# ---- dac_table_8x_hls_deadlock_monitor_param_flat ----
$ cat src/rtl/dac_table_8x_hls_deadlock_monitor_param_if.sv
// Signal bundle between a dataflow region and its deadlock monitor.
// The monitor sits on the slave side; the region/debug logic sits on the master side.
interface dac_table_8x_hls_deadlock_monitor_param_if #(
    parameter int N_AXIS = 3,
    parameter int N_INST = 1,
    parameter int CNT_W  = 16,
    parameter int EVT_W  = 8
);
    logic [N_AXIS-1:0] axis_block_sigs;
    logic [N_INST-1:0] inst_idle_sigs;
    logic [N_INST-1:0] inst_block_sigs;
    logic              clear;
    logic              block;
    logic [N_AXIS-1:0] block_axis_mask;
    logic [N_INST-1:0] block_inst_mask;
    logic [CNT_W-1:0]  stall_cycles;
    logic [EVT_W-1:0]  event_count;

    modport master (
        output axis_block_sigs, inst_idle_sigs, inst_block_sigs, clear,
        input  block, block_axis_mask, block_inst_mask, stall_cycles, event_count
    );

    modport slave (
        input  axis_block_sigs, inst_idle_sigs, inst_block_sigs, clear,
        output block, block_axis_mask, block_inst_mask, stall_cycles, event_count
    );
endinterface

$ cat src/rtl/dac_table_8x_hls_deadlock_monitor_param.sv
// Parametrised HLS dataflow deadlock monitor: persistence threshold, sticky mode,
// offender snapshot at detection and a saturating detection-event counter.
module dac_table_8x_hls_deadlock_monitor_param #(
    parameter int N_AXIS = 3,
    parameter int N_INST = 1,
    parameter int THRESH = 1,
    parameter int CNT_W  = 16,
    parameter bit STICKY = 1'b0,
    parameter int EVT_W  = 8
) (
    input  logic clock,
    input  logic reset_n,
    dac_table_8x_hls_deadlock_monitor_param_if.slave mon
);
    localparam logic [CNT_W-1:0] CNT_MAX  = '1;
    localparam logic [EVT_W-1:0] EVT_MAX  = '1;
    localparam logic [CNT_W-1:0] THRESH_C = CNT_W'(THRESH);

    // Assertion is immediate; deassertion reaches the logic via two flops.
    logic [1:0] rst_sync_reg;
    always_ff @(posedge clock or negedge reset_n) begin
        if (!reset_n) rst_sync_reg <= 2'b00;
        else          rst_sync_reg <= {rst_sync_reg[0], 1'b1};
    end

    logic run;
    assign run = rst_sync_reg[1];

    // An idle instance is never treated as blocked.
    logic [N_INST-1:0] qi;
    genvar gi;
    generate
        for (gi = 0; gi < N_INST; gi++) begin : g_qual
            assign qi[gi] = mon.inst_block_sigs[gi] & ~mon.inst_idle_sigs[gi];
        end
    endgenerate

    logic              stall;
    logic              det;
    logic              rise;
    logic [CNT_W-1:0]  cnt_reg,   cnt_next;
    logic              block_reg, block_next;
    logic [N_AXIS-1:0] amask_reg, amask_next;
    logic [N_INST-1:0] imask_reg, imask_next;
    logic [EVT_W-1:0]  evt_reg,   evt_next;

    always_comb begin
        stall      = (|mon.axis_block_sigs) | (|qi);
        cnt_next   = '0;
        block_next = 1'b0;
        amask_next = amask_reg;
        imask_next = imask_reg;
        evt_next   = evt_reg;
        if (!mon.clear && stall)
            cnt_next = (cnt_reg == CNT_MAX) ? cnt_reg : cnt_reg + 1'b1;
        det = (cnt_next >= THRESH_C);
        if (!mon.clear)
            block_next = STICKY ? (block_reg | det) : det;
        rise = block_next & ~block_reg;
        if (mon.clear) begin
            amask_next = '0;
            imask_next = '0;
            evt_next   = '0;
        end else if (rise) begin
            amask_next = mon.axis_block_sigs;
            imask_next = qi;
            if (evt_reg != EVT_MAX) evt_next = evt_reg + 1'b1;
        end
    end

    always_ff @(posedge clock or negedge reset_n) begin
        if (!reset_n) begin
            cnt_reg   <= '0;
            block_reg <= 1'b0;
            amask_reg <= '0;
            imask_reg <= '0;
            evt_reg   <= '0;
        end else if (!run) begin
            cnt_reg   <= '0;
            block_reg <= 1'b0;
            amask_reg <= '0;
            imask_reg <= '0;
            evt_reg   <= '0;
        end else begin
            cnt_reg   <= cnt_next;
            block_reg <= block_next;
            amask_reg <= amask_next;
            imask_reg <= imask_next;
            evt_reg   <= evt_next;
        end
    end

    assign mon.block           = block_reg;
    assign mon.block_axis_mask = amask_reg;
    assign mon.block_inst_mask = imask_reg;
    assign mon.stall_cycles    = cnt_reg;
    assign mon.event_count     = evt_reg;
endmodule
$ cat src/flat_wrapper.sv
// flat-port wrapper written by rule: the top's interface ports become plain ports
module dac_table_8x_hls_deadlock_monitor_param_flat 
#(
    parameter int N_AXIS = 3,
    parameter int N_INST = 1,
    parameter int THRESH = 1,
    parameter int CNT_W  = 16,
    parameter bit STICKY = 1'b0,
    parameter int EVT_W  = 8
)
  (clock, reset_n, mon_axis_block_sigs, mon_inst_idle_sigs, mon_inst_block_sigs, mon_clear, mon_block, mon_block_axis_mask, mon_block_inst_mask, mon_stall_cycles, mon_event_count);
  dac_table_8x_hls_deadlock_monitor_param_if #(.N_AXIS(N_AXIS), .N_INST(N_INST), .CNT_W(CNT_W), .EVT_W(EVT_W)) mon_i ();
  input  logic clock;
  input  logic reset_n;
  input wire logic [$bits(mon_i.axis_block_sigs)-1:0] mon_axis_block_sigs;
  input wire logic [$bits(mon_i.inst_idle_sigs)-1:0] mon_inst_idle_sigs;
  input wire logic [$bits(mon_i.inst_block_sigs)-1:0] mon_inst_block_sigs;
  input wire logic [$bits(mon_i.clear)-1:0] mon_clear;
  output wire logic [$bits(mon_i.block)-1:0] mon_block;
  output wire logic [$bits(mon_i.block_axis_mask)-1:0] mon_block_axis_mask;
  output wire logic [$bits(mon_i.block_inst_mask)-1:0] mon_block_inst_mask;
  output wire logic [$bits(mon_i.stall_cycles)-1:0] mon_stall_cycles;
  output wire logic [$bits(mon_i.event_count)-1:0] mon_event_count;
  assign mon_i.axis_block_sigs = mon_axis_block_sigs;
  assign mon_i.inst_idle_sigs = mon_inst_idle_sigs;
  assign mon_i.inst_block_sigs = mon_inst_block_sigs;
  assign mon_i.clear = mon_clear;
  assign mon_block = mon_i.block;
  assign mon_block_axis_mask = mon_i.block_axis_mask;
  assign mon_block_inst_mask = mon_i.block_inst_mask;
  assign mon_stall_cycles = mon_i.stall_cycles;
  assign mon_event_count = mon_i.event_count;
  dac_table_8x_hls_deadlock_monitor_param #(.N_AXIS(N_AXIS), .N_INST(N_INST), .THRESH(THRESH), .CNT_W(CNT_W), .STICKY(STICKY), .EVT_W(EVT_W)) u_core (.clock(clock), .reset_n(reset_n), .mon(mon_i));
endmodule
$ cat config.mk
export PLATFORM = sky130hd
export DESIGN_NAME = dac_table_8x_hls_deadlock_monitor_param_flat
export DESIGN_NICKNAME = d
export VERILOG_FILES = /design/src/rtl/dac_table_8x_hls_deadlock_monitor_param_if.sv /design/src/rtl/dac_table_8x_hls_deadlock_monitor_param.sv /design/src/flat_wrapper.sv
export SDC_FILE = /design/constraint.sdc
export NUM_CORES = 1
export LEC_CHECK = 0
export CAP_MARGIN = 10
export CORE_MARGIN = 5
export CORE_UTILIZATION = 55
export DETAILED_ROUTE_END_ITERATION = 8
export MAX_ROUTING_LAYER = met4
export PLACE_DENSITY = 0.95
export SLEW_MARGIN = 5
export SYNTH_ARGS = -nofsm -noshare
export SYNTH_HDL_FRONTEND = slang
export SYNTH_SLANG_ARGS = --single-unit
$ cat constraint.sdc
create_clock -name clock -period 6.1 [get_ports clock]
set_clock_uncertainty 0.2 [all_clocks]
set_input_delay 1.22 -clock clock [delete_from_list [all_inputs] [get_ports clock]]
set_output_delay 1.22 -clock clock [all_outputs]
set_load 0.01 [all_outputs]
# ---- disp_trace_multi ----
`src/rtl/disp_trace_multi.sv`:
```
// Multi-channel oscilloscope trace renderer: turns channel-major sample streams
// into stepped-line or dot pixels and writes them one at a time through the arbiter.
module disp_trace_multi #(
  parameter int          CH   = 2,
  parameter int          SW   = 10,
  parameter int          SIZE = 256,
  parameter int          W    = 320,
  parameter int          H    = 240,
  parameter logic [31:0] BASE = 32'h0,
  parameter logic [31:0] SWAP = 32'h0
) (
  input  logic                clkSYS,
  input  logic                n_reset,
  input  logic                start,
  output logic                done,
  input  logic                stat,
  input  logic                mode,
  input  logic [CH-1:0]       ch_en,
  input  logic [CH-1:0][15:0] colour,
  input  logic                smpl_valid,
  output logic                smpl_ready,
  input  logic [SW-1:0]       smpl,
  output logic                arb_req,
  input  logic                arb_ack,
  output logic [31:0]         arb_addr,
  output logic [15:0]         arb_data,
  output logic                arb_wr
);

  localparam int XSTEP = (W - 1) / (SIZE - 1);
  localparam int XW    = $clog2(W);
  localparam int YW    = $clog2(H);
  localparam int IW    = $clog2(SIZE);
  localparam int CW    = (CH > 1) ? $clog2(CH) : 1;

  typedef enum logic [2:0] {S_IDLE, S_LOAD, S_HOLD, S_SPAN, S_DONE} state_t;

  state_t           state_reg, state_next;
  logic             mode_reg;
  logic [CH-1:0]    en_reg;
  logic [CW-1:0]    ch_reg;
  logic [IW-1:0]    idx_reg;
  logic [XW-1:0]    x_reg, col_reg;
  logic [YW-1:0]    y_reg, yp_reg, row_reg, row_end_reg;
  logic             req_reg;
  logic [31:0]      addr_reg;
  logic [15:0]      data_reg;

  logic             xfer, pix_done, hold_last, span_last, idx_last, ch_last, ch_on, sample_end;
  logic [SW+YW-1:0] prod;
  logic [YW-1:0]    y_new, lo_x, hi_x, lo_h, hi_h;
  logic [XW-1:0]    x_new;
  logic [31:0]      pix_off;

  // H <= 2**YW, so the full product fits SW+YW bits and the shifted value is < H.
  assign prod       = (SW+YW)'(smpl) * (SW+YW)'(H);
  assign y_new      = YW'(H - 1) - YW'(prod >> SW);
  assign x_new      = (idx_reg == '0) ? '0 : x_reg + XW'(XSTEP);
  assign lo_x       = (y_reg < y_new) ? y_reg : y_new;
  assign hi_x       = (y_reg < y_new) ? y_new : y_reg;
  assign lo_h       = (yp_reg < y_reg) ? yp_reg : y_reg;
  assign hi_h       = (yp_reg < y_reg) ? y_reg : yp_reg;

  assign xfer       = (state_reg == S_LOAD) && smpl_valid;
  assign pix_done   = req_reg && arb_ack;
  assign hold_last  = (col_reg == x_reg - XW'(1));
  assign span_last  = (row_reg == row_end_reg);
  assign idx_last   = (idx_reg == IW'(SIZE - 1));
  assign ch_last    = (ch_reg == CW'(CH - 1));
  assign ch_on      = en_reg[ch_reg];
  assign sample_end = (xfer && !ch_on) || ((state_reg == S_SPAN) && pix_done && span_last);
  assign pix_off    = 32'(row_reg) * 32'(W) + 32'(col_reg);

  assign arb_req  = req_reg;
  assign arb_addr = addr_reg;
  assign arb_data = data_reg;
  assign arb_wr   = 1'b1;

  always_ff @(posedge clkSYS or negedge n_reset) begin
    if (!n_reset) state_reg <= S_IDLE;
    else          state_reg <= state_next;
  end

  always_comb begin
    state_next = state_reg;
    smpl_ready = 1'b0;
    done       = 1'b0;
    case (state_reg)
      S_IDLE: if (start) state_next = S_LOAD;
      S_LOAD: begin
        smpl_ready = 1'b1;
        if (xfer) begin
          if (!ch_on) begin
            if (idx_last && ch_last) state_next = S_DONE;
          end else if (idx_reg == '0 || mode_reg) begin
            state_next = S_SPAN;
          end else if (XSTEP > 1) begin
            state_next = S_HOLD;
          end else begin
            state_next = S_SPAN;
          end
        end
      end
      S_HOLD: if (pix_done && hold_last) state_next = S_SPAN;
      S_SPAN: if (pix_done && span_last) state_next = (idx_last && ch_last) ? S_DONE : S_LOAD;
      S_DONE: begin
        done       = 1'b1;
        state_next = S_IDLE;
      end
      default: state_next = S_IDLE;
    endcase
  end

  always_ff @(posedge clkSYS or negedge n_reset) begin
    if (!n_reset) begin
      mode_reg    <= 1'b0;
      en_reg      <= '0;
      ch_reg      <= '0;
      idx_reg     <= '0;
      x_reg       <= '0;
      y_reg       <= '0;
      yp_reg      <= '0;
      col_reg     <= '0;
      row_reg     <= '0;
      row_end_reg <= '0;
      req_reg     <= 1'b0;
      addr_reg    <= '0;
      data_reg    <= '0;
    end else begin
      if (state_reg == S_IDLE && start) begin
        mode_reg <= mode;
        en_reg   <= ch_en;
        ch_reg   <= '0;
        idx_reg  <= '0;
      end
      // The pixel walker (col/row..row_end) is primed at transfer time for the first run.
      if (xfer) begin
        x_reg  <= x_new;
        y_reg  <= y_new;
        yp_reg <= y_reg;
        if (idx_reg == '0 || mode_reg) begin
          col_reg     <= x_new;
          row_reg     <= y_new;
          row_end_reg <= y_new;
        end else if (XSTEP > 1) begin
          col_reg     <= x_reg + XW'(1);
          row_reg     <= y_reg;
          row_end_reg <= y_reg;
        end else begin
          col_reg     <= x_new;
          row_reg     <= lo_x;
          row_end_reg <= hi_x;
        end
      end
      if (state_reg == S_HOLD && pix_done) begin
        if (hold_last) begin
          col_reg     <= x_reg;
          row_reg     <= lo_h;
          row_end_reg <= hi_h;
        end else begin
          col_reg <= col_reg + XW'(1);
        end
      end
      if (state_reg == S_SPAN && pix_done && !span_last) row_reg <= row_reg + YW'(1);
      if (sample_end) begin
        if (idx_last) begin
          idx_reg <= '0;
          if (!ch_last) ch_reg <= ch_reg + CW'(1);
        end else begin
          idx_reg <= idx_reg + IW'(1);
        end
      end
      // Address/data are captured when req rises and frozen until the ack.
      if ((state_reg == S_HOLD || state_reg == S_SPAN) && !req_reg) begin
        req_reg  <= 1'b1;
        addr_reg <= (stat ? SWAP : BASE) | pix_off;
        data_reg <= colour[ch_reg];
      end else if (pix_done) begin
        req_reg <= 1'b0;
      end
    end
  end

endmodule

```
`config.mk`:
```
export PLATFORM = sky130hd
export DESIGN_NAME = disp_trace_multi
export DESIGN_NICKNAME = d
export VERILOG_FILES = /design/src/rtl/disp_trace_multi.sv
export SDC_FILE = /design/constraint.sdc
export NUM_CORES = 1
export LEC_CHECK = 0
export CAP_MARGIN = 20
export CORE_MARGIN = 3
export CORE_UTILIZATION = 56
export CTS_CLUSTER_DIAMETER = 100
export DETAILED_ROUTE_END_ITERATION = 12
export PLACE_DENSITY = 0.88
export SLEW_MARGIN = 20
export SYNTH_ARGS = -nofsm -noshare
export SYNTH_HDL_FRONTEND = slang
export SYNTH_SLANG_ARGS = --single-unit
```
`constraint.sdc`:
```
create_clock -name clkSYS -period 3.9 [get_ports clkSYS]
set_clock_uncertainty 0.15 [all_clocks]
set_input_delay 0.78 -clock clkSYS [delete_from_list [all_inputs] [get_ports clkSYS]]
set_output_delay 0.78 -clock clkSYS [all_outputs]
set_load 0.005 [all_outputs]
```
### Clock distribution, disp_trace_multi

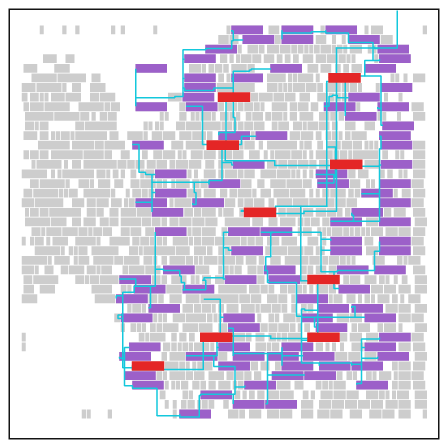
Cyan is clock wires, length 1,220 um. Purple is flip-flops, count 100. Red is clock-net drivers, count 9.
There are 10 routed clock nets.
clock share of power: 12.2%
clk ins delay skew pair: 0.35 ns

==> ci_impl_report.md, disp_trace_multi <==
### Metrics collected by this job

| Metric | Value |
|---|---|
| WL final | `just under 20,000 um` |
| Fmax | `approximately 0.18 GHz` |
| Largest class | `multi-input combinational cells` |
| Reg area | `2502 um2` |
| Avg Inst Size Synth | `8.950 um2` |
| Chip Height | `between 100 and 150 um` |
| Run status | `finished, violations left` |
| Seq pwr share | `about 24%` |
| Vias per cell | `a little under 6` |
| Actual slew at the worst max-slew pin | `~1.1 ns` |
| Core area | `~13,000 um2` |
| Most frequent CP cell | `xnor2_2` |
| Pwr dens | `~800 nW/um2` |
| DRT Pass-1 Iters | `5` |
| EDFF count, synth | `0` |
| Final WS setup | `-1.608 ns` |
| Final setup viols | `16` |
| Buffering overhead | `15.53%` |
| Synth Seq Share | `33.65%` |
| Site row count | `a little over 40` |
| Comb area share | `between 50% and 60%` |
| Yosys top cell by instances | `nand2_1` |
| Delay-heaviest family, CP | `AND-OR/OR-AND gates` |
| Synth Area in XOR/XNOR | `roughly 7.3%` |
| Clock root cell | `clkbuf_16` |
| M2 GR Usage | `between 40 and 50%` |
| Number of flip-flops in the largest register | `18` |
| DR WL/cell | `17.25 um` |
| Failing checks | `setup timing` |
| # Cells Yosys | `roughly 830` |
| ANT cells | `0` |
| Setup crit start | `smpl[4]` |
| Total gr overflow | `0` |
| Fin. max-slew vios | `0` |
| Top power group | `combinational logic` |
| Switching share of power | `43.68%` |
| Die Span X | `~120 um` |
| Multi-In Gates | `approximately 630` |
| Layout cells sized above 1 | `18.29%` |
| Seq/total area | `about a quarter` |
| Dominant kind of combinational cell | `simple AND/OR/NAND/NOR gates` |
| Overall global routing resource usage | `26.14%` |
| Top cells by area | `dfrtp_1, ha_1, nand2_1` |
-- disp_trace_multi: placed cells by master (no fill, tap or decap), types with 7 or more instances in the layout --
| cell type | n |
|---|---|
| nand2_1 | 118 |
| dfrtp_1 | 100 |
| clkdlybuf4s50_1 | 76 |
| o21ai_0 | 74 |
| buf_4 | 68 |
| ha_1 | 45 |
| inv_1 | 43 |
| mux2i_1 | 36 |
| nor2_1 | 35 |
| a21oi_1 | 34 |
| xor2_1 | 32 |
| xnor2_1 | 26 |
| nand3_1 | 19 |
| and3_1 | 15 |
| fa_1 | 15 |
| conb_1 | 15 |
| nand2b_1 | 13 |
| buf_6 | 11 |
| inv_2 | 9 |
| o22ai_1 | 9 |
| clkbuf_16 | 9 |
| nor3_1 | 8 |
| mux2_2 | 8 |
| a21o_1 | 7 |
| ha_4 | 7 |
-- disp_trace_multi: repair_timing --
action | CTS | global route
setup buffers | 11 | 8
endpoints found under the setup margin | 19 | 18
resized | 62 | 18
pin swaps | 32 | 15
-- disp_trace_multi: per-layer routing --
layer	part of all wire (%)	up-vias
met5	0	-
met4	4.0	0
met3	7.4	76
met2	50	326
met1	38	3154
li1	-	3095
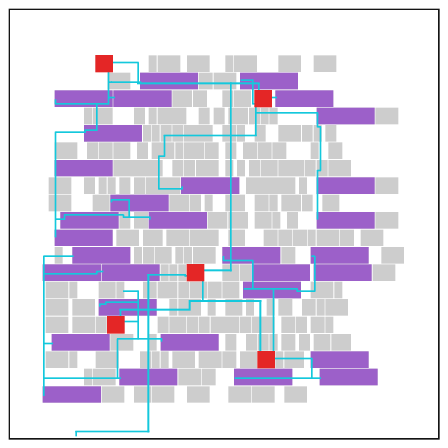
*Clock distribution, dac_table_8x_hls_deadlock_monitor_param_flat*
Red is clock-net drivers, count 5. Purple is flip-flops, count 31. Cyan is clock wires, length 429 um.
There are 6 routed clock nets.
Clock Power: 0.117 mW
clock share of power: 32.3%
clk ins delay skew pair: 0.34 ns

==> ci_impl_report.md, dac_table_8x_hls_deadlock_monitor_param_flat <==
### Metrics collected by this job

| Metric | Value |
|---|---|
| Run status | `completed` |
| Worst path required time | `a little over 6 ns` |
| Basic Gates by Area | `a little under a third` |
| Final Util | `71.67%` |
| Site row count | `20` |
| Comb area | `~930 um2` |
| Design internal power | `approximately 0.27 mW` |
| Number of CTS-inserted buffers | `5` |
| Vias per cell | `a little over 6` |
| VDD IR max | `approximately 130 uV` |
| Flop Count | `31` |
| Layout cells sized above 1 | `between 7 and 8%` |
| Synthesized instance count | `about 190` |
| Tmin final | `about 3.5 ns` |
| GR Layer Usage met3 | `roughly 6%` |
| Pwr dens | `roughly 160 nW/um2` |
| Top power group | `registers` |
| Layout clock area frac | `under 10%` |
| CP bufs+invs | `1` |
| Synth Register Bits | `31` |
| Global route hottest layer | `met2` |
| P&R area growth vs syn | `23.98%` |
| Buffering overhead | `17.02%` |
| # fillers | `roughly 230` |
| P_comb | `0.0343 mW` |
| CP cell instances | `ha_1, nand4_2, or3_1, a2111oi_0, o2111ai_1, nor4_2, nor3_1, buf_4, and4_1, o21a_1` |
| Fin. max-slew vios | `0` |
| Postcts setup bufs | `0` |
| First-pass GRT wire length | `7265 um` |
| DIE AREA | `4472 um2` |
| Reg area | `a little under 800 um2` |
| Seq pwr share | `between 50% and 60%` |
| Max H-tree Level | `2` |
| Seq pwr | `between 0.2 and 0.25 mW` |
| Inst Count DP | `264` |
| Final WS setup | `approximately 2.6 ns` |
| Critical path arrival | `~3.6 ns` |
| Max stage delay on crit path | `approximately 0.51 ns` |
| Post-layout net count | `around 240` |
| Crit path max fanout | `14` |
| Clock sink count | `31` |
| Final Hold Vio Count | `0` |
| Synth Area in XOR/XNOR | `under 10%` |
| Log Warnings | `26` |
| Initial antenna violation count | `0` |
| Post-synth top cells | `dfrtp_1, nor2_1, nor3_1` |
| Fin cells | `272` |
| DRT Pass-1 Iters | `4` |
## dac_table_8x_hls_deadlock_monitor_param_flat: path summary, 6_finish.rpt
kind	depth (start not counted)	slack (ns)	endpoint	start
worst max-delay path	10	2.58	u_core.mon.event_count[6]$_DFFE_PN0P_	u_core.mon.stall_cycles[0]$_DFF_PN0_
worst min-delay path	0	0.16	u_core.rst_sync_reg[1]$_DFF_PN0_	u_core.rst_sync_reg[0]$_DFF_PN0_
worst max register to register	10	2.58	u_core.mon.event_count[6]$_DFFE_PN0P_	u_core.mon.stall_cycles[0]$_DFF_PN0_
worst min register to register	0	0.16	u_core.rst_sync_reg[1]$_DFF_PN0_	u_core.rst_sync_reg[0]$_DFF_PN0_
max in group asynchronous	2	4.35	u_core.mon.stall_cycles[1]$_DFF_PN0_	reset_n
min in group asynchronous	2	1.07	u_core.mon.block_axis_mask[2]$_DFFE_PN0P_	reset_n
## dac_table_8x_hls_deadlock_monitor_param_flat: layer usage
metal,wire length [um],share of wire [%]
met5,0,0
met4,63,1.5
met3,264,6.1
met2,2067,48
met1,1909,44

# ---- animation_recorder ----
`src/rtl/animation_pkg.sv`:
```
// Shared defaults and state encoding for the LED animation recorder.
package animation_pkg;

  localparam int unsigned DEF_WIDTH = 10;
  localparam int unsigned DEF_DEPTH = 42;
  localparam int unsigned DEF_AW    = 6;

  typedef enum logic [1:0] {
    IDLE   = 2'd0,
    RECORD = 2'd1,
    PLAY   = 2'd2
  } rec_state_t;

endpackage

```
`src/rtl/frame_ram.sv`:
```
// Frame store: one synchronous write port, one registered read port with sync clear.
module frame_ram #(
  parameter int unsigned WIDTH = 10,
  parameter int unsigned DEPTH = 42,
  parameter int unsigned AW    = 6
) (
  input  logic             CLK,
  input  logic             wr_en,
  input  logic [AW-1:0]    wr_addr,
  input  logic [WIDTH-1:0] wr_data,
  input  logic             rd_en,
  input  logic             rd_clr,
  input  logic [AW-1:0]    rd_addr,
  output logic [WIDTH-1:0] rd_data
);

  logic [WIDTH-1:0] mem [DEPTH];

  always_ff @(posedge CLK) begin
    if (wr_en) mem[wr_addr] <= wr_data;
  end

  // Clear lives on the output register only, so the array still maps to block RAM.
  always_ff @(posedge CLK) begin
    if (rd_clr)     rd_data <= '0;
    else if (rd_en) rd_data <= mem[rd_addr];
  end

endmodule

```
`src/rtl/animation_recorder.sv`:
```
// Records input frames on slow ticks into frame RAM and replays them in a loop on the LEDs.
module animation_recorder
  import animation_pkg::*;
#(
  parameter int unsigned WIDTH = DEF_WIDTH,
  parameter int unsigned DEPTH = DEF_DEPTH,
  parameter int unsigned AW    = DEF_AW
) (
  input  logic             CLK,
  input  logic             reset,
  input  logic             tick,
  input  logic             rec_btn,
  input  logic             play_btn,
  input  logic [WIDTH-1:0] din,
  output logic [WIDTH-1:0] dout,
  output logic             rec_led,
  output logic             play_led,
  output logic             full,
  output logic [AW-1:0]    len
);

  rec_state_t    state, next_state;
  logic          rec_q, play_q;
  logic          rec_e, play_e;
  logic [AW-1:0] wptr, rptr;

  logic start_rec, start_play, clr_dout, do_write, last_write, do_step;

  assign rec_e  = rec_btn  & ~rec_q;
  assign play_e = play_btn & ~play_q;

  // State register
  always_ff @(posedge CLK) begin
    if (reset) state <= IDLE;
    else       state <= next_state;
  end

  // Next-state logic; rec_e has priority over play_e
  always_comb begin
    next_state = state;
    case (state)
      IDLE: begin
        if (rec_e)                     next_state = RECORD;
        else if (play_e && len != '0)  next_state = PLAY;
      end
      RECORD: begin
        if (rec_e)                                      next_state = IDLE;
        else if (tick && wptr == AW'(DEPTH - 1))        next_state = IDLE;
      end
      PLAY: begin
        if (rec_e)       next_state = RECORD;
        else if (play_e) next_state = IDLE;
      end
      default: next_state = IDLE;
    endcase
  end

  // Control strobes; a button transition suppresses the same-cycle tick action
  always_comb begin
    start_rec  = 1'b0;
    start_play = 1'b0;
    clr_dout   = 1'b0;
    do_write   = 1'b0;
    last_write = 1'b0;
    do_step    = 1'b0;
    case (state)
      IDLE: begin
        start_rec  = rec_e;
        start_play = ~rec_e & play_e & (len != '0);
      end
      RECORD: begin
        do_write   = ~rec_e & tick;
        last_write = ~rec_e & tick & (wptr == AW'(DEPTH - 1));
      end
      PLAY: begin
        start_rec = rec_e;
        clr_dout  = rec_e | play_e;
        do_step   = ~rec_e & ~play_e & tick;
      end
      default: ;
    endcase
  end

  // Button history, pointers, length and status flags
  always_ff @(posedge CLK) begin
    if (reset) begin
      rec_q    <= 1'b0;
      play_q   <= 1'b0;
      wptr     <= '0;
      rptr     <= '0;
      len      <= '0;
      full     <= 1'b0;
      rec_led  <= 1'b0;
      play_led <= 1'b0;
    end else begin
      rec_q    <= rec_btn;
      play_q   <= play_btn;
      rec_led  <= (next_state == RECORD);
      play_led <= (next_state == PLAY);
      if (start_rec) begin
        wptr <= '0;
        len  <= '0;
        full <= 1'b0;
      end else if (do_write) begin
        wptr <= wptr + AW'(1);
        len  <= len + AW'(1);
        if (last_write) full <= 1'b1;
      end
      if (start_play)   rptr <= '0;
      else if (do_step) rptr <= (rptr == len - AW'(1)) ? '0 : rptr + AW'(1);
    end
  end

  frame_ram #(
    .WIDTH (WIDTH),
    .DEPTH (DEPTH),
    .AW    (AW)
  ) u_frame_ram (
    .CLK     (CLK),
    .wr_en   (do_write),
    .wr_addr (wptr),
    .wr_data (din),
    .rd_en   (do_step),
    .rd_clr  (reset | clr_dout),
    .rd_addr (rptr),
    .rd_data (dout)
  );

endmodule

```
`config.mk`:
```
export PLATFORM = sky130hd
export DESIGN_NAME = animation_recorder
export DESIGN_NICKNAME = d
export VERILOG_FILES = /design/src/rtl/animation_pkg.sv /design/src/rtl/frame_ram.sv /design/src/rtl/animation_recorder.sv
export SDC_FILE = /design/constraint.sdc
export NUM_CORES = 1
export LEC_CHECK = 0
export CORE_MARGIN = 3
export CORE_UTILIZATION = 30
export DETAILED_ROUTE_END_ITERATION = 16
export SYNTH_ARGS = -nofsm -noshare
export SYNTH_HDL_FRONTEND = slang
export SYNTH_SLANG_ARGS = --single-unit
```
`constraint.sdc`:
```
create_clock -name CLK -period 2.1 [get_ports CLK]
set_input_delay 0.315 -clock CLK [delete_from_list [all_inputs] [get_ports CLK]]
set_output_delay 0.315 -clock CLK [all_outputs]
set_load 0.005 [all_outputs]
```
# ---- hazard_ctrl_fsm ----
File: src/rtl/cpu_types_pkg.sv
// rtl/cpu_types_pkg.sv - shared hazard-unit state and forward-select types
package cpu_types_pkg;

   typedef enum logic [1:0] {
      RUN     = 2'd0,
      MEMWAIT = 2'd1,
      FLUSH   = 2'd2
   } hz_state_t;

   typedef enum logic [1:0] {
      FWD_RF  = 2'b00,
      FWD_MEM = 2'b01,
      FWD_WB  = 2'b10
   } fwd_sel_t;

   localparam int WAIT_W = 16;

endpackage

File: src/rtl/hazard_ctrl_fsm_fwd_match.sv
// rtl/hazard_ctrl_fsm_fwd_match.sv - forward select for one EX source operand
module fwd_match
   import cpu_types_pkg::*;
#(
   parameter int REG_W = 5
) (
   input  logic [REG_W-1:0] src,
   input  logic             mem_regwrite,
   input  logic [REG_W-1:0] mem_wsel,
   input  logic             wb_regwrite,
   input  logic [REG_W-1:0] wb_wsel,
   output fwd_sel_t         sel
);

   // MEM holds the younger result, so it wins over WB; register 0 never forwards
   always_comb begin
      sel = FWD_RF;
      if (mem_regwrite && (mem_wsel != '0) && (mem_wsel == src))
         sel = FWD_MEM;
      else if (wb_regwrite && (wb_wsel != '0) && (wb_wsel == src))
         sel = FWD_WB;
   end

endmodule

File: src/rtl/hazard_ctrl_fsm.sv
// rtl/hazard_ctrl_fsm.sv - pipeline hazard/stall/flush controller; HAZARD_STATS_EN adds perf counters
module hazard_ctrl_fsm
   import cpu_types_pkg::*;
#(
   parameter int NUM_SRC = 2,
   parameter int REG_W   = 5,
   parameter int TIMEOUT = 255
) (
   input  logic                            clk,
   input  logic                            rst,
   input  logic [NUM_SRC-1:0][REG_W-1:0]   src_id,
   input  logic [NUM_SRC-1:0][REG_W-1:0]   src_ex,
   input  logic                            ex_memread,
   input  logic [REG_W-1:0]                ex_wsel,
   input  logic                            mem_regwrite,
   input  logic [REG_W-1:0]                mem_wsel,
   input  logic                            wb_regwrite,
   input  logic [REG_W-1:0]                wb_wsel,
   input  logic                            mem_dreq,
   input  logic                            dhit,
   input  logic                            ihit,
   input  logic                            branch_taken_mem,
   output logic [NUM_SRC-1:0][1:0]         fwd_sel,
   output logic                            pc_en,
   output logic                            ifid_en,
   output logic                            idex_en,
   output logic                            exmem_en,
   output logic                            memwb_en,
   output logic                            ifid_flush,
   output logic                            idex_flush,
   output logic                            exmem_flush,
   output logic [1:0]                      state,
   output logic                            mem_timeout,
   output logic [31:0]                     stall_cnt,
   output logic [31:0]                     flush_cnt
);

   localparam logic [WAIT_W-1:0] TIMEOUT_V = WAIT_W'(TIMEOUT);

   hz_state_t         cur_state;
   hz_state_t         nxt_state;
   logic              load_use;
   logic              flush_evt;
   logic [4:0]        en_v;      // {pc, ifid, idex, exmem, memwb}
   logic [2:0]        flush_v;   // {ifid, idex, exmem}
   logic [WAIT_W-1:0] wait_cnt;

   for (genvar i = 0; i < NUM_SRC; i++) begin : g_fwd
      fwd_sel_t sel;
      fwd_match #(.REG_W(REG_W)) u_fwd_match (
         .src          (src_ex[i]),
         .mem_regwrite (mem_regwrite),
         .mem_wsel     (mem_wsel),
         .wb_regwrite  (wb_regwrite),
         .wb_wsel      (wb_wsel),
         .sel          (sel)
      );
      assign fwd_sel[i] = sel;
   end

   always_comb begin
      load_use = 1'b0;
      for (int i = 0; i < NUM_SRC; i++)
         if (ex_memread && (ex_wsel != '0) && (ex_wsel == src_id[i]))
            load_use = 1'b1;
   end

   always_ff @(posedge clk or posedge rst) begin
      if (rst)
         cur_state <= RUN;
      else
         cur_state <= nxt_state;
   end

   always_comb begin
      nxt_state = cur_state;
      case (cur_state)
         RUN: begin
            if (mem_dreq && !dhit)
               nxt_state = MEMWAIT;
            else if (branch_taken_mem && !ihit)
               nxt_state = FLUSH;
         end
         MEMWAIT: if (dhit) nxt_state = RUN;
         FLUSH:   if (ihit) nxt_state = RUN;
         default: nxt_state = RUN;
      endcase
   end

   // RUN priority: data wait, then branch flush, then load-use, then fetch stall
   always_comb begin
      en_v      = 5'b11111;
      flush_v   = 3'b000;
      flush_evt = 1'b0;
      case (cur_state)
         RUN: begin
            if (mem_dreq && !dhit) begin
               en_v = 5'b00000;
            end else if (branch_taken_mem && ihit) begin
               flush_v   = 3'b111;
               flush_evt = 1'b1;
            end else if (branch_taken_mem) begin
               en_v      = 5'b10000;
               flush_v   = 3'b111;
               flush_evt = 1'b1;
            end else if (load_use || !ihit) begin
               en_v    = 5'b00111;
               flush_v = 3'b010;
            end
         end
         MEMWAIT: if (!dhit) en_v = 5'b00000;
         FLUSH: begin
            flush_v = 3'b111;
            if (!ihit) en_v = 5'b10000;
         end
         default: en_v = 5'b00000;
      endcase
      if (rst) begin
         en_v      = 5'b00000;
         flush_v   = 3'b000;
         flush_evt = 1'b0;
      end
   end

   assign {pc_en, ifid_en, idex_en, exmem_en, memwb_en} = en_v;
   assign {ifid_flush, idex_flush, exmem_flush}         = flush_v;
   assign state = cur_state;

   always_ff @(posedge clk or posedge rst) begin
      if (rst) begin
         wait_cnt    <= '0;
         mem_timeout <= 1'b0;
      end else if ((cur_state == RUN) && (nxt_state == MEMWAIT)) begin
         wait_cnt <= '0;
      end else if ((cur_state == MEMWAIT) && (wait_cnt != TIMEOUT_V)) begin
         wait_cnt <= wait_cnt + WAIT_W'(1);
         if ((wait_cnt + WAIT_W'(1)) == TIMEOUT_V)
            mem_timeout <= 1'b1;
      end
   end

`ifdef HAZARD_STATS_EN
   always_ff @(posedge clk or posedge rst) begin
      if (rst) begin
         stall_cnt <= '0;
         flush_cnt <= '0;
      end else begin
         if (!pc_en && (stall_cnt != '1))
            stall_cnt <= stall_cnt + 32'd1;
         if (flush_evt && (flush_cnt != '1))
            flush_cnt <= flush_cnt + 32'd1;
      end
   end
`else
   logic stats_unused;
   assign stats_unused = flush_evt;
   assign stall_cnt    = '0;
   assign flush_cnt    = '0;
`endif

endmodule

File: config.mk
export PLATFORM = sky130hd
export DESIGN_NAME = hazard_ctrl_fsm
export DESIGN_NICKNAME = d
export VERILOG_FILES = /design/src/rtl/cpu_types_pkg.sv /design/src/rtl/hazard_ctrl_fsm_fwd_match.sv /design/src/rtl/hazard_ctrl_fsm.sv
export SDC_FILE = /design/constraint.sdc
export NUM_CORES = 1
export LEC_CHECK = 0
export ABC_AREA = 1
export CORE_ASPECT_RATIO = 2
export CORE_UTILIZATION = 40
export CTS_CLUSTER_SIZE = 12
export DETAILED_ROUTE_END_ITERATION = 8
export PLACE_DENSITY = 0.83
export SYNTH_ARGS = -nofsm -noshare
export SYNTH_HDL_FRONTEND = slang
export SYNTH_SLANG_ARGS = --single-unit
File: constraint.sdc
create_clock -name clk -period 1.9 [get_ports clk]
set_input_delay 0.475 -clock clk [delete_from_list [all_inputs] [get_ports clk]]
set_output_delay 0.475 -clock clk [all_outputs]
set_load 0.02 [all_outputs]
# ---- req_index_encoder ----
==> src/rtl/req_index_encoder.sv <==
// rtl/req_index_encoder.sv - collects request pulses and emits their indices round-robin over valid/ready
module req_index_encoder #(
    parameter int N  = 8,
    parameter int IW = 3
) (
    input  logic          clk,
    input  logic          clr,
    input  logic [N-1:0]  req,
    input  logic          ready,
    output logic          valid,
    output logic [IW-1:0] idx,
    output logic [N-1:0]  pending,
    output logic          ovf
);

    logic [N-1:0]  pending_q, pending_d;
    logic          valid_q, valid_d;
    logic [IW-1:0] idx_q, idx_d;
    logic [IW-1:0] ptr_q, ptr_d;
    logic          ovf_q, ovf_d;

    logic [N-1:0]  cand;
    logic [N-1:0]  rot;
    logic [IW-1:0] off;
    logic [IW-1:0] sel;
    logic [N-1:0]  sel_mask;
    logic          load;
    logic          ovf_hit;

    always_comb begin
        cand = pending_q | req;
        // rot[i] is the candidate i positions after ptr; 3-bit sum wraps mod 8
        rot = '0;
        for (int i = 0; i < N; i++) begin
            rot[i] = cand[ptr_q + i[IW-1:0]];
        end
        off = '0;
        for (int i = N - 1; i >= 0; i--) begin
            if (rot[i]) begin
                off = i[IW-1:0];
            end
        end
        sel      = ptr_q + off;
        sel_mask = {{(N-1){1'b0}}, 1'b1} << sel;
        load     = !valid_q || ready;
    end

    always_comb begin
        pending_d = pending_q;
        valid_d   = valid_q;
        idx_d     = idx_q;
        ptr_d     = ptr_q;
        ovf_hit   = 1'b0;
        if (load) begin
            if (|cand) begin
                pending_d = cand & ~sel_mask;
                valid_d   = 1'b1;
                idx_d     = sel;
                ptr_d     = sel + 1'b1;
                // a repeat of the bit being selected is consumed, not an overflow
                ovf_hit   = |(req & pending_q & ~sel_mask);
            end else begin
                pending_d = '0;
                valid_d   = 1'b0;
            end
        end else begin
            pending_d = cand;
            ovf_hit   = |(req & pending_q);
        end
        ovf_d = ovf_q || ovf_hit;
    end

    always_ff @(posedge clk or negedge clr) begin
        if (!clr) begin
            pending_q <= '0;
            valid_q   <= 1'b0;
            idx_q     <= '0;
            ptr_q     <= '0;
            ovf_q     <= 1'b0;
        end else begin
            pending_q <= pending_d;
            valid_q   <= valid_d;
            idx_q     <= idx_d;
            ptr_q     <= ptr_d;
            ovf_q     <= ovf_d;
        end
    end

    assign valid   = valid_q;
    assign idx     = idx_q;
    assign pending = pending_q;
    assign ovf     = ovf_q;

endmodule

==> config.mk <==
export PLATFORM = sky130hd
export DESIGN_NAME = req_index_encoder
export DESIGN_NICKNAME = d
export VERILOG_FILES = /design/src/rtl/req_index_encoder.sv
export SDC_FILE = /design/constraint.sdc
export NUM_CORES = 1
export LEC_CHECK = 0
export ABC_AREA = 1
export ABC_CLOCK_PERIOD_IN_PS = 9100
export CORE_ASPECT_RATIO = 1.75
export CORE_MARGIN = 2
export CORE_UTILIZATION = 50
export CTS_CLUSTER_DIAMETER = 120
export DETAILED_ROUTE_END_ITERATION = 16
export GPL_ROUTABILITY_DRIVEN = 0
export HOLD_SLACK_MARGIN = 0.05
export PLACE_DENSITY = 0.76
export SLEW_MARGIN = 40
export SYNTH_ARGS = -nofsm -noshare
export SYNTH_HDL_FRONTEND = slang
export SYNTH_SLANG_ARGS = --single-unit
==> constraint.sdc <==
create_clock -name clk -period 9.1 [get_ports clk]
set_input_delay 2.73 -clock clk [delete_from_list [all_inputs] [get_ports clk]]
set_output_delay 2.73 -clock clk [all_outputs]
set_load 0.01 [all_outputs]
### Placement view, animation_recorder

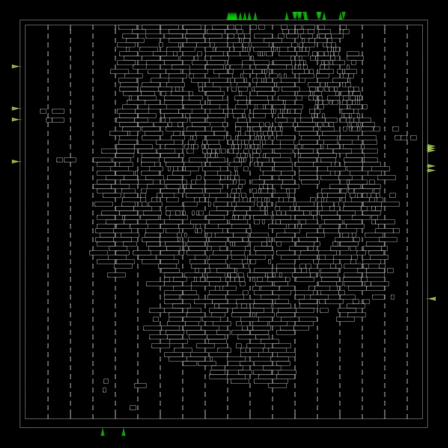
core area: 59,130 um2
site row count: 89
fin cells: 1,927
# fillers: 5,370
Tap Count: 773

==> ci_impl_report.md, animation_recorder <==
### Metrics collected by this job

| Metric | Value |
|---|---|
| Clock Tree Buf Depth | `3` |
| Clock sink count | `about 460` |
| Hold path startpoint | `din[7]` |
| Top cell area share | `70.27%` |
| Avg Inst Size Synth | `about 19 um2` |
| Max stage delay on crit path | `0.50 ns` |
| Worst setup SP type | `register` |
| Unique cell types | `around 40` |
| Final setup viols | `10` |
| Crit path max fanout | `6` |
| Post-DP HPWL | `between 20,000 and 30,000 um` |
| NetSw | `around 3.6 mW` |
| Failing checks | `setup timing` |
| Run status | `finished, violations left` |
| Yosys top cell by instances | `edfxtp_1` |
| P&R area growth vs syn | `23.03%` |
| Syn Nets | `approximately 970` |
| Total gr overflow | `0` |
| Slowest CP cell | `mux4_2` |
| EDFF count, synth | `420` |
| Post-route DRC | `0` |
| Comb area share | `19.68%` |
| Clock share of power | `about 44%` |
| Synth Register Bits | `~460` |
| Combinational share of power | `~1.9%` |
| CP bufs+invs | `3` |
| Actual slew at the worst max-slew pin | `0.6293 ns` |
| Seq pwr share | `53.8%` |
| Pwr dens | `833.1 nW/um2` |
| Log Warnings | `32` |
| # port buffers | `33` |
| Worst setup endpoint | `u_frame_ram.rd_data[2]$_SDFFE_PP0P_` |
| Number of CTS-inserted buffers | `roughly 46` |
| Final WS setup | `-0.1690 ns` |
| Resized cells post-CTS | `9` |
| Top flop regs | `u_frame_ram.mem (420), u_frame_ram.rd_data (10)` |
| Setup crit start | `rptr[0]$_SDFFE_PP0P_` |
| Global route hottest layer | `met2` |
| Number of flip-flops in the largest register | `between 400 and 500` |
| Design internal power | `about 15 mW` |
| Comb area | `~4300 um2` |
[animation_recorder: power groups by stage]
| stage | logic, mW | clock network (mW) | registers, mW |
|---|---|---|---|
| final | 0.353 | 8.14 | 9.90 |
| after CTS | 0.355 | 8.31 | 9.90 |
| after global placement | 0.349 | 0 | 10.1 |
| after detailed placement | 0.353 | 0 | 10.1 |
| after floorplan | 0.0709 | 0 | 10.1 |
| after global routing | 0.380 | 8.68 | 9.90 |
[animation_recorder: cell families after synthesis]
logic type      count (synthesis)  share of synthesized area [%]
buf+inv                        69                          2.008
fa+ha+maj                       6                         0.4183
mux                           131                          12.95
xor+xnor                       24                          1.171
simple gates                  167                          4.580
compound gates                 95                          4.692
flops                         455                          74.18
[animation_recorder: per-layer routing]
layer,part of all wire (%),vias up
met5,0.034,-
met4,2.7,2
met3,5.7,68
met2,47,256
met1,44,4832
li1,-,4158
[animation_recorder: through the flow]
stage                     instance area, um2  total power, mW
final                                  22080            18.40
after global routing                   22080            18.96
after CTS                              21910            18.57
after detailed placement               20270            10.45
after global placement                 20270            10.44
after floorplan                        17970            10.17
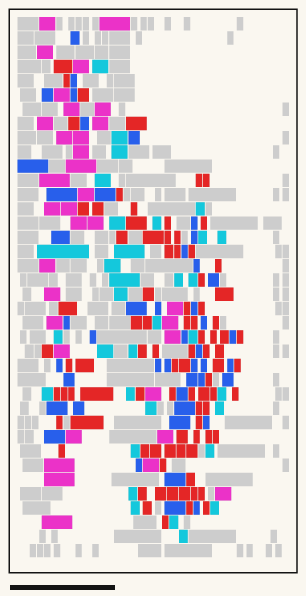
*Gate families picked out, hazard_ctrl_fsm*
Scale bar: 20 um.
Blue is nor cells, cells 45. Cyan is aoi and oai cells, cells 33. Red is nand cells, cells 87. Magenta is xor and xnor cells, cells 34.
most common logic cell in the routed design: conb_1
Comb area share: 51.43%
fin cells: 466

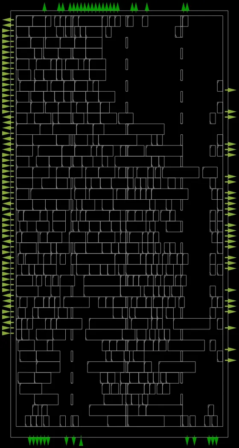
*Placement view, hazard_ctrl_fsm*
core area: 5373 um2
Final Util: 57.96%
Flop Count: 19
site row count: 38

==> ci_impl_report.md, hazard_ctrl_fsm <==
### Metrics collected by this job

| Metric | Value |
|---|---|
| Initial antenna violation count | `0` |
| Failing checks | `setup timing` |
| Max H-tree Level | `1` |
| Final setup viols | `10` |
| Design internal power | `approximately 0.85 mW` |
| Vias | `2,202` |
| Final WS setup | `-0.2610 ns` |
| Clk_skew | `~0.0021 ns` |
| Number of CTS-inserted buffers | `3` |
| Basic Gates by Area | `~28%` |
| Inst Count DP | `~460` |
| Synth Area in XOR/XNOR | `13.42%` |
| Synth Cell Area | `around 2200 um2` |
| Layout clock area frac | `under 10%` |
| EDFF count, synth | `0` |
| Run status | `finished, violations left` |
| DRT Pass-1 Iters | `4` |
==> hazard_ctrl_fsm: power groups by stage <==
| stage | sequential (mW) | combinational (mW) | clock (mW) |
|---|---|---|---|
| 2_1_floorplan | 0.478 | 0.452 | 0 |
| 3_3_place_gp | 0.477 | 0.591 | 0 |
| 3_5_place_dp | 0.479 | 0.601 | 0 |
| 4_1_cts | 0.472 | 0.630 | 0.292 |
| 5_1_grt | 0.481 | 0.729 | 0.305 |
| 6_report | 0.475 | 0.676 | 0.284 |
==> hazard_ctrl_fsm: worst min path at each step <==
| stage | to | startpoint | cells after the start |
|---|---|---|---|
| after floorplan | mem_timeout$_DFFE_PP0P_ | rst | 1 |
| after global placement | mem_timeout$_DFFE_PP0P_ | mem_timeout$_DFFE_PP0P_ | 2 |
| after detailed placement | mem_timeout$_DFFE_PP0P_ | mem_timeout$_DFFE_PP0P_ | 2 |
| after CTS | wait_cnt[6]$_DFFE_PP0P_ | rst | 3 |
| after global routing | wait_cnt[4]$_DFFE_PP0P_ | rst | 3 |
| final | state[0]$_DFF_PP0_ | rst | 3 |
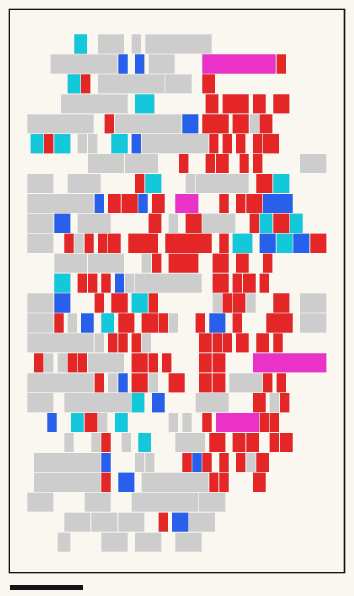
*Gate families picked out, req_index_encoder*
Scale bar: 10 um.
Blue is nor cells, cells 21, where spread over the die. Cyan is aoi and oai cells, cells 19. Magenta is xor and xnor cells, cells 4. Red is nand cells, cells 113.

==> ci_impl_report.md, req_index_encoder <==
### Metrics collected by this job

| Metric | Value |
|---|---|
| Run status | `completed` |
| Worst reg2reg path startpoint | `ptr_q[1]$_DFFE_PN0P_` |
| Final Hold Vio Count | `0` |
| Post-synth top cells | `nand2_1, nand3_1, inv_1` |
| Worst Setup End Kind | `register` |
| Cts hold-fix bufs | `0` |
| I/O pins | `24` |
| Chip Height | `about 77 um` |
| And-or/or-and share of the synthesized area | `7.202%` |
| Cell type with the largest total area | `dfrtp_1` |
| Max stage delay on crit path | `roughly 0.43 ns` |
| Slew Limit Headroom | `61.55%` |
| Switching share of power | `between 50% and 60%` |
| # Cells Yosys | `between 200 and 250` |
| Met3 wire length | `about 100 um` |
| Clock share of power | `between 6 and 7%` |
| DRT Pass-1 Iters | `4` |
-- req_index_encoder: worst register-to-register path, stage by stage, from the launching register on --
cell	delay, ns
dfrtp_1	0.66
inv_2	0.15
ha_1	0.38
inv_1	0.16
nand3_1	0.14
nand2_1	0.10
nand2_1	0.05
nand2_1	0.11
a31oi_1	0.09
o21ai_0	0.15
nand2_1	0.07
a21boi_0	0.18
ha_1	0.20
fa_1	0.48
inv_1	0.14
ha_1	0.24
nand3_1	0.10
nand2_1	0.06
nand2_1	0.05
nor2_1	0.15
nand2_1	0.08
nand2_1	0.06
nand2_1	0.05
-- req_index_encoder: cell type report --
class,instances,area [um2]
Multi-Input combinational cell,165,957.2
Inverter,30,120.1
Fill cell,266,1116
Tap cell,28,35.03
Timing Repair Buffer,23,225.2
Sequential cell,16,400.4
Clock buffer,3,41.29
-- req_index_encoder: per-stage QoR --
stage | hold WS [ns] | worst slack, ns | util, %
after floorplan | 0.5034 | 3.989 | -
after global placement | 0.4722 | 3.201 | 60.20
after detailed placement | 0.4767 | 3.137 | 60.20
after CTS | 0.4929 | 3.354 | 61.62
after global routing | 0.5110 | 3.098 | 61.45
final | 0.4880 | 3.322 | 61.45

## Gallery

Wire density map.
Plate I
The die is cut into 25 by 25 equal tiles; black is low, pale yellow is high, scaled to the fullest tile. Values are wire area over tile area, all layers added.
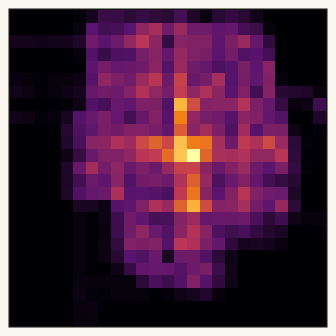
Plate II
The die is cut into 11 by 21 equal tiles; black is low, pale yellow is high, scaled to the fullest tile. Values are wire area over tile area, all layers added.
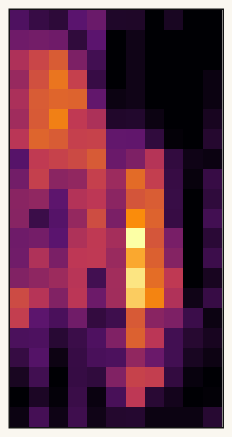
Plate III
The die is cut into 9 by 15 equal tiles; black is low, pale yellow is high, scaled to the fullest tile. Values are wire area over tile area, all layers added.
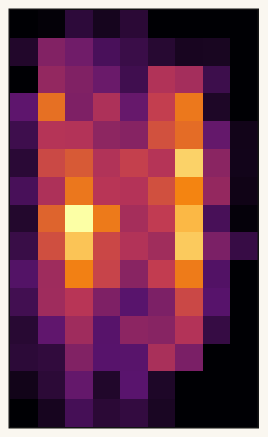
- Plate II = hazard_ctrl_fsm
- Plate III = req_index_encoder
- Plate I = animation_recorder


# ---- icache_refill_ctrl ----
### Gate families picked out, icache_refill_ctrl

Scale bar: 20 um.
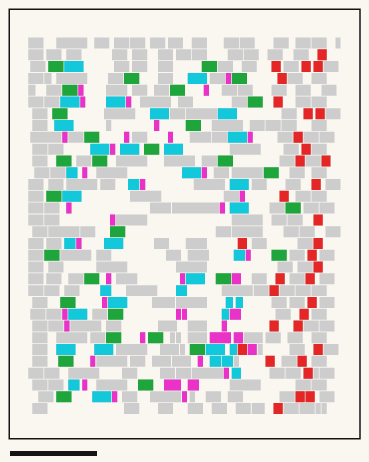

**src/rtl/icache_refill_ctrl_pkg.sv**
```systemverilog
// Shared refill-controller definitions: line geometry, derived field widths and FSM encoding.
package icache_refill_ctrl_pkg;

  localparam int unsigned LINE_WORDS = 4;
  localparam int unsigned INDEX_BITS = 6;
  localparam int unsigned OFF_BITS   = $clog2(LINE_WORDS);
  localparam int unsigned TAG_BITS   = 32 - INDEX_BITS - OFF_BITS - 2;
  localparam int unsigned LINE_LSB   = OFF_BITS + 2;
  localparam int unsigned TAG_LSB    = INDEX_BITS + OFF_BITS + 2;

  typedef enum logic [1:0] {
    ST_IDLE = 2'd0,
    ST_REQ  = 2'd1,
    ST_FILL = 2'd2,
    ST_DONE = 2'd3
  } state_e;

  // Clear the word-offset and byte-offset bits of a fetch address.
  function automatic logic [31:0] line_align(input logic [31:0] a);
    return a & ~((32'd1 << LINE_LSB) - 32'd1);
  endfunction

endpackage

```
**src/rtl/icache_refill_ctrl.sv**
```systemverilog
// Instruction-cache miss handler: serialises lane misses, fetches one line per miss,
// writes the data words first and the tag last so a partial line is never valid.
module icache_refill_ctrl
  import icache_refill_ctrl_pkg::*;
(
  input  logic                  clk,
  input  logic                  rst,
  input  logic                  miss1,
  input  logic                  miss2,
  input  logic [31:0]           addr1,
  input  logic [31:0]           addr2,
  output logic                  mem_req,
  output logic [31:0]           mem_addr,
  input  logic                  mem_gnt,
  input  logic                  mem_rvalid,
  input  logic [31:0]           mem_rdata,
  output logic                  fill_we,
  output logic [INDEX_BITS-1:0] fill_index,
  output logic [OFF_BITS-1:0]   fill_word,
  output logic [31:0]           fill_data,
  output logic                  tag_we,
  output logic [TAG_BITS-1:0]   tag_data,
  output logic                  stall,
  output logic                  busy
);

  state_e              state_q, state_d;
  logic [OFF_BITS-1:0] cnt_q, cnt_d;
  logic [31:0]         addr_q, addr_d;
  logic                mem_req_q, mem_req_d;

  // State, word counter, latched line address and memory request registers.
  always_ff @(posedge clk) begin
    if (rst) begin
      state_q   <= ST_IDLE;
      cnt_q     <= '0;
      addr_q    <= '0;
      mem_req_q <= 1'b0;
    end else begin
      state_q   <= state_d;
      cnt_q     <= cnt_d;
      addr_q    <= addr_d;
      mem_req_q <= mem_req_d;
    end
  end

  // Next-state and strobe logic; lane 1 wins when both lanes miss (older instruction).
  always_comb begin
    state_d   = state_q;
    cnt_d     = cnt_q;
    addr_d    = addr_q;
    mem_req_d = mem_req_q;
    fill_we   = 1'b0;
    tag_we    = 1'b0;
    unique case (state_q)
      ST_IDLE: begin
        if (miss1) begin
          addr_d    = line_align(addr1);
          mem_req_d = 1'b1;
          state_d   = ST_REQ;
        end else if (miss2) begin
          addr_d    = line_align(addr2);
          mem_req_d = 1'b1;
          state_d   = ST_REQ;
        end
      end
      ST_REQ: begin
        if (mem_gnt) begin
          mem_req_d = 1'b0;
          cnt_d     = '0;
          state_d   = ST_FILL;
        end
      end
      ST_FILL: begin
        if (mem_rvalid) begin
          fill_we = 1'b1;
          cnt_d   = cnt_q + OFF_BITS'(1);
          if (cnt_q == OFF_BITS'(LINE_WORDS - 1)) begin
            state_d = ST_DONE;
          end
        end
      end
      ST_DONE: begin
        tag_we  = 1'b1;
        state_d = ST_IDLE;
      end
      default: state_d = ST_IDLE;
    endcase
  end

  // Address-derived outputs come straight from the latched line register.
  assign mem_req    = mem_req_q;
  assign mem_addr   = addr_q;
  assign fill_index = addr_q[TAG_LSB-1:LINE_LSB];
  assign tag_data   = addr_q[31:TAG_LSB];
  assign fill_word  = cnt_q;
  assign fill_data  = fill_we ? mem_rdata : 32'd0;
  assign busy       = (state_q != ST_IDLE);
  assign stall      = miss1 | miss2 | busy;

endmodule

```
**config.mk**
```make
export PLATFORM = sky130hd
export DESIGN_NAME = icache_refill_ctrl
export DESIGN_NICKNAME = d
export VERILOG_FILES = /design/src/rtl/icache_refill_ctrl_pkg.sv /design/src/rtl/icache_refill_ctrl.sv
export SDC_FILE = /design/constraint.sdc
export NUM_CORES = 1
export LEC_CHECK = 0
export ABC_AREA = 0
export CORE_ASPECT_RATIO = 1.25
export CORE_MARGIN = 4
export CORE_UTILIZATION = 34
export CTS_CLUSTER_SIZE = 25
export DETAILED_ROUTE_END_ITERATION = 7
export GPL_TIMING_DRIVEN = 0
export PLACE_DENSITY_LB_ADDON = 0.1
export REMOVE_ABC_BUFFERS = 1
export SYNTH_ARGS = -nofsm -noshare
export SYNTH_HDL_FRONTEND = slang
export SYNTH_SLANG_ARGS = --single-unit
export TNS_END_PERCENT = 50
```
**constraint.sdc**
```tcl
create_clock -name clk -period 3.25 [get_ports clk]
set_input_delay 0.65 -clock clk [delete_from_list [all_inputs] [get_ports clk]]
set_output_delay 0.65 -clock clk [all_outputs]
set_load 0.02 [all_outputs]
```
# ---- cram_read_arbiter_flat ----
**config.mk**
```make
export PLATFORM = sky130hd
export DESIGN_NAME = cram_read_arbiter_flat
export DESIGN_NICKNAME = d
export VERILOG_FILES = /design/src/rtl/cram_read_arbiter_if.sv /design/src/rtl/cram_read_arbiter.sv /design/src/flat_wrapper.sv
export SDC_FILE = /design/constraint.sdc
export NUM_CORES = 1
export LEC_CHECK = 0
export CAP_MARGIN = 30
export CORE_MARGIN = 10
export CORE_UTILIZATION = 32
export DETAILED_ROUTE_END_ITERATION = 6
export PLACE_DENSITY = 0.76
export SLEW_MARGIN = 10
export SYNTH_ARGS = -nofsm -noshare
export SYNTH_HDL_FRONTEND = slang
export SYNTH_SLANG_ARGS = --single-unit
export TNS_END_PERCENT = 30
```
**constraint.sdc**
```tcl
create_clock -name clk -period 2.75 [get_ports clk]
set_clock_uncertainty 0.1 [all_clocks]
set_input_delay 0.6875 -clock clk [delete_from_list [all_inputs] [get_ports clk]]
set_output_delay 0.6875 -clock clk [all_outputs]
set_load 0.01 [all_outputs]
```
**src/rtl/cram_read_arbiter_if.sv**
```systemverilog
// One AXI4 read port (AR + R channels). The arbiter takes two slave-side
// instances (core, MMU) and drives one master-side instance toward the CRAM.
interface cram_read_arbiter_if #(
  parameter int ID_W     = 4,
  parameter int ADDR_W   = 32,
  parameter int DATA_W_C = 32
);
  logic [ID_W-1:0]     arid;
  logic [ADDR_W-1:0]   araddr;
  logic [7:0]          arlen;
  logic [2:0]          arsize;
  logic [1:0]          arburst;
  logic                arlock;
  logic [3:0]          arcache;
  logic [2:0]          arprot;
  logic [3:0]          arqos;
  logic                arvalid;
  logic                arready;
  logic [ID_W-1:0]     rid;
  logic [DATA_W_C-1:0] rdata;
  logic [1:0]          rresp;
  logic                rlast;
  logic                rvalid;
  logic                rready;

  modport master (
    output arid, araddr, arlen, arsize, arburst, arlock, arcache, arprot, arqos,
    output arvalid, rready,
    input  arready, rid, rdata, rresp, rlast, rvalid
  );

  modport slave (
    input  arid, araddr, arlen, arsize, arburst, arlock, arcache, arprot, arqos,
    input  arvalid, rready,
    output arready, rid, rdata, rresp, rlast, rvalid
  );
endinterface

```
**src/rtl/cram_read_arbiter.sv**
```systemverilog
// Two-master, one-slave AXI4 read arbiter for the CRAM port; one burst in flight.
// Define CRAM_ARB_RR_EN for round-robin tie-breaking; otherwise master 0 wins ties.
module cram_read_arbiter #(
  parameter int ID_W     = 4,
  parameter int ADDR_W   = 32,
  parameter int DATA_W_C = 32
) (
  input  logic                 clk,
  input  logic                 rst,
  cram_read_arbiter_if.slave   s0,
  cram_read_arbiter_if.slave   s1,
  cram_read_arbiter_if.master  m,
  output logic                 owner,
  output logic                 busy,
  output logic                 burst_err
);

  localparam int RW = ID_W + DATA_W_C + 3;

  typedef enum logic [1:0] {IDLE, ADDR, DATA} state_t;

  typedef struct packed {
    logic [ID_W-1:0]   id;
    logic [ADDR_W-1:0] addr;
    logic [7:0]        len;
    logic [2:0]        size;
    logic [1:0]        burst;
    logic              lock;
    logic [3:0]        cache;
    logic [2:0]        prot;
    logic [3:0]        qos;
  } ar_t;

  state_t      state_q, state_d;
  ar_t         ar_q, ar_d, s0_ar, s1_ar;
  logic        owner_q, owner_d;
  logic        arvalid_q, arvalid_d;
  logic        err_q, err_d;
  logic [8:0]  beat_q, beat_d;
  logic [8:0]  beat_inc, len_p1;
  logic        grant1, grant_any, r_hs;
  logic [RW-1:0] r_pay;

  assign s0_ar = {s0.arid, s0.araddr, s0.arlen, s0.arsize, s0.arburst,
                  s0.arlock, s0.arcache, s0.arprot, s0.arqos};
  assign s1_ar = {s1.arid, s1.araddr, s1.arlen, s1.arsize, s1.arburst,
                  s1.arlock, s1.arcache, s1.arprot, s1.arqos};

`ifdef CRAM_ARB_RR_EN
  logic rr_q, rr_d;
  assign grant1 = s1.arvalid & (~s0.arvalid | rr_q);
`else
  assign grant1 = s1.arvalid & ~s0.arvalid;
`endif

  // rst gates the grant so arready stays low while reset is held
  assign grant_any  = (state_q == IDLE) & ~rst & (s0.arvalid | s1.arvalid);
  assign s0.arready = grant_any & ~grant1;
  assign s1.arready = grant_any & grant1;

  assign m.arid    = ar_q.id;
  assign m.araddr  = ar_q.addr;
  assign m.arlen   = ar_q.len;
  assign m.arsize  = ar_q.size;
  assign m.arburst = ar_q.burst;
  assign m.arlock  = ar_q.lock;
  assign m.arcache = ar_q.cache;
  assign m.arprot  = ar_q.prot;
  assign m.arqos   = ar_q.qos;
  assign m.arvalid = arvalid_q;

  assign r_pay = {m.rid, m.rdata, m.rresp, m.rlast};

  always_comb begin
    {s0.rid, s0.rdata, s0.rresp, s0.rlast} = '0;
    {s1.rid, s1.rdata, s1.rresp, s1.rlast} = '0;
    s0.rvalid = 1'b0;
    s1.rvalid = 1'b0;
    m.rready  = 1'b0;
    if (state_q == DATA) begin
      if (owner_q) begin
        {s1.rid, s1.rdata, s1.rresp, s1.rlast} = r_pay;
        s1.rvalid = m.rvalid;
        m.rready  = s1.rready;
      end else begin
        {s0.rid, s0.rdata, s0.rresp, s0.rlast} = r_pay;
        s0.rvalid = m.rvalid;
        m.rready  = s0.rready;
      end
    end
  end

  assign r_hs     = m.rvalid & m.rready;
  assign beat_inc = beat_q + 9'd1;
  assign len_p1   = {1'b0, ar_q.len} + 9'd1;

  always_comb begin
    state_d   = state_q;
    ar_d      = ar_q;
    owner_d   = owner_q;
    arvalid_d = arvalid_q;
    beat_d    = beat_q;
    err_d     = err_q;
`ifdef CRAM_ARB_RR_EN
    rr_d      = rr_q;
`endif
    case (state_q)
      IDLE: begin
        if (grant_any) begin
          ar_d      = grant1 ? s1_ar : s0_ar;
          owner_d   = grant1;
          beat_d    = '0;
          arvalid_d = 1'b1;
          state_d   = ADDR;
        end
      end
      ADDR: begin
        if (m.arready) begin
          arvalid_d = 1'b0;
          state_d   = DATA;
        end
      end
      DATA: begin
        if (r_hs) begin
          // saturate so a runaway burst cannot wrap back to a matching count
          if (beat_q != 9'h1FF) beat_d = beat_inc;
          if (m.rlast) begin
            state_d = IDLE;
            if (beat_inc != len_p1) err_d = 1'b1;
`ifdef CRAM_ARB_RR_EN
            rr_d = ~owner_q;
`endif
          end else if (beat_inc == len_p1) begin
            err_d = 1'b1;
          end
        end
      end
      default: state_d = IDLE;
    endcase
  end

  always_ff @(posedge clk or posedge rst) begin
    if (rst) begin
      state_q   <= IDLE;
      ar_q      <= '0;
      owner_q   <= 1'b0;
      arvalid_q <= 1'b0;
      beat_q    <= '0;
      err_q     <= 1'b0;
`ifdef CRAM_ARB_RR_EN
      rr_q      <= 1'b0;
`endif
    end else begin
      state_q   <= state_d;
      ar_q      <= ar_d;
      owner_q   <= owner_d;
      arvalid_q <= arvalid_d;
      beat_q    <= beat_d;
      err_q     <= err_d;
`ifdef CRAM_ARB_RR_EN
      rr_q      <= rr_d;
`endif
    end
  end

  assign owner     = owner_q;
  assign busy      = (state_q != IDLE);
  assign burst_err = err_q;

endmodule

```
**src/flat_wrapper.sv**
```systemverilog
// flat-port wrapper written by rule: the top's interface ports become plain ports
module cram_read_arbiter_flat 
#(
  parameter int ID_W     = 4,
  parameter int ADDR_W   = 32,
  parameter int DATA_W_C = 32
)
  (clk, rst, owner, busy, burst_err, s0_arid, s0_araddr, s0_arlen, s0_arsize, s0_arburst, s0_arlock, s0_arcache, s0_arprot, s0_arqos, s0_arvalid, s0_rready, s0_arready, s0_rid, s0_rdata, s0_rresp, s0_rlast, s0_rvalid, s1_arid, s1_araddr, s1_arlen, s1_arsize, s1_arburst, s1_arlock, s1_arcache, s1_arprot, s1_arqos, s1_arvalid, s1_rready, s1_arready, s1_rid, s1_rdata, s1_rresp, s1_rlast, s1_rvalid, m_arid, m_araddr, m_arlen, m_arsize, m_arburst, m_arlock, m_arcache, m_arprot, m_arqos, m_arvalid, m_rready, m_arready, m_rid, m_rdata, m_rresp, m_rlast, m_rvalid);
  cram_read_arbiter_if #(.ID_W(ID_W), .ADDR_W(ADDR_W), .DATA_W_C(DATA_W_C)) s0_i ();
  cram_read_arbiter_if #(.ID_W(ID_W), .ADDR_W(ADDR_W), .DATA_W_C(DATA_W_C)) s1_i ();
  cram_read_arbiter_if #(.ID_W(ID_W), .ADDR_W(ADDR_W), .DATA_W_C(DATA_W_C)) m_i ();
  input  logic clk;
  input  logic rst;
  output logic owner;
  output logic busy;
  output logic burst_err;
  input wire logic [$bits(s0_i.arid)-1:0] s0_arid;
  input wire logic [$bits(s0_i.araddr)-1:0] s0_araddr;
  input wire logic [$bits(s0_i.arlen)-1:0] s0_arlen;
  input wire logic [$bits(s0_i.arsize)-1:0] s0_arsize;
  input wire logic [$bits(s0_i.arburst)-1:0] s0_arburst;
  input wire logic [$bits(s0_i.arlock)-1:0] s0_arlock;
  input wire logic [$bits(s0_i.arcache)-1:0] s0_arcache;
  input wire logic [$bits(s0_i.arprot)-1:0] s0_arprot;
  input wire logic [$bits(s0_i.arqos)-1:0] s0_arqos;
  input wire logic [$bits(s0_i.arvalid)-1:0] s0_arvalid;
  input wire logic [$bits(s0_i.rready)-1:0] s0_rready;
  output wire logic [$bits(s0_i.arready)-1:0] s0_arready;
  output wire logic [$bits(s0_i.rid)-1:0] s0_rid;
  output wire logic [$bits(s0_i.rdata)-1:0] s0_rdata;
  output wire logic [$bits(s0_i.rresp)-1:0] s0_rresp;
  output wire logic [$bits(s0_i.rlast)-1:0] s0_rlast;
  output wire logic [$bits(s0_i.rvalid)-1:0] s0_rvalid;
  input wire logic [$bits(s1_i.arid)-1:0] s1_arid;
  input wire logic [$bits(s1_i.araddr)-1:0] s1_araddr;
  input wire logic [$bits(s1_i.arlen)-1:0] s1_arlen;
  input wire logic [$bits(s1_i.arsize)-1:0] s1_arsize;
  input wire logic [$bits(s1_i.arburst)-1:0] s1_arburst;
  input wire logic [$bits(s1_i.arlock)-1:0] s1_arlock;
  input wire logic [$bits(s1_i.arcache)-1:0] s1_arcache;
  input wire logic [$bits(s1_i.arprot)-1:0] s1_arprot;
  input wire logic [$bits(s1_i.arqos)-1:0] s1_arqos;
  input wire logic [$bits(s1_i.arvalid)-1:0] s1_arvalid;
  input wire logic [$bits(s1_i.rready)-1:0] s1_rready;
  output wire logic [$bits(s1_i.arready)-1:0] s1_arready;
  output wire logic [$bits(s1_i.rid)-1:0] s1_rid;
  output wire logic [$bits(s1_i.rdata)-1:0] s1_rdata;
  output wire logic [$bits(s1_i.rresp)-1:0] s1_rresp;
  output wire logic [$bits(s1_i.rlast)-1:0] s1_rlast;
  output wire logic [$bits(s1_i.rvalid)-1:0] s1_rvalid;
  output wire logic [$bits(m_i.arid)-1:0] m_arid;
  output wire logic [$bits(m_i.araddr)-1:0] m_araddr;
  output wire logic [$bits(m_i.arlen)-1:0] m_arlen;
  output wire logic [$bits(m_i.arsize)-1:0] m_arsize;
  output wire logic [$bits(m_i.arburst)-1:0] m_arburst;
  output wire logic [$bits(m_i.arlock)-1:0] m_arlock;
  output wire logic [$bits(m_i.arcache)-1:0] m_arcache;
  output wire logic [$bits(m_i.arprot)-1:0] m_arprot;
  output wire logic [$bits(m_i.arqos)-1:0] m_arqos;
  output wire logic [$bits(m_i.arvalid)-1:0] m_arvalid;
  output wire logic [$bits(m_i.rready)-1:0] m_rready;
  input wire logic [$bits(m_i.arready)-1:0] m_arready;
  input wire logic [$bits(m_i.rid)-1:0] m_rid;
  input wire logic [$bits(m_i.rdata)-1:0] m_rdata;
  input wire logic [$bits(m_i.rresp)-1:0] m_rresp;
  input wire logic [$bits(m_i.rlast)-1:0] m_rlast;
  input wire logic [$bits(m_i.rvalid)-1:0] m_rvalid;
  assign s0_i.arid = s0_arid;
  assign s0_i.araddr = s0_araddr;
  assign s0_i.arlen = s0_arlen;
  assign s0_i.arsize = s0_arsize;
  assign s0_i.arburst = s0_arburst;
  assign s0_i.arlock = s0_arlock;
  assign s0_i.arcache = s0_arcache;
  assign s0_i.arprot = s0_arprot;
  assign s0_i.arqos = s0_arqos;
  assign s0_i.arvalid = s0_arvalid;
  assign s0_i.rready = s0_rready;
  assign s0_arready = s0_i.arready;
  assign s0_rid = s0_i.rid;
  assign s0_rdata = s0_i.rdata;
  assign s0_rresp = s0_i.rresp;
  assign s0_rlast = s0_i.rlast;
  assign s0_rvalid = s0_i.rvalid;
  assign s1_i.arid = s1_arid;
  assign s1_i.araddr = s1_araddr;
  assign s1_i.arlen = s1_arlen;
  assign s1_i.arsize = s1_arsize;
  assign s1_i.arburst = s1_arburst;
  assign s1_i.arlock = s1_arlock;
  assign s1_i.arcache = s1_arcache;
  assign s1_i.arprot = s1_arprot;
  assign s1_i.arqos = s1_arqos;
  assign s1_i.arvalid = s1_arvalid;
  assign s1_i.rready = s1_rready;
  assign s1_arready = s1_i.arready;
  assign s1_rid = s1_i.rid;
  assign s1_rdata = s1_i.rdata;
  assign s1_rresp = s1_i.rresp;
  assign s1_rlast = s1_i.rlast;
  assign s1_rvalid = s1_i.rvalid;
  assign m_arid = m_i.arid;
  assign m_araddr = m_i.araddr;
  assign m_arlen = m_i.arlen;
  assign m_arsize = m_i.arsize;
  assign m_arburst = m_i.arburst;
  assign m_arlock = m_i.arlock;
  assign m_arcache = m_i.arcache;
  assign m_arprot = m_i.arprot;
  assign m_arqos = m_i.arqos;
  assign m_arvalid = m_i.arvalid;
  assign m_rready = m_i.rready;
  assign m_i.arready = m_arready;
  assign m_i.rid = m_rid;
  assign m_i.rdata = m_rdata;
  assign m_i.rresp = m_rresp;
  assign m_i.rlast = m_rlast;
  assign m_i.rvalid = m_rvalid;
  cram_read_arbiter #(.ID_W(ID_W), .ADDR_W(ADDR_W), .DATA_W_C(DATA_W_C)) u_core (.clk(clk), .rst(rst), .s0(s0_i), .s1(s1_i), .m(m_i), .owner(owner), .busy(busy), .burst_err(burst_err));
endmodule
```
# ---- isqrt_csr_slave ----
`src/rtl/isqrt_csr_pkg.sv`:
```
// isqrt_csr_pkg: shared definitions for the square-root CSR slave.
//   - register offsets inside the 32-byte decode window
//   - CTRL / STATUS bit positions
//   - core FSM state type
package isqrt_csr_pkg;

    localparam int ISQRT_ITER = 16;

    localparam logic [4:0] OFS_OPERAND = 5'h00;
    localparam logic [4:0] OFS_CTRL    = 5'h04;
    localparam logic [4:0] OFS_STATUS  = 5'h08;
    localparam logic [4:0] OFS_ROOT    = 5'h0C;
    localparam logic [4:0] OFS_REM     = 5'h10;

    localparam int CTRL_START    = 0;
    localparam int CTRL_CLR_DONE = 1;
    localparam int CTRL_CLR_OVR  = 2;

    localparam int STAT_BUSY = 0;
    localparam int STAT_DONE = 1;
    localparam int STAT_OVR  = 2;

    typedef enum logic {
        IDLE = 1'b0,
        CALC = 1'b1
    } state_e;

endpackage

```
`src/rtl/isqrt_core.sv`:
```
// isqrt_core: iterative restoring square root, one root bit per cycle.
// Ports:
//   clk_i, rst_i      clock, async active-high reset
//   start_i           start request (ignored unless idle)
//   operand_bi[31:0]  radicand, sampled when a start is taken
//   busy_o            high while iterating
//   done_o            1-cycle pulse during the final iteration cycle;
//                     root_bo/rem_bo hold the new result after that edge
//   root_bo[15:0]     last completed root
//   rem_bo[16:0]      last completed remainder
module isqrt_core
    import isqrt_csr_pkg::*;
#(
    parameter int ITER = ISQRT_ITER
) (
    input  logic        clk_i,
    input  logic        rst_i,
    input  logic        start_i,
    input  logic [31:0] operand_bi,
    output logic        busy_o,
    output logic        done_o,
    output logic [15:0] root_bo,
    output logic [16:0] rem_bo
);

    localparam int CW = $clog2(ITER);

    state_e         state_q, state_d;
    logic [31:0]    work_q;
    logic [15:0]    proot_q;
    logic [16:0]    prem_q;
    logic [CW-1:0]  cnt_q;

    logic [18:0]    rem_sh;
    logic [18:0]    trial_sub;
    logic [18:0]    trial;
    logic           take;
    logic [15:0]    root_nx;
    logic [16:0]    rem_nx;
    logic           last;

    // One digit step: bring down two radicand bits, trial-subtract 4r+1.
    // The partial remainder never exceeds 2r, so 17 bits hold it whether or
    // not the subtraction is taken.
    always_comb begin
        rem_sh    = {prem_q, work_q[31:30]};
        trial_sub = {1'b0, proot_q, 2'b01};
        trial     = rem_sh - trial_sub;
        take      = (rem_sh >= trial_sub);
        root_nx   = {proot_q[14:0], take};
        rem_nx    = take ? trial[16:0] : rem_sh[16:0];
    end

    assign last   = (cnt_q == CW'(ITER - 1));
    assign busy_o = (state_q == CALC);

    always_comb begin
        state_d = state_q;
        done_o  = 1'b0;
        case (state_q)
            IDLE: if (start_i) state_d = CALC;
            CALC: begin
                if (last) begin
                    state_d = IDLE;
                    done_o  = 1'b1;
                end
            end
            default: state_d = IDLE;
        endcase
    end

    always_ff @(posedge clk_i or posedge rst_i) begin
        if (rst_i) begin
            state_q <= IDLE;
            work_q  <= '0;
            proot_q <= '0;
            prem_q  <= '0;
            cnt_q   <= '0;
            root_bo <= '0;
            rem_bo  <= '0;
        end else begin
            state_q <= state_d;
            case (state_q)
                IDLE: begin
                    if (start_i) begin
                        work_q  <= operand_bi;
                        proot_q <= '0;
                        prem_q  <= '0;
                        cnt_q   <= '0;
                    end
                end
                CALC: begin
                    work_q  <= {work_q[29:0], 2'b00};
                    proot_q <= root_nx;
                    prem_q  <= rem_nx;
                    cnt_q   <= cnt_q + 1'b1;
                    // Result registers only move on completion so the host
                    // keeps seeing the previous answer while a new one runs.
                    if (last) begin
                        root_bo <= root_nx;
                        rem_bo  <= rem_nx;
                    end
                end
                default: ;
            endcase
        end
    end

endmodule

```
`src/rtl/isqrt_csr_slave.sv`:
```
// isqrt_csr_slave: UDM split-bus slave wrapping isqrt_core.
// Ports:
//   clk_i, rst_i                 clock, async active-high reset
//   bus_req_i/we_i/addr_bi/be_bi/wdata_bi   bus request side
//   bus_ack_o                    combinational accept (always ready on hit)
//   bus_resp_o, bus_rdata_bo     read response, one cycle after accept
//   irq_o                        level interrupt = STATUS.done
module isqrt_csr_slave
    import isqrt_csr_pkg::*;
#(
    parameter logic [31:0] BASE_ADDR = 32'h80001000,
    parameter int          ITER      = ISQRT_ITER
) (
    input  logic        clk_i,
    input  logic        rst_i,
    input  logic        bus_req_i,
    input  logic        bus_we_i,
    input  logic [31:0] bus_addr_bi,
    input  logic [3:0]  bus_be_bi,
    input  logic [31:0] bus_wdata_bi,
    output logic        bus_ack_o,
    output logic        bus_resp_o,
    output logic [31:0] bus_rdata_bo,
    output logic        irq_o
);

    logic        hit, wr_acc, rd_acc;
    logic [4:0]  ofs;
    logic        ctrl_wr, cmd_start, cmd_clr_done, cmd_clr_ovr;

    logic [31:0] operand_q;
    logic        done_q, ovr_q;
    logic        resp_q;
    logic [4:0]  raddr_q;

    logic        core_busy, core_done;
    logic [15:0] core_root;
    logic [16:0] core_rem;

    assign hit       = (bus_addr_bi[31:5] == BASE_ADDR[31:5]);
    assign bus_ack_o = bus_req_i & hit;
    assign wr_acc    = bus_ack_o & bus_we_i;
    assign rd_acc    = bus_ack_o & ~bus_we_i;
    assign ofs       = bus_addr_bi[4:0];

    assign ctrl_wr      = wr_acc && (ofs == OFS_CTRL) && bus_be_bi[0];
    assign cmd_start    = ctrl_wr & bus_wdata_bi[CTRL_START];
    assign cmd_clr_done = ctrl_wr & bus_wdata_bi[CTRL_CLR_DONE];
    assign cmd_clr_ovr  = ctrl_wr & bus_wdata_bi[CTRL_CLR_OVR];

    isqrt_core #(.ITER(ITER)) u_core (
        .clk_i      (clk_i),
        .rst_i      (rst_i),
        .start_i    (cmd_start),
        .operand_bi (operand_q),
        .busy_o     (core_busy),
        .done_o     (core_done),
        .root_bo    (core_root),
        .rem_bo     (core_rem)
    );

    always_ff @(posedge clk_i or posedge rst_i) begin
        if (rst_i) begin
            operand_q <= '0;
            done_q    <= 1'b0;
            ovr_q     <= 1'b0;
            resp_q    <= 1'b0;
            raddr_q   <= '0;
        end else begin
            if (wr_acc && (ofs == OFS_OPERAND)) begin
                for (int b = 0; b < 4; b++)
                    if (bus_be_bi[b]) operand_q[8*b +: 8] <= bus_wdata_bi[8*b +: 8];
            end

            // Completion outranks a simultaneous clear so a result is never lost.
            if (core_done)         done_q <= 1'b1;
            else if (cmd_clr_done) done_q <= 1'b0;

            if (cmd_start && core_busy) ovr_q <= 1'b1;
            else if (cmd_clr_ovr)       ovr_q <= 1'b0;

            resp_q  <= rd_acc;
            raddr_q <= ofs;
        end
    end

    // Read data is muxed from live registers during the response cycle, so a
    // read accepted on the completion edge already sees done/ROOT/REM.
    always_comb begin
        bus_rdata_bo = '0;
        if (resp_q) begin
            case (raddr_q)
                OFS_OPERAND: bus_rdata_bo = operand_q;
                OFS_STATUS:  bus_rdata_bo = {29'd0, ovr_q, done_q, core_busy};
                OFS_ROOT:    bus_rdata_bo = {16'd0, core_root};
                OFS_REM:     bus_rdata_bo = {15'd0, core_rem};
                default:     bus_rdata_bo = '0;
            endcase
        end
    end

    assign bus_resp_o = resp_q;
    assign irq_o      = done_q;

endmodule

```
`config.mk`:
```
export PLATFORM = sky130hd
export DESIGN_NAME = isqrt_csr_slave
export DESIGN_NICKNAME = d
export VERILOG_FILES = /design/src/rtl/isqrt_csr_pkg.sv /design/src/rtl/isqrt_core.sv /design/src/rtl/isqrt_csr_slave.sv
export SDC_FILE = /design/constraint.sdc
export NUM_CORES = 1
export LEC_CHECK = 0
export CORE_AREA = 5 5 142 144
export DETAILED_ROUTE_END_ITERATION = 10
export DIE_AREA = 0 0 147 149
export PLACE_DENSITY = 0.65
export SLEW_MARGIN = 10
export SYNTH_ARGS = -nofsm -noshare
export SYNTH_HDL_FRONTEND = slang
export SYNTH_SLANG_ARGS = --single-unit
export TNS_END_PERCENT = 1
```
`constraint.sdc`:
```
create_clock -name clk_i -period 5.1 [get_ports clk_i]
set_input_delay 0.51 -clock clk_i [delete_from_list [all_inputs] [get_ports clk_i]]
set_output_delay 0.51 -clock clk_i [all_outputs]
set_load 0.01 [all_outputs]
```
# ---- sdram_refresh_scheduler ----
<file path="src/rtl/sdram_refresh_scheduler.sv">
// Periodic SDRAM refresh scheduler: post-reset init burst, tREFI tick generation,
// bounded refresh debt with urgency, and retention-window refresh counting.
module sdram_refresh_scheduler #(
    parameter int unsigned REFI_CYCLES     = 780,
    parameter int unsigned INIT_REFRESHES  = 8,
    parameter int unsigned MAX_DEBT        = 8,
    parameter int unsigned URGENT_LVL      = 6,
    parameter int unsigned REFS_PER_WINDOW = 8192,
    localparam int unsigned DEBT_W  = $clog2(MAX_DEBT + 1),
    localparam int unsigned CNT_W   = $clog2(REFS_PER_WINDOW)
) (
    input  logic              clk,
    input  logic              rst,
    input  logic              en,
    input  logic              ref_ack,
    output logic              ref_req,
    output logic              ref_urgent,
    output logic [DEBT_W-1:0] ref_debt,
    output logic              init_done,
    output logic [CNT_W-1:0]  ref_count,
    output logic              window_done,
    output logic              overflow
);

    localparam int unsigned TIMER_W = $clog2(REFI_CYCLES);
    localparam int unsigned INIT_W  = $clog2(INIT_REFRESHES + 1);

    typedef enum logic {
        ST_INIT = 1'b0,
        ST_RUN  = 1'b1
    } state_t;

    state_t              state_q, state_d;
    logic [INIT_W-1:0]   init_left_q, init_left_d;
    logic [TIMER_W-1:0]  timer_q, timer_d;
    logic [DEBT_W-1:0]   debt_d;
    logic [CNT_W-1:0]    count_d;
    logic                init_done_d;
    logic                window_done_d;
    logic                overflow_d;
    logic                ref_req_d;
    logic                ref_urgent_d;
    logic                tick;
    logic                ack_ok;

    // State and output registers; outputs are precomputed for the next cycle
    always_ff @(posedge clk or posedge rst) begin
        if (rst) begin
            state_q     <= ST_INIT;
            init_left_q <= INIT_W'(INIT_REFRESHES);
            timer_q     <= '0;
            ref_debt    <= '0;
            ref_count   <= '0;
            init_done   <= 1'b0;
            window_done <= 1'b0;
            overflow    <= 1'b0;
            ref_req     <= 1'b1;
            ref_urgent  <= 1'b1;
        end else begin
            state_q     <= state_d;
            init_left_q <= init_left_d;
            timer_q     <= timer_d;
            ref_debt    <= debt_d;
            ref_count   <= count_d;
            init_done   <= init_done_d;
            window_done <= window_done_d;
            overflow    <= overflow_d;
            ref_req     <= ref_req_d;
            ref_urgent  <= ref_urgent_d;
        end
    end

    // Next-state and next-output logic
    always_comb begin
        state_d       = state_q;
        init_left_d   = init_left_q;
        timer_d       = timer_q;
        debt_d        = ref_debt;
        count_d       = ref_count;
        init_done_d   = init_done;
        window_done_d = 1'b0;
        overflow_d    = overflow;
        tick          = 1'b0;
        ack_ok        = 1'b0;

        case (state_q)
            ST_INIT: begin
                timer_d = '0;
                if (ref_ack) begin
                    if (init_left_q == INIT_W'(1)) begin
                        state_d     = ST_RUN;
                        init_done_d = 1'b1;
                    end
                    init_left_d = init_left_q - INIT_W'(1);
                end
            end
            ST_RUN: begin
                tick   = en && (timer_q == TIMER_W'(REFI_CYCLES - 1));
                ack_ok = ref_ack && (ref_debt != '0);
                if (en) begin
                    timer_d = tick ? '0 : timer_q + TIMER_W'(1);
                end
                // A tick cancels against an accepted ack on the same edge
                if (tick && !ack_ok) begin
                    if (ref_debt == DEBT_W'(MAX_DEBT)) begin
                        overflow_d = 1'b1;
                    end else begin
                        debt_d = ref_debt + DEBT_W'(1);
                    end
                end else if (ack_ok && !tick) begin
                    debt_d = ref_debt - DEBT_W'(1);
                end
                if (ack_ok) begin
                    if (ref_count == CNT_W'(REFS_PER_WINDOW - 1)) begin
                        count_d       = '0;
                        window_done_d = 1'b1;
                    end else begin
                        count_d = ref_count + CNT_W'(1);
                    end
                end
            end
            default: state_d = ST_INIT;
        endcase

        ref_req_d    = (state_d == ST_INIT) || (debt_d != '0);
        ref_urgent_d = (state_d == ST_INIT) || (debt_d >= DEBT_W'(URGENT_LVL));
    end

endmodule

</file>
<file path="config.mk">
export PLATFORM = sky130hd
export DESIGN_NAME = sdram_refresh_scheduler
export DESIGN_NICKNAME = d
export VERILOG_FILES = /design/src/rtl/sdram_refresh_scheduler.sv
export SDC_FILE = /design/constraint.sdc
export NUM_CORES = 1
export LEC_CHECK = 0
export CORE_MARGIN = 4
export CORE_UTILIZATION = 35
export CTS_CLUSTER_SIZE = 10
export DETAILED_ROUTE_END_ITERATION = 12
export SKIP_CTS_REPAIR_TIMING = 1
export SLEW_MARGIN = 5
export SYNTH_ARGS = -nofsm -noshare
export SYNTH_HDL_FRONTEND = slang
export SYNTH_SLANG_ARGS = --single-unit
</file>
<file path="constraint.sdc">
create_clock -name clk -period 2.5 [get_ports clk]
set_clock_uncertainty 0.2 [all_clocks]
set_input_delay 0.375 -clock clk [delete_from_list [all_inputs] [get_ports clk]]
set_output_delay 0.375 -clock clk [all_outputs]
set_load 0.005 [all_outputs]
</file>

==> gallery <==
Placement view.
picture 1
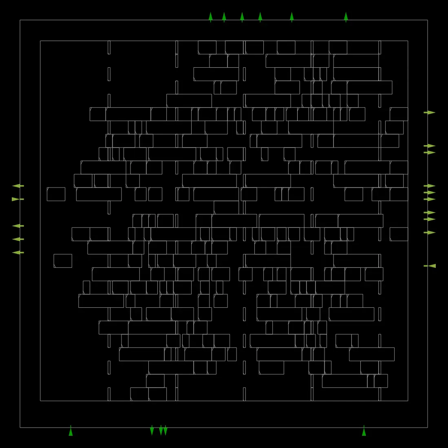
picture 2
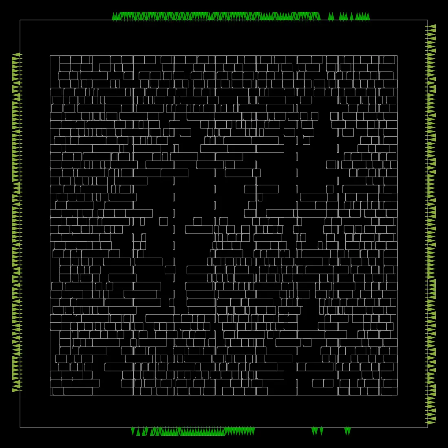
picture 3
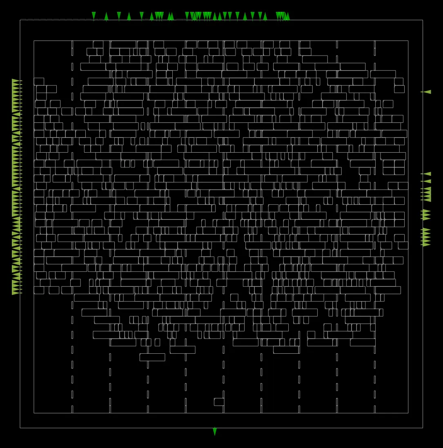
picture 4
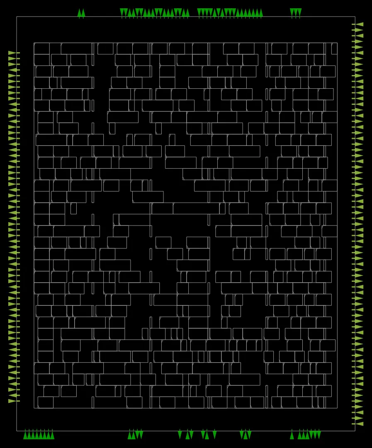
icache_refill_ctrl: picture 4
cram_read_arbiter_flat: picture 2
isqrt_csr_slave: picture 3
sdram_refresh_scheduler: picture 1

### Clock distribution, icache_refill_ctrl

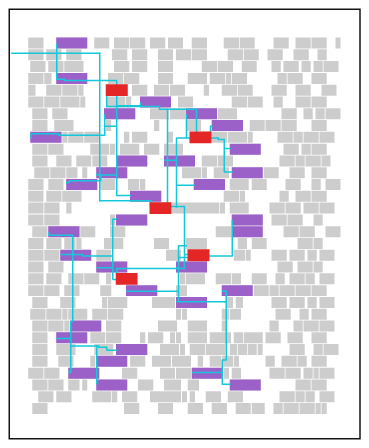
Purple is flip-flops, count 33. Cyan is clock wires, length 502 um. Red is clock-net drivers, count 5.
There are 6 routed clock nets.
clock share of power: 15.0%
Clock Power: 0.403 mW
clk ins delay skew pair: 0.28 ns

About 'Gate families picked out' of icache_refill_ctrl:
Cyan is aoi and oai cells, cells 37. Red is and/or cells, cells 34, where a vertical strip on the right. Magenta is nor cells, cells 42. Green is mux cells, cells 30.
most common logic cell in the routed design: clkdlybuf4s50_1
Comb area share: 30.26%

==> ci_impl_report.md, icache_refill_ctrl <==
### Metrics collected by this job

| Metric | Value |
|---|---|
| FF-to-FF path depth | `7` |
| DRT Pass-1 Iters | `4` |
| Postcts setup bufs | `0` |
| Max stage delay on crit path | `just under 0.8 ns` |
| Worst setup path class | `in -> out` |
| Clock root cell | `clkbuf_8` |
| DP Area | `3881 um2` |
| Main synth FF type | `dfxtp_1` |
| Run status | `completed` |
| Global route hottest layer | `met2` |
| Initial antenna violation count | `0` |
| Final setup viols | `0` |
| DR WL/cell | `approximately 15 um` |
| Reg2reg end | `mem_addr[12]$_SDFFE_PP0P_` |
| Slowest CP cell | `dlygate4sd2_1` |
| Pwr dens | `a little under 700 nW/um2` |
| Post-synth top cells | `buf_4, nor2_1, and3_1, dfxtp_1, mux2i_1` |
| Mux cell area share after synthesis | `13.41%` |
| VDD IR max | `~440 uV` |
==> icache_refill_ctrl: metrics by stage <==
stage | hold WS [ns] | power, mW | setup TNS, ns
final | 0.5152 | 2.690 | 0
after global routing | 0.5569 | 2.865 | 0
after CTS | 0.5199 | 2.721 | 0
after detailed placement | 0.5079 | 2.304 | -0.7072
after global placement | 0.4890 | 2.267 | -48.07
after floorplan | 0.5202 | 1.496 | 0
==> icache_refill_ctrl: report_power, final <==
group / leakage [nW] / switching (mW) / total (mW) / internal (mW)
Combinational: 1.33 / 0.846 / 1.64 / 0.793
Sequential: 0.274 / 0.111 / 0.647 / 0.536
Clock: 0.0585 / 0.153 / 0.403 / 0.250
==> icache_refill_ctrl: registers in the layout, summed over array words and instances (netlist names) <==
signal and cells:
mem_req 1, fill_word 2, state_q 2, mem_addr 28
==> icache_refill_ctrl: critical path, delay by kind of cell <==
kind | cells | cell delay [ns]
buffers and inverters | 2 | 1.40
AND/OR/NAND/NOR | 1 | 0.29
==> icache_refill_ctrl: repair_timing <==
action | CTS | global route
gates resized | 1 | 1
setup endpoints to repair | 32 | 32
pin swaps | 0 | 0
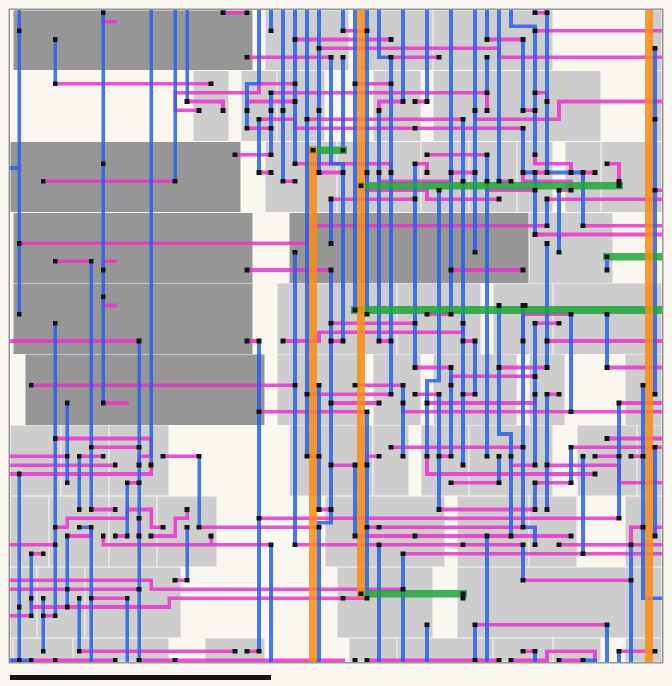
*Close-up of the layout, cram_read_arbiter_flat*
Scale bar: 10 um. Window x 56 to 81, y 29 to 54 um. Cells in grey, sequential cells in the stronger grey; small squares are vias.
Green is M3. Magenta is M1. Orange is M4. Blue is M2.
48 logic cells have their middle in the window. Netlist names of flops here include u_core.beat_q (3), u_core.m.arlen (3). Sequential cells in the window: 6. Most frequent: dfrtp_1 (6), nand3_1 (4).

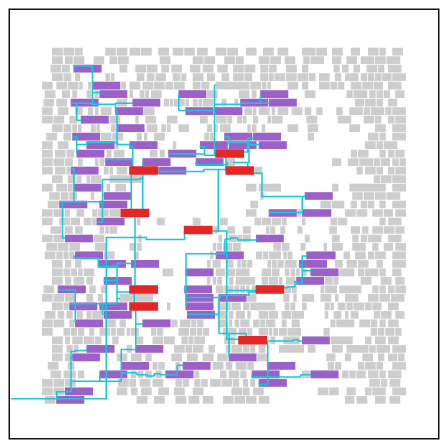
*Clock distribution, cram_read_arbiter_flat*
Purple is flip-flops, count 75. Cyan is clock wires, length 1,040 um. Red is clock-net drivers, count 9.
There are 10 routed clock nets.
Clock Power: 1.35 mW
clk ins delay skew pair: 0.33 ns

==> ci_impl_report.md, cram_read_arbiter_flat <==
### Metrics collected by this job

| Metric | Value |
|---|---|
| Syn Nets | `about 680` |
| Final Hold Vio Count | `0` |
| Pwr dens | `890.8 nW/um2` |
| Hold Crit Class | `reg -> reg` |
| Log Warnings | `26` |
| Worst setup endpoint | `s1_rdata[17]` |
| Delay-heaviest family, CP | `buffers and inverters` |
| Run status | `completed` |
| Final setup viols | `0` |
| And-or/or-and share of the synthesized area | `between 20% and 30%` |
| Most frequent cells in the layout | `clkdlybuf4s50_1, dfrtp_1, o22ai_1` |
| DR WL/cell | `~21 um` |
| Top power group | `combinational logic` |
| Top cells by area | `dfrtp_1, o22ai_1, a22oi_1` |
| Inst Count DP | `977` |
| Chip Height | `~140 um` |
| Final setup TNS | `0 ns` |
| Post-DP HPWL | `~16,000 um` |
| DP Area | `7843 um2` |
| VDD IR max | `522.1 uV` |
| EDFF count, synth | `0` |
| Hold Crit Depth | `2` |
| Finished Cell Area | `between 8000 and 9000 um2` |
| Initial antenna violation count | `0` |
| FF-to-FF path depth | `9` |
| Cts hold-fix bufs | `0` |
| Final WS setup | `0.02542 ns` |
| Worst Hold End | `u_core.m.araddr[10]$_DFFE_PP0P_` |
| Yosys top cell by instances | `dfrtp_1` |
-- cram_read_arbiter_flat: metal layers --
metal	vias to the layer above	track usage, %	part of all wire, %
met4	0	9.016	3.4
met5	-	0	0
met3	33	7.038	9.0
li1	2482	-	-
met2	245	34.60	49
met1	2483	22.52	39
-- cram_read_arbiter_flat: flip-flops by register name (all words and copies together) (netlist names), 2 cells and up --
| name | flops |
|---|---|
| u_core.beat_q | 9 |
| u_core.m.araddr | 32 |
| u_core.m.arburst | 2 |
| u_core.m.arcache | 4 |
| u_core.m.arid | 4 |
| u_core.m.arlen | 8 |
| u_core.m.arprot | 3 |
| u_core.m.arqos | 4 |
| u_core.m.arsize | 3 |
| u_core.state_q | 2 |
-- cram_read_arbiter_flat: final cells by class --
class,instances,area [um2]
Tap cell,176,220.2
Inverter,6,22.52
Timing Repair Buffer,346,3518
Clock buffer,9,225.2
Multi-Input combinational cell,378,2330
Sequential cell,75,1879
Fill cell,1150,5036
Clock inverter,7,116.4
-- cram_read_arbiter_flat: tightest hold or removal path: cells and delay by family, from the launching register on --
kind,cells,cell delay [ns]
AND-OR/OR-AND,1,0.06
flip-flops,1,0.34
AND/OR/NAND/NOR,1,0.04
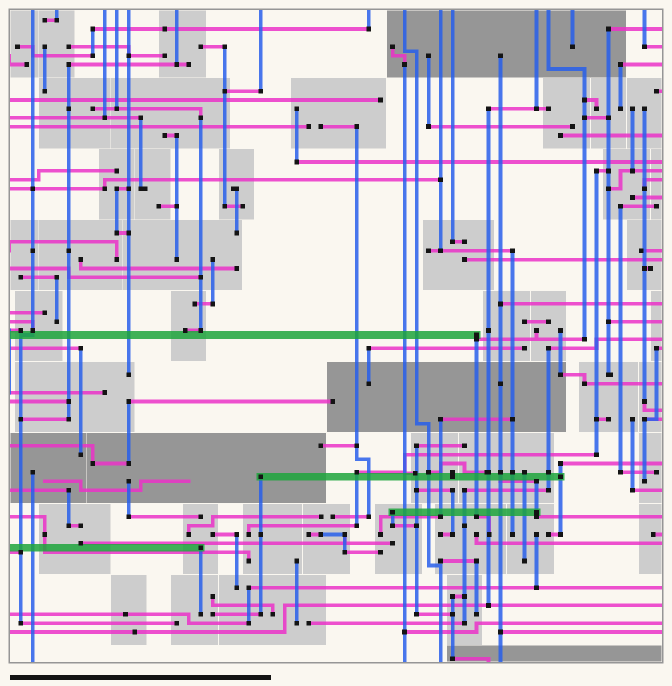
*Close-up of the layout, isqrt_csr_slave*
Scale bar: 10 um. Window x 61 to 86, y 32 to 57 um. Cells in grey, sequential cells in the stronger grey; small squares are vias.
Green is M3. Blue is M2. Magenta is M1.
Most frequent: inv_1 (7), nand2_1 (6). Sequential cells in the window: 3. Netlist names of flops here include u_core.prem_q (2), u_core.rem_bo (1). 40 logic cells have their middle in the window.

==> ci_impl_report.md, isqrt_csr_slave <==
### Metrics collected by this job

| Metric | Value |
|---|---|
| Leakage power | `slightly above 4 nW` |
| Cell type with the largest total area | `dfrtp_1` |
| Slew Limit Headroom | `33.21%` |
| Final ANT Viol Nets | `0` |
| Critical path arrival | `roughly 3.1 ns` |
| Top cell area share | `48.76%` |
| DIE AREA | `21,900 um2` |
| Avg Inst Size Synth | `9.773 um2` |
| Clk_skew | `~0.013 ns` |
| Delay-heaviest family, CP | `simple AND/OR/NAND/NOR gates` |
| Final RePlAce weighted congestion | `0.8516` |
| Main synth FF type | `dfrtp_1` |
| Fin cells | `about 1,100` |
| Total of max-cap violations | `0` |
| Run status | `completed` |
| Synth Seq Share | `between 40% and 50%` |
| Fin. max-slew vios | `0` |
| Levels on crit path | `4` |
| DR WL met2 | `8648 um` |
| Clock sink count | `~140` |
| Hold Crit Class | `reg -> reg` |
| Design Power | `2.562 mW` |
| # port buffers | `between 100 and 150` |
| Synthesized instance count | `approximately 750` |
| # Cells Yosys | `between 700 and 800` |
| M1 wire length | `8702 um` |
| Core area | `roughly 19,000 um2` |
| Actual slew at the worst max-slew pin | `1.002 ns` |
| Top flop regs | `operand_q (32), u_core.work_q (32)` |
| Post-synth top cells | `dfrtp_1, nand2_1, o21ai_1` |
| Post-layout net count | `about 930` |
| # fillers | `1,707` |
[isqrt_csr_slave: per-stage QoR]
step	setup slack, ns	utilization (%)	hold slack [ns]
floorplan	0.7521	-	0.4444
global placement	1.715	46.15	0.4508
detailed placement	1.553	46.15	0.4625
CTS	1.440	49.53	0.4828
global route	1.274	49.53	0.4935
finish	1.487	49.53	0.4797
[isqrt_csr_slave: cell families after synthesis]
| kind of cell | synth area share [%] |
|---|---|
| AND/OR/NAND/NOR | 15.22 |
| XOR/XNOR | 1.432 |
| flip-flops | 48.76 |
| multiplexers | 12.70 |
| AND-OR/OR-AND | 14.61 |
| adder cells (fa/ha/maj) | 3.239 |
| buffers and inverters | 4.040 |
[isqrt_csr_slave: power by group through the flow]
stage / Combinational, mW / Clock [mW] / Sequential [mW]
global route: 0.102 / 1.40 / 1.14
detailed placement: 0.0949 / 0 / 1.16
finish: 0.0931 / 1.33 / 1.14
global placement: 0.0939 / 0 / 1.16
floorplan: 0.0281 / 0 / 1.16
CTS: 0.0950 / 1.34 / 1.14
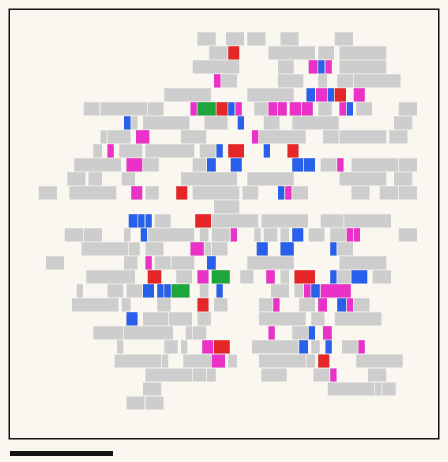
*Gate families picked out, sdram_refresh_scheduler*
Scale bar: 20 um.
Red is and/or cells, cells 12. Magenta is nor cells, cells 37. Green is mux cells, cells 3. Blue is nand cells, cells 35.
fin cells: 309
Comb area share: 38.82%
most common logic cell in the routed design: dfrtp_1

==> ci_impl_report.md, sdram_refresh_scheduler <==
### Metrics collected by this job

| Metric | Value |
|---|---|
| Run status | `completed` |
| Top cells by area | `dfrtp_1, xor2_1, xnor2_1` |
| Top power group | `registers` |
| RSZ-0062 raised after global routing | `false` |
| EDFF count, synth | `0` |
| Max H-tree Level | `2` |
| Initial antenna violation count | `0` |
| Core area | `between 5000 and 6000 um2` |
| Worst Setup End Kind | `register` |
| Yosys top cell by instances | `dfrtp_1` |
| M2 GR Usage | `a little under a fifth` |
| Vias in the first global route | `between 1,000 and 1,500` |
| Synthesized instance count | `~200` |
| Switching share of power | `~33%` |
| Global route hottest layer | `met2` |
| Finished Cell Area | `2479 um2` |
| DRT Pass-1 Iters | `4` |
| M1 wire length | `1898 um` |
| P&R area growth vs syn | `25.46%` |
| Hold Crit Class | `reg -> reg` |
| Comb area | `just under 1000 um2` |
| Worst setup path class | `reg -> reg` |
| Final setup viols | `0` |
| Critical path arrival | `around 2.3 ns` |
| I/O pins | `26` |
| VDD IR max | `329.0 uV` |
| Clock Power | `approximately 0.53 mW` |
## sdram_refresh_scheduler: path summary, 6_finish.rpt
kind                                   startpoint                         end  depth (start not counted)
max                        timer_q[5]$_DFFE_PP0P_           ref_req$_DFF_PP1_                          6
min                         init_done$_DFFE_PP0P_       init_done$_DFFE_PP0P_                          1
max reg2reg                timer_q[5]$_DFFE_PP0P_           ref_req$_DFF_PP1_                          6
min reg2reg                 init_done$_DFFE_PP0P_       init_done$_DFFE_PP0P_                          1
max in group asynchronous                     rst  init_left_q[3]$_DFFE_PP1P_                          3
min in group asynchronous                     rst      timer_q[0]$_DFFE_PP0P_                          3
## sdram_refresh_scheduler: cell type report
type | instances | share of cell area [%]
Tap cell | 72 | 3.635
Timing Repair Buffer | 37 | 13.73
Clock inverter | 3 | 1.868
Inverter | 11 | 1.666
Clock buffer | 5 | 2.776
Multi-Input combinational cell | 144 | 38.82
Sequential cell | 37 | 37.51
## sdram_refresh_scheduler: worst max-delay path, delay by kind of cell, from the launching register on
kind | cells | cell delay, ns
and+or+nand+nor | 4 | 1.16
AOI/OAI and AO/OA | 1 | 0.30
DFF | 1 | 0.42
xor gates and xnor gates | 1 | 0.17


==> layout pictures side by side <==
Placement view.
(a)
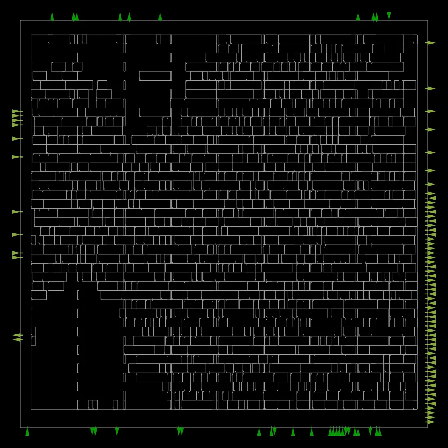
(b)
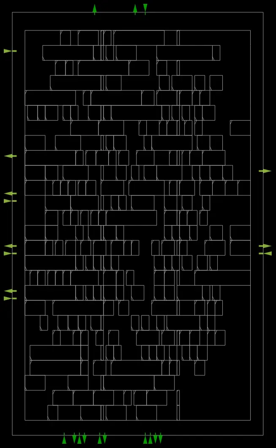
(c)
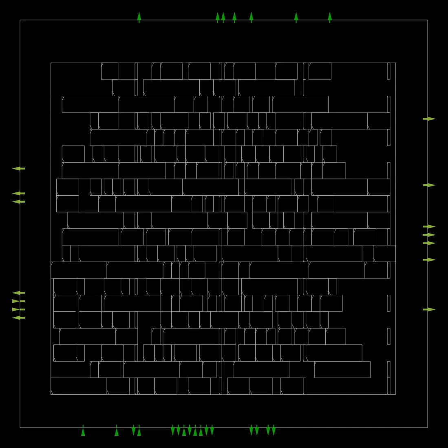
disp_trace_multi is (a).
dac_table_8x_hls_deadlock_monitor_param_flat is (c).
req_index_encoder is (b).
- most cells: (a)
- most sequential cells: (a)


==> notes/layouts.md <==
Pictures saved along the way, in no particular order.

Clock distribution.
panel A
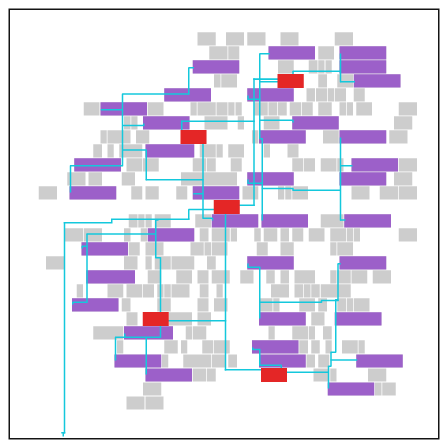
panel B
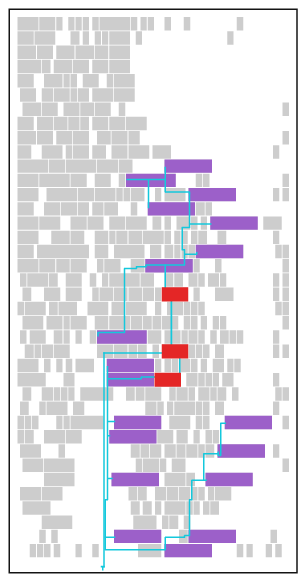
panel C
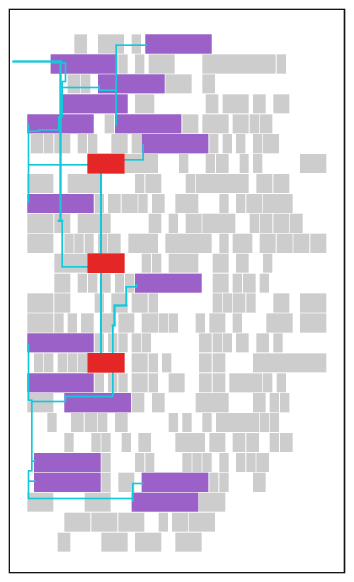
panel D
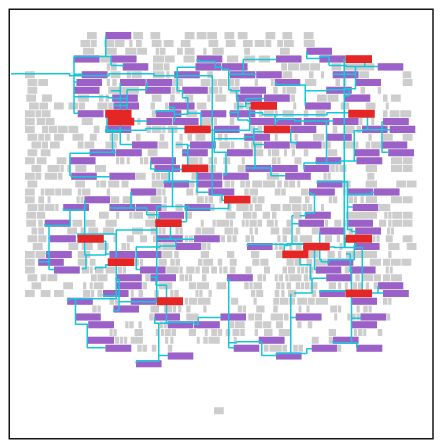
panel E
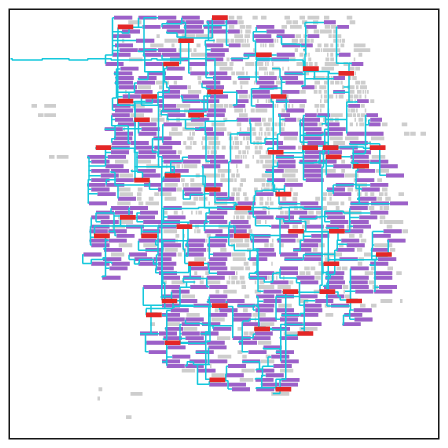
| picture | from |
|---|---|
| panel C | req_index_encoder |
| panel A | sdram_refresh_scheduler |
| panel E | animation_recorder |
| panel D | isqrt_csr_slave |
| panel B | hazard_ctrl_fsm |
The one with the most sequential cells is panel E.

Key to panel E:
Purple is flip-flops, count 455. Cyan is clock wires, length 5,330 um. Red is clock-net drivers, count 46.
There are 47 routed clock nets.

No activity file was given, so power comes from the tool's default toggle rates.
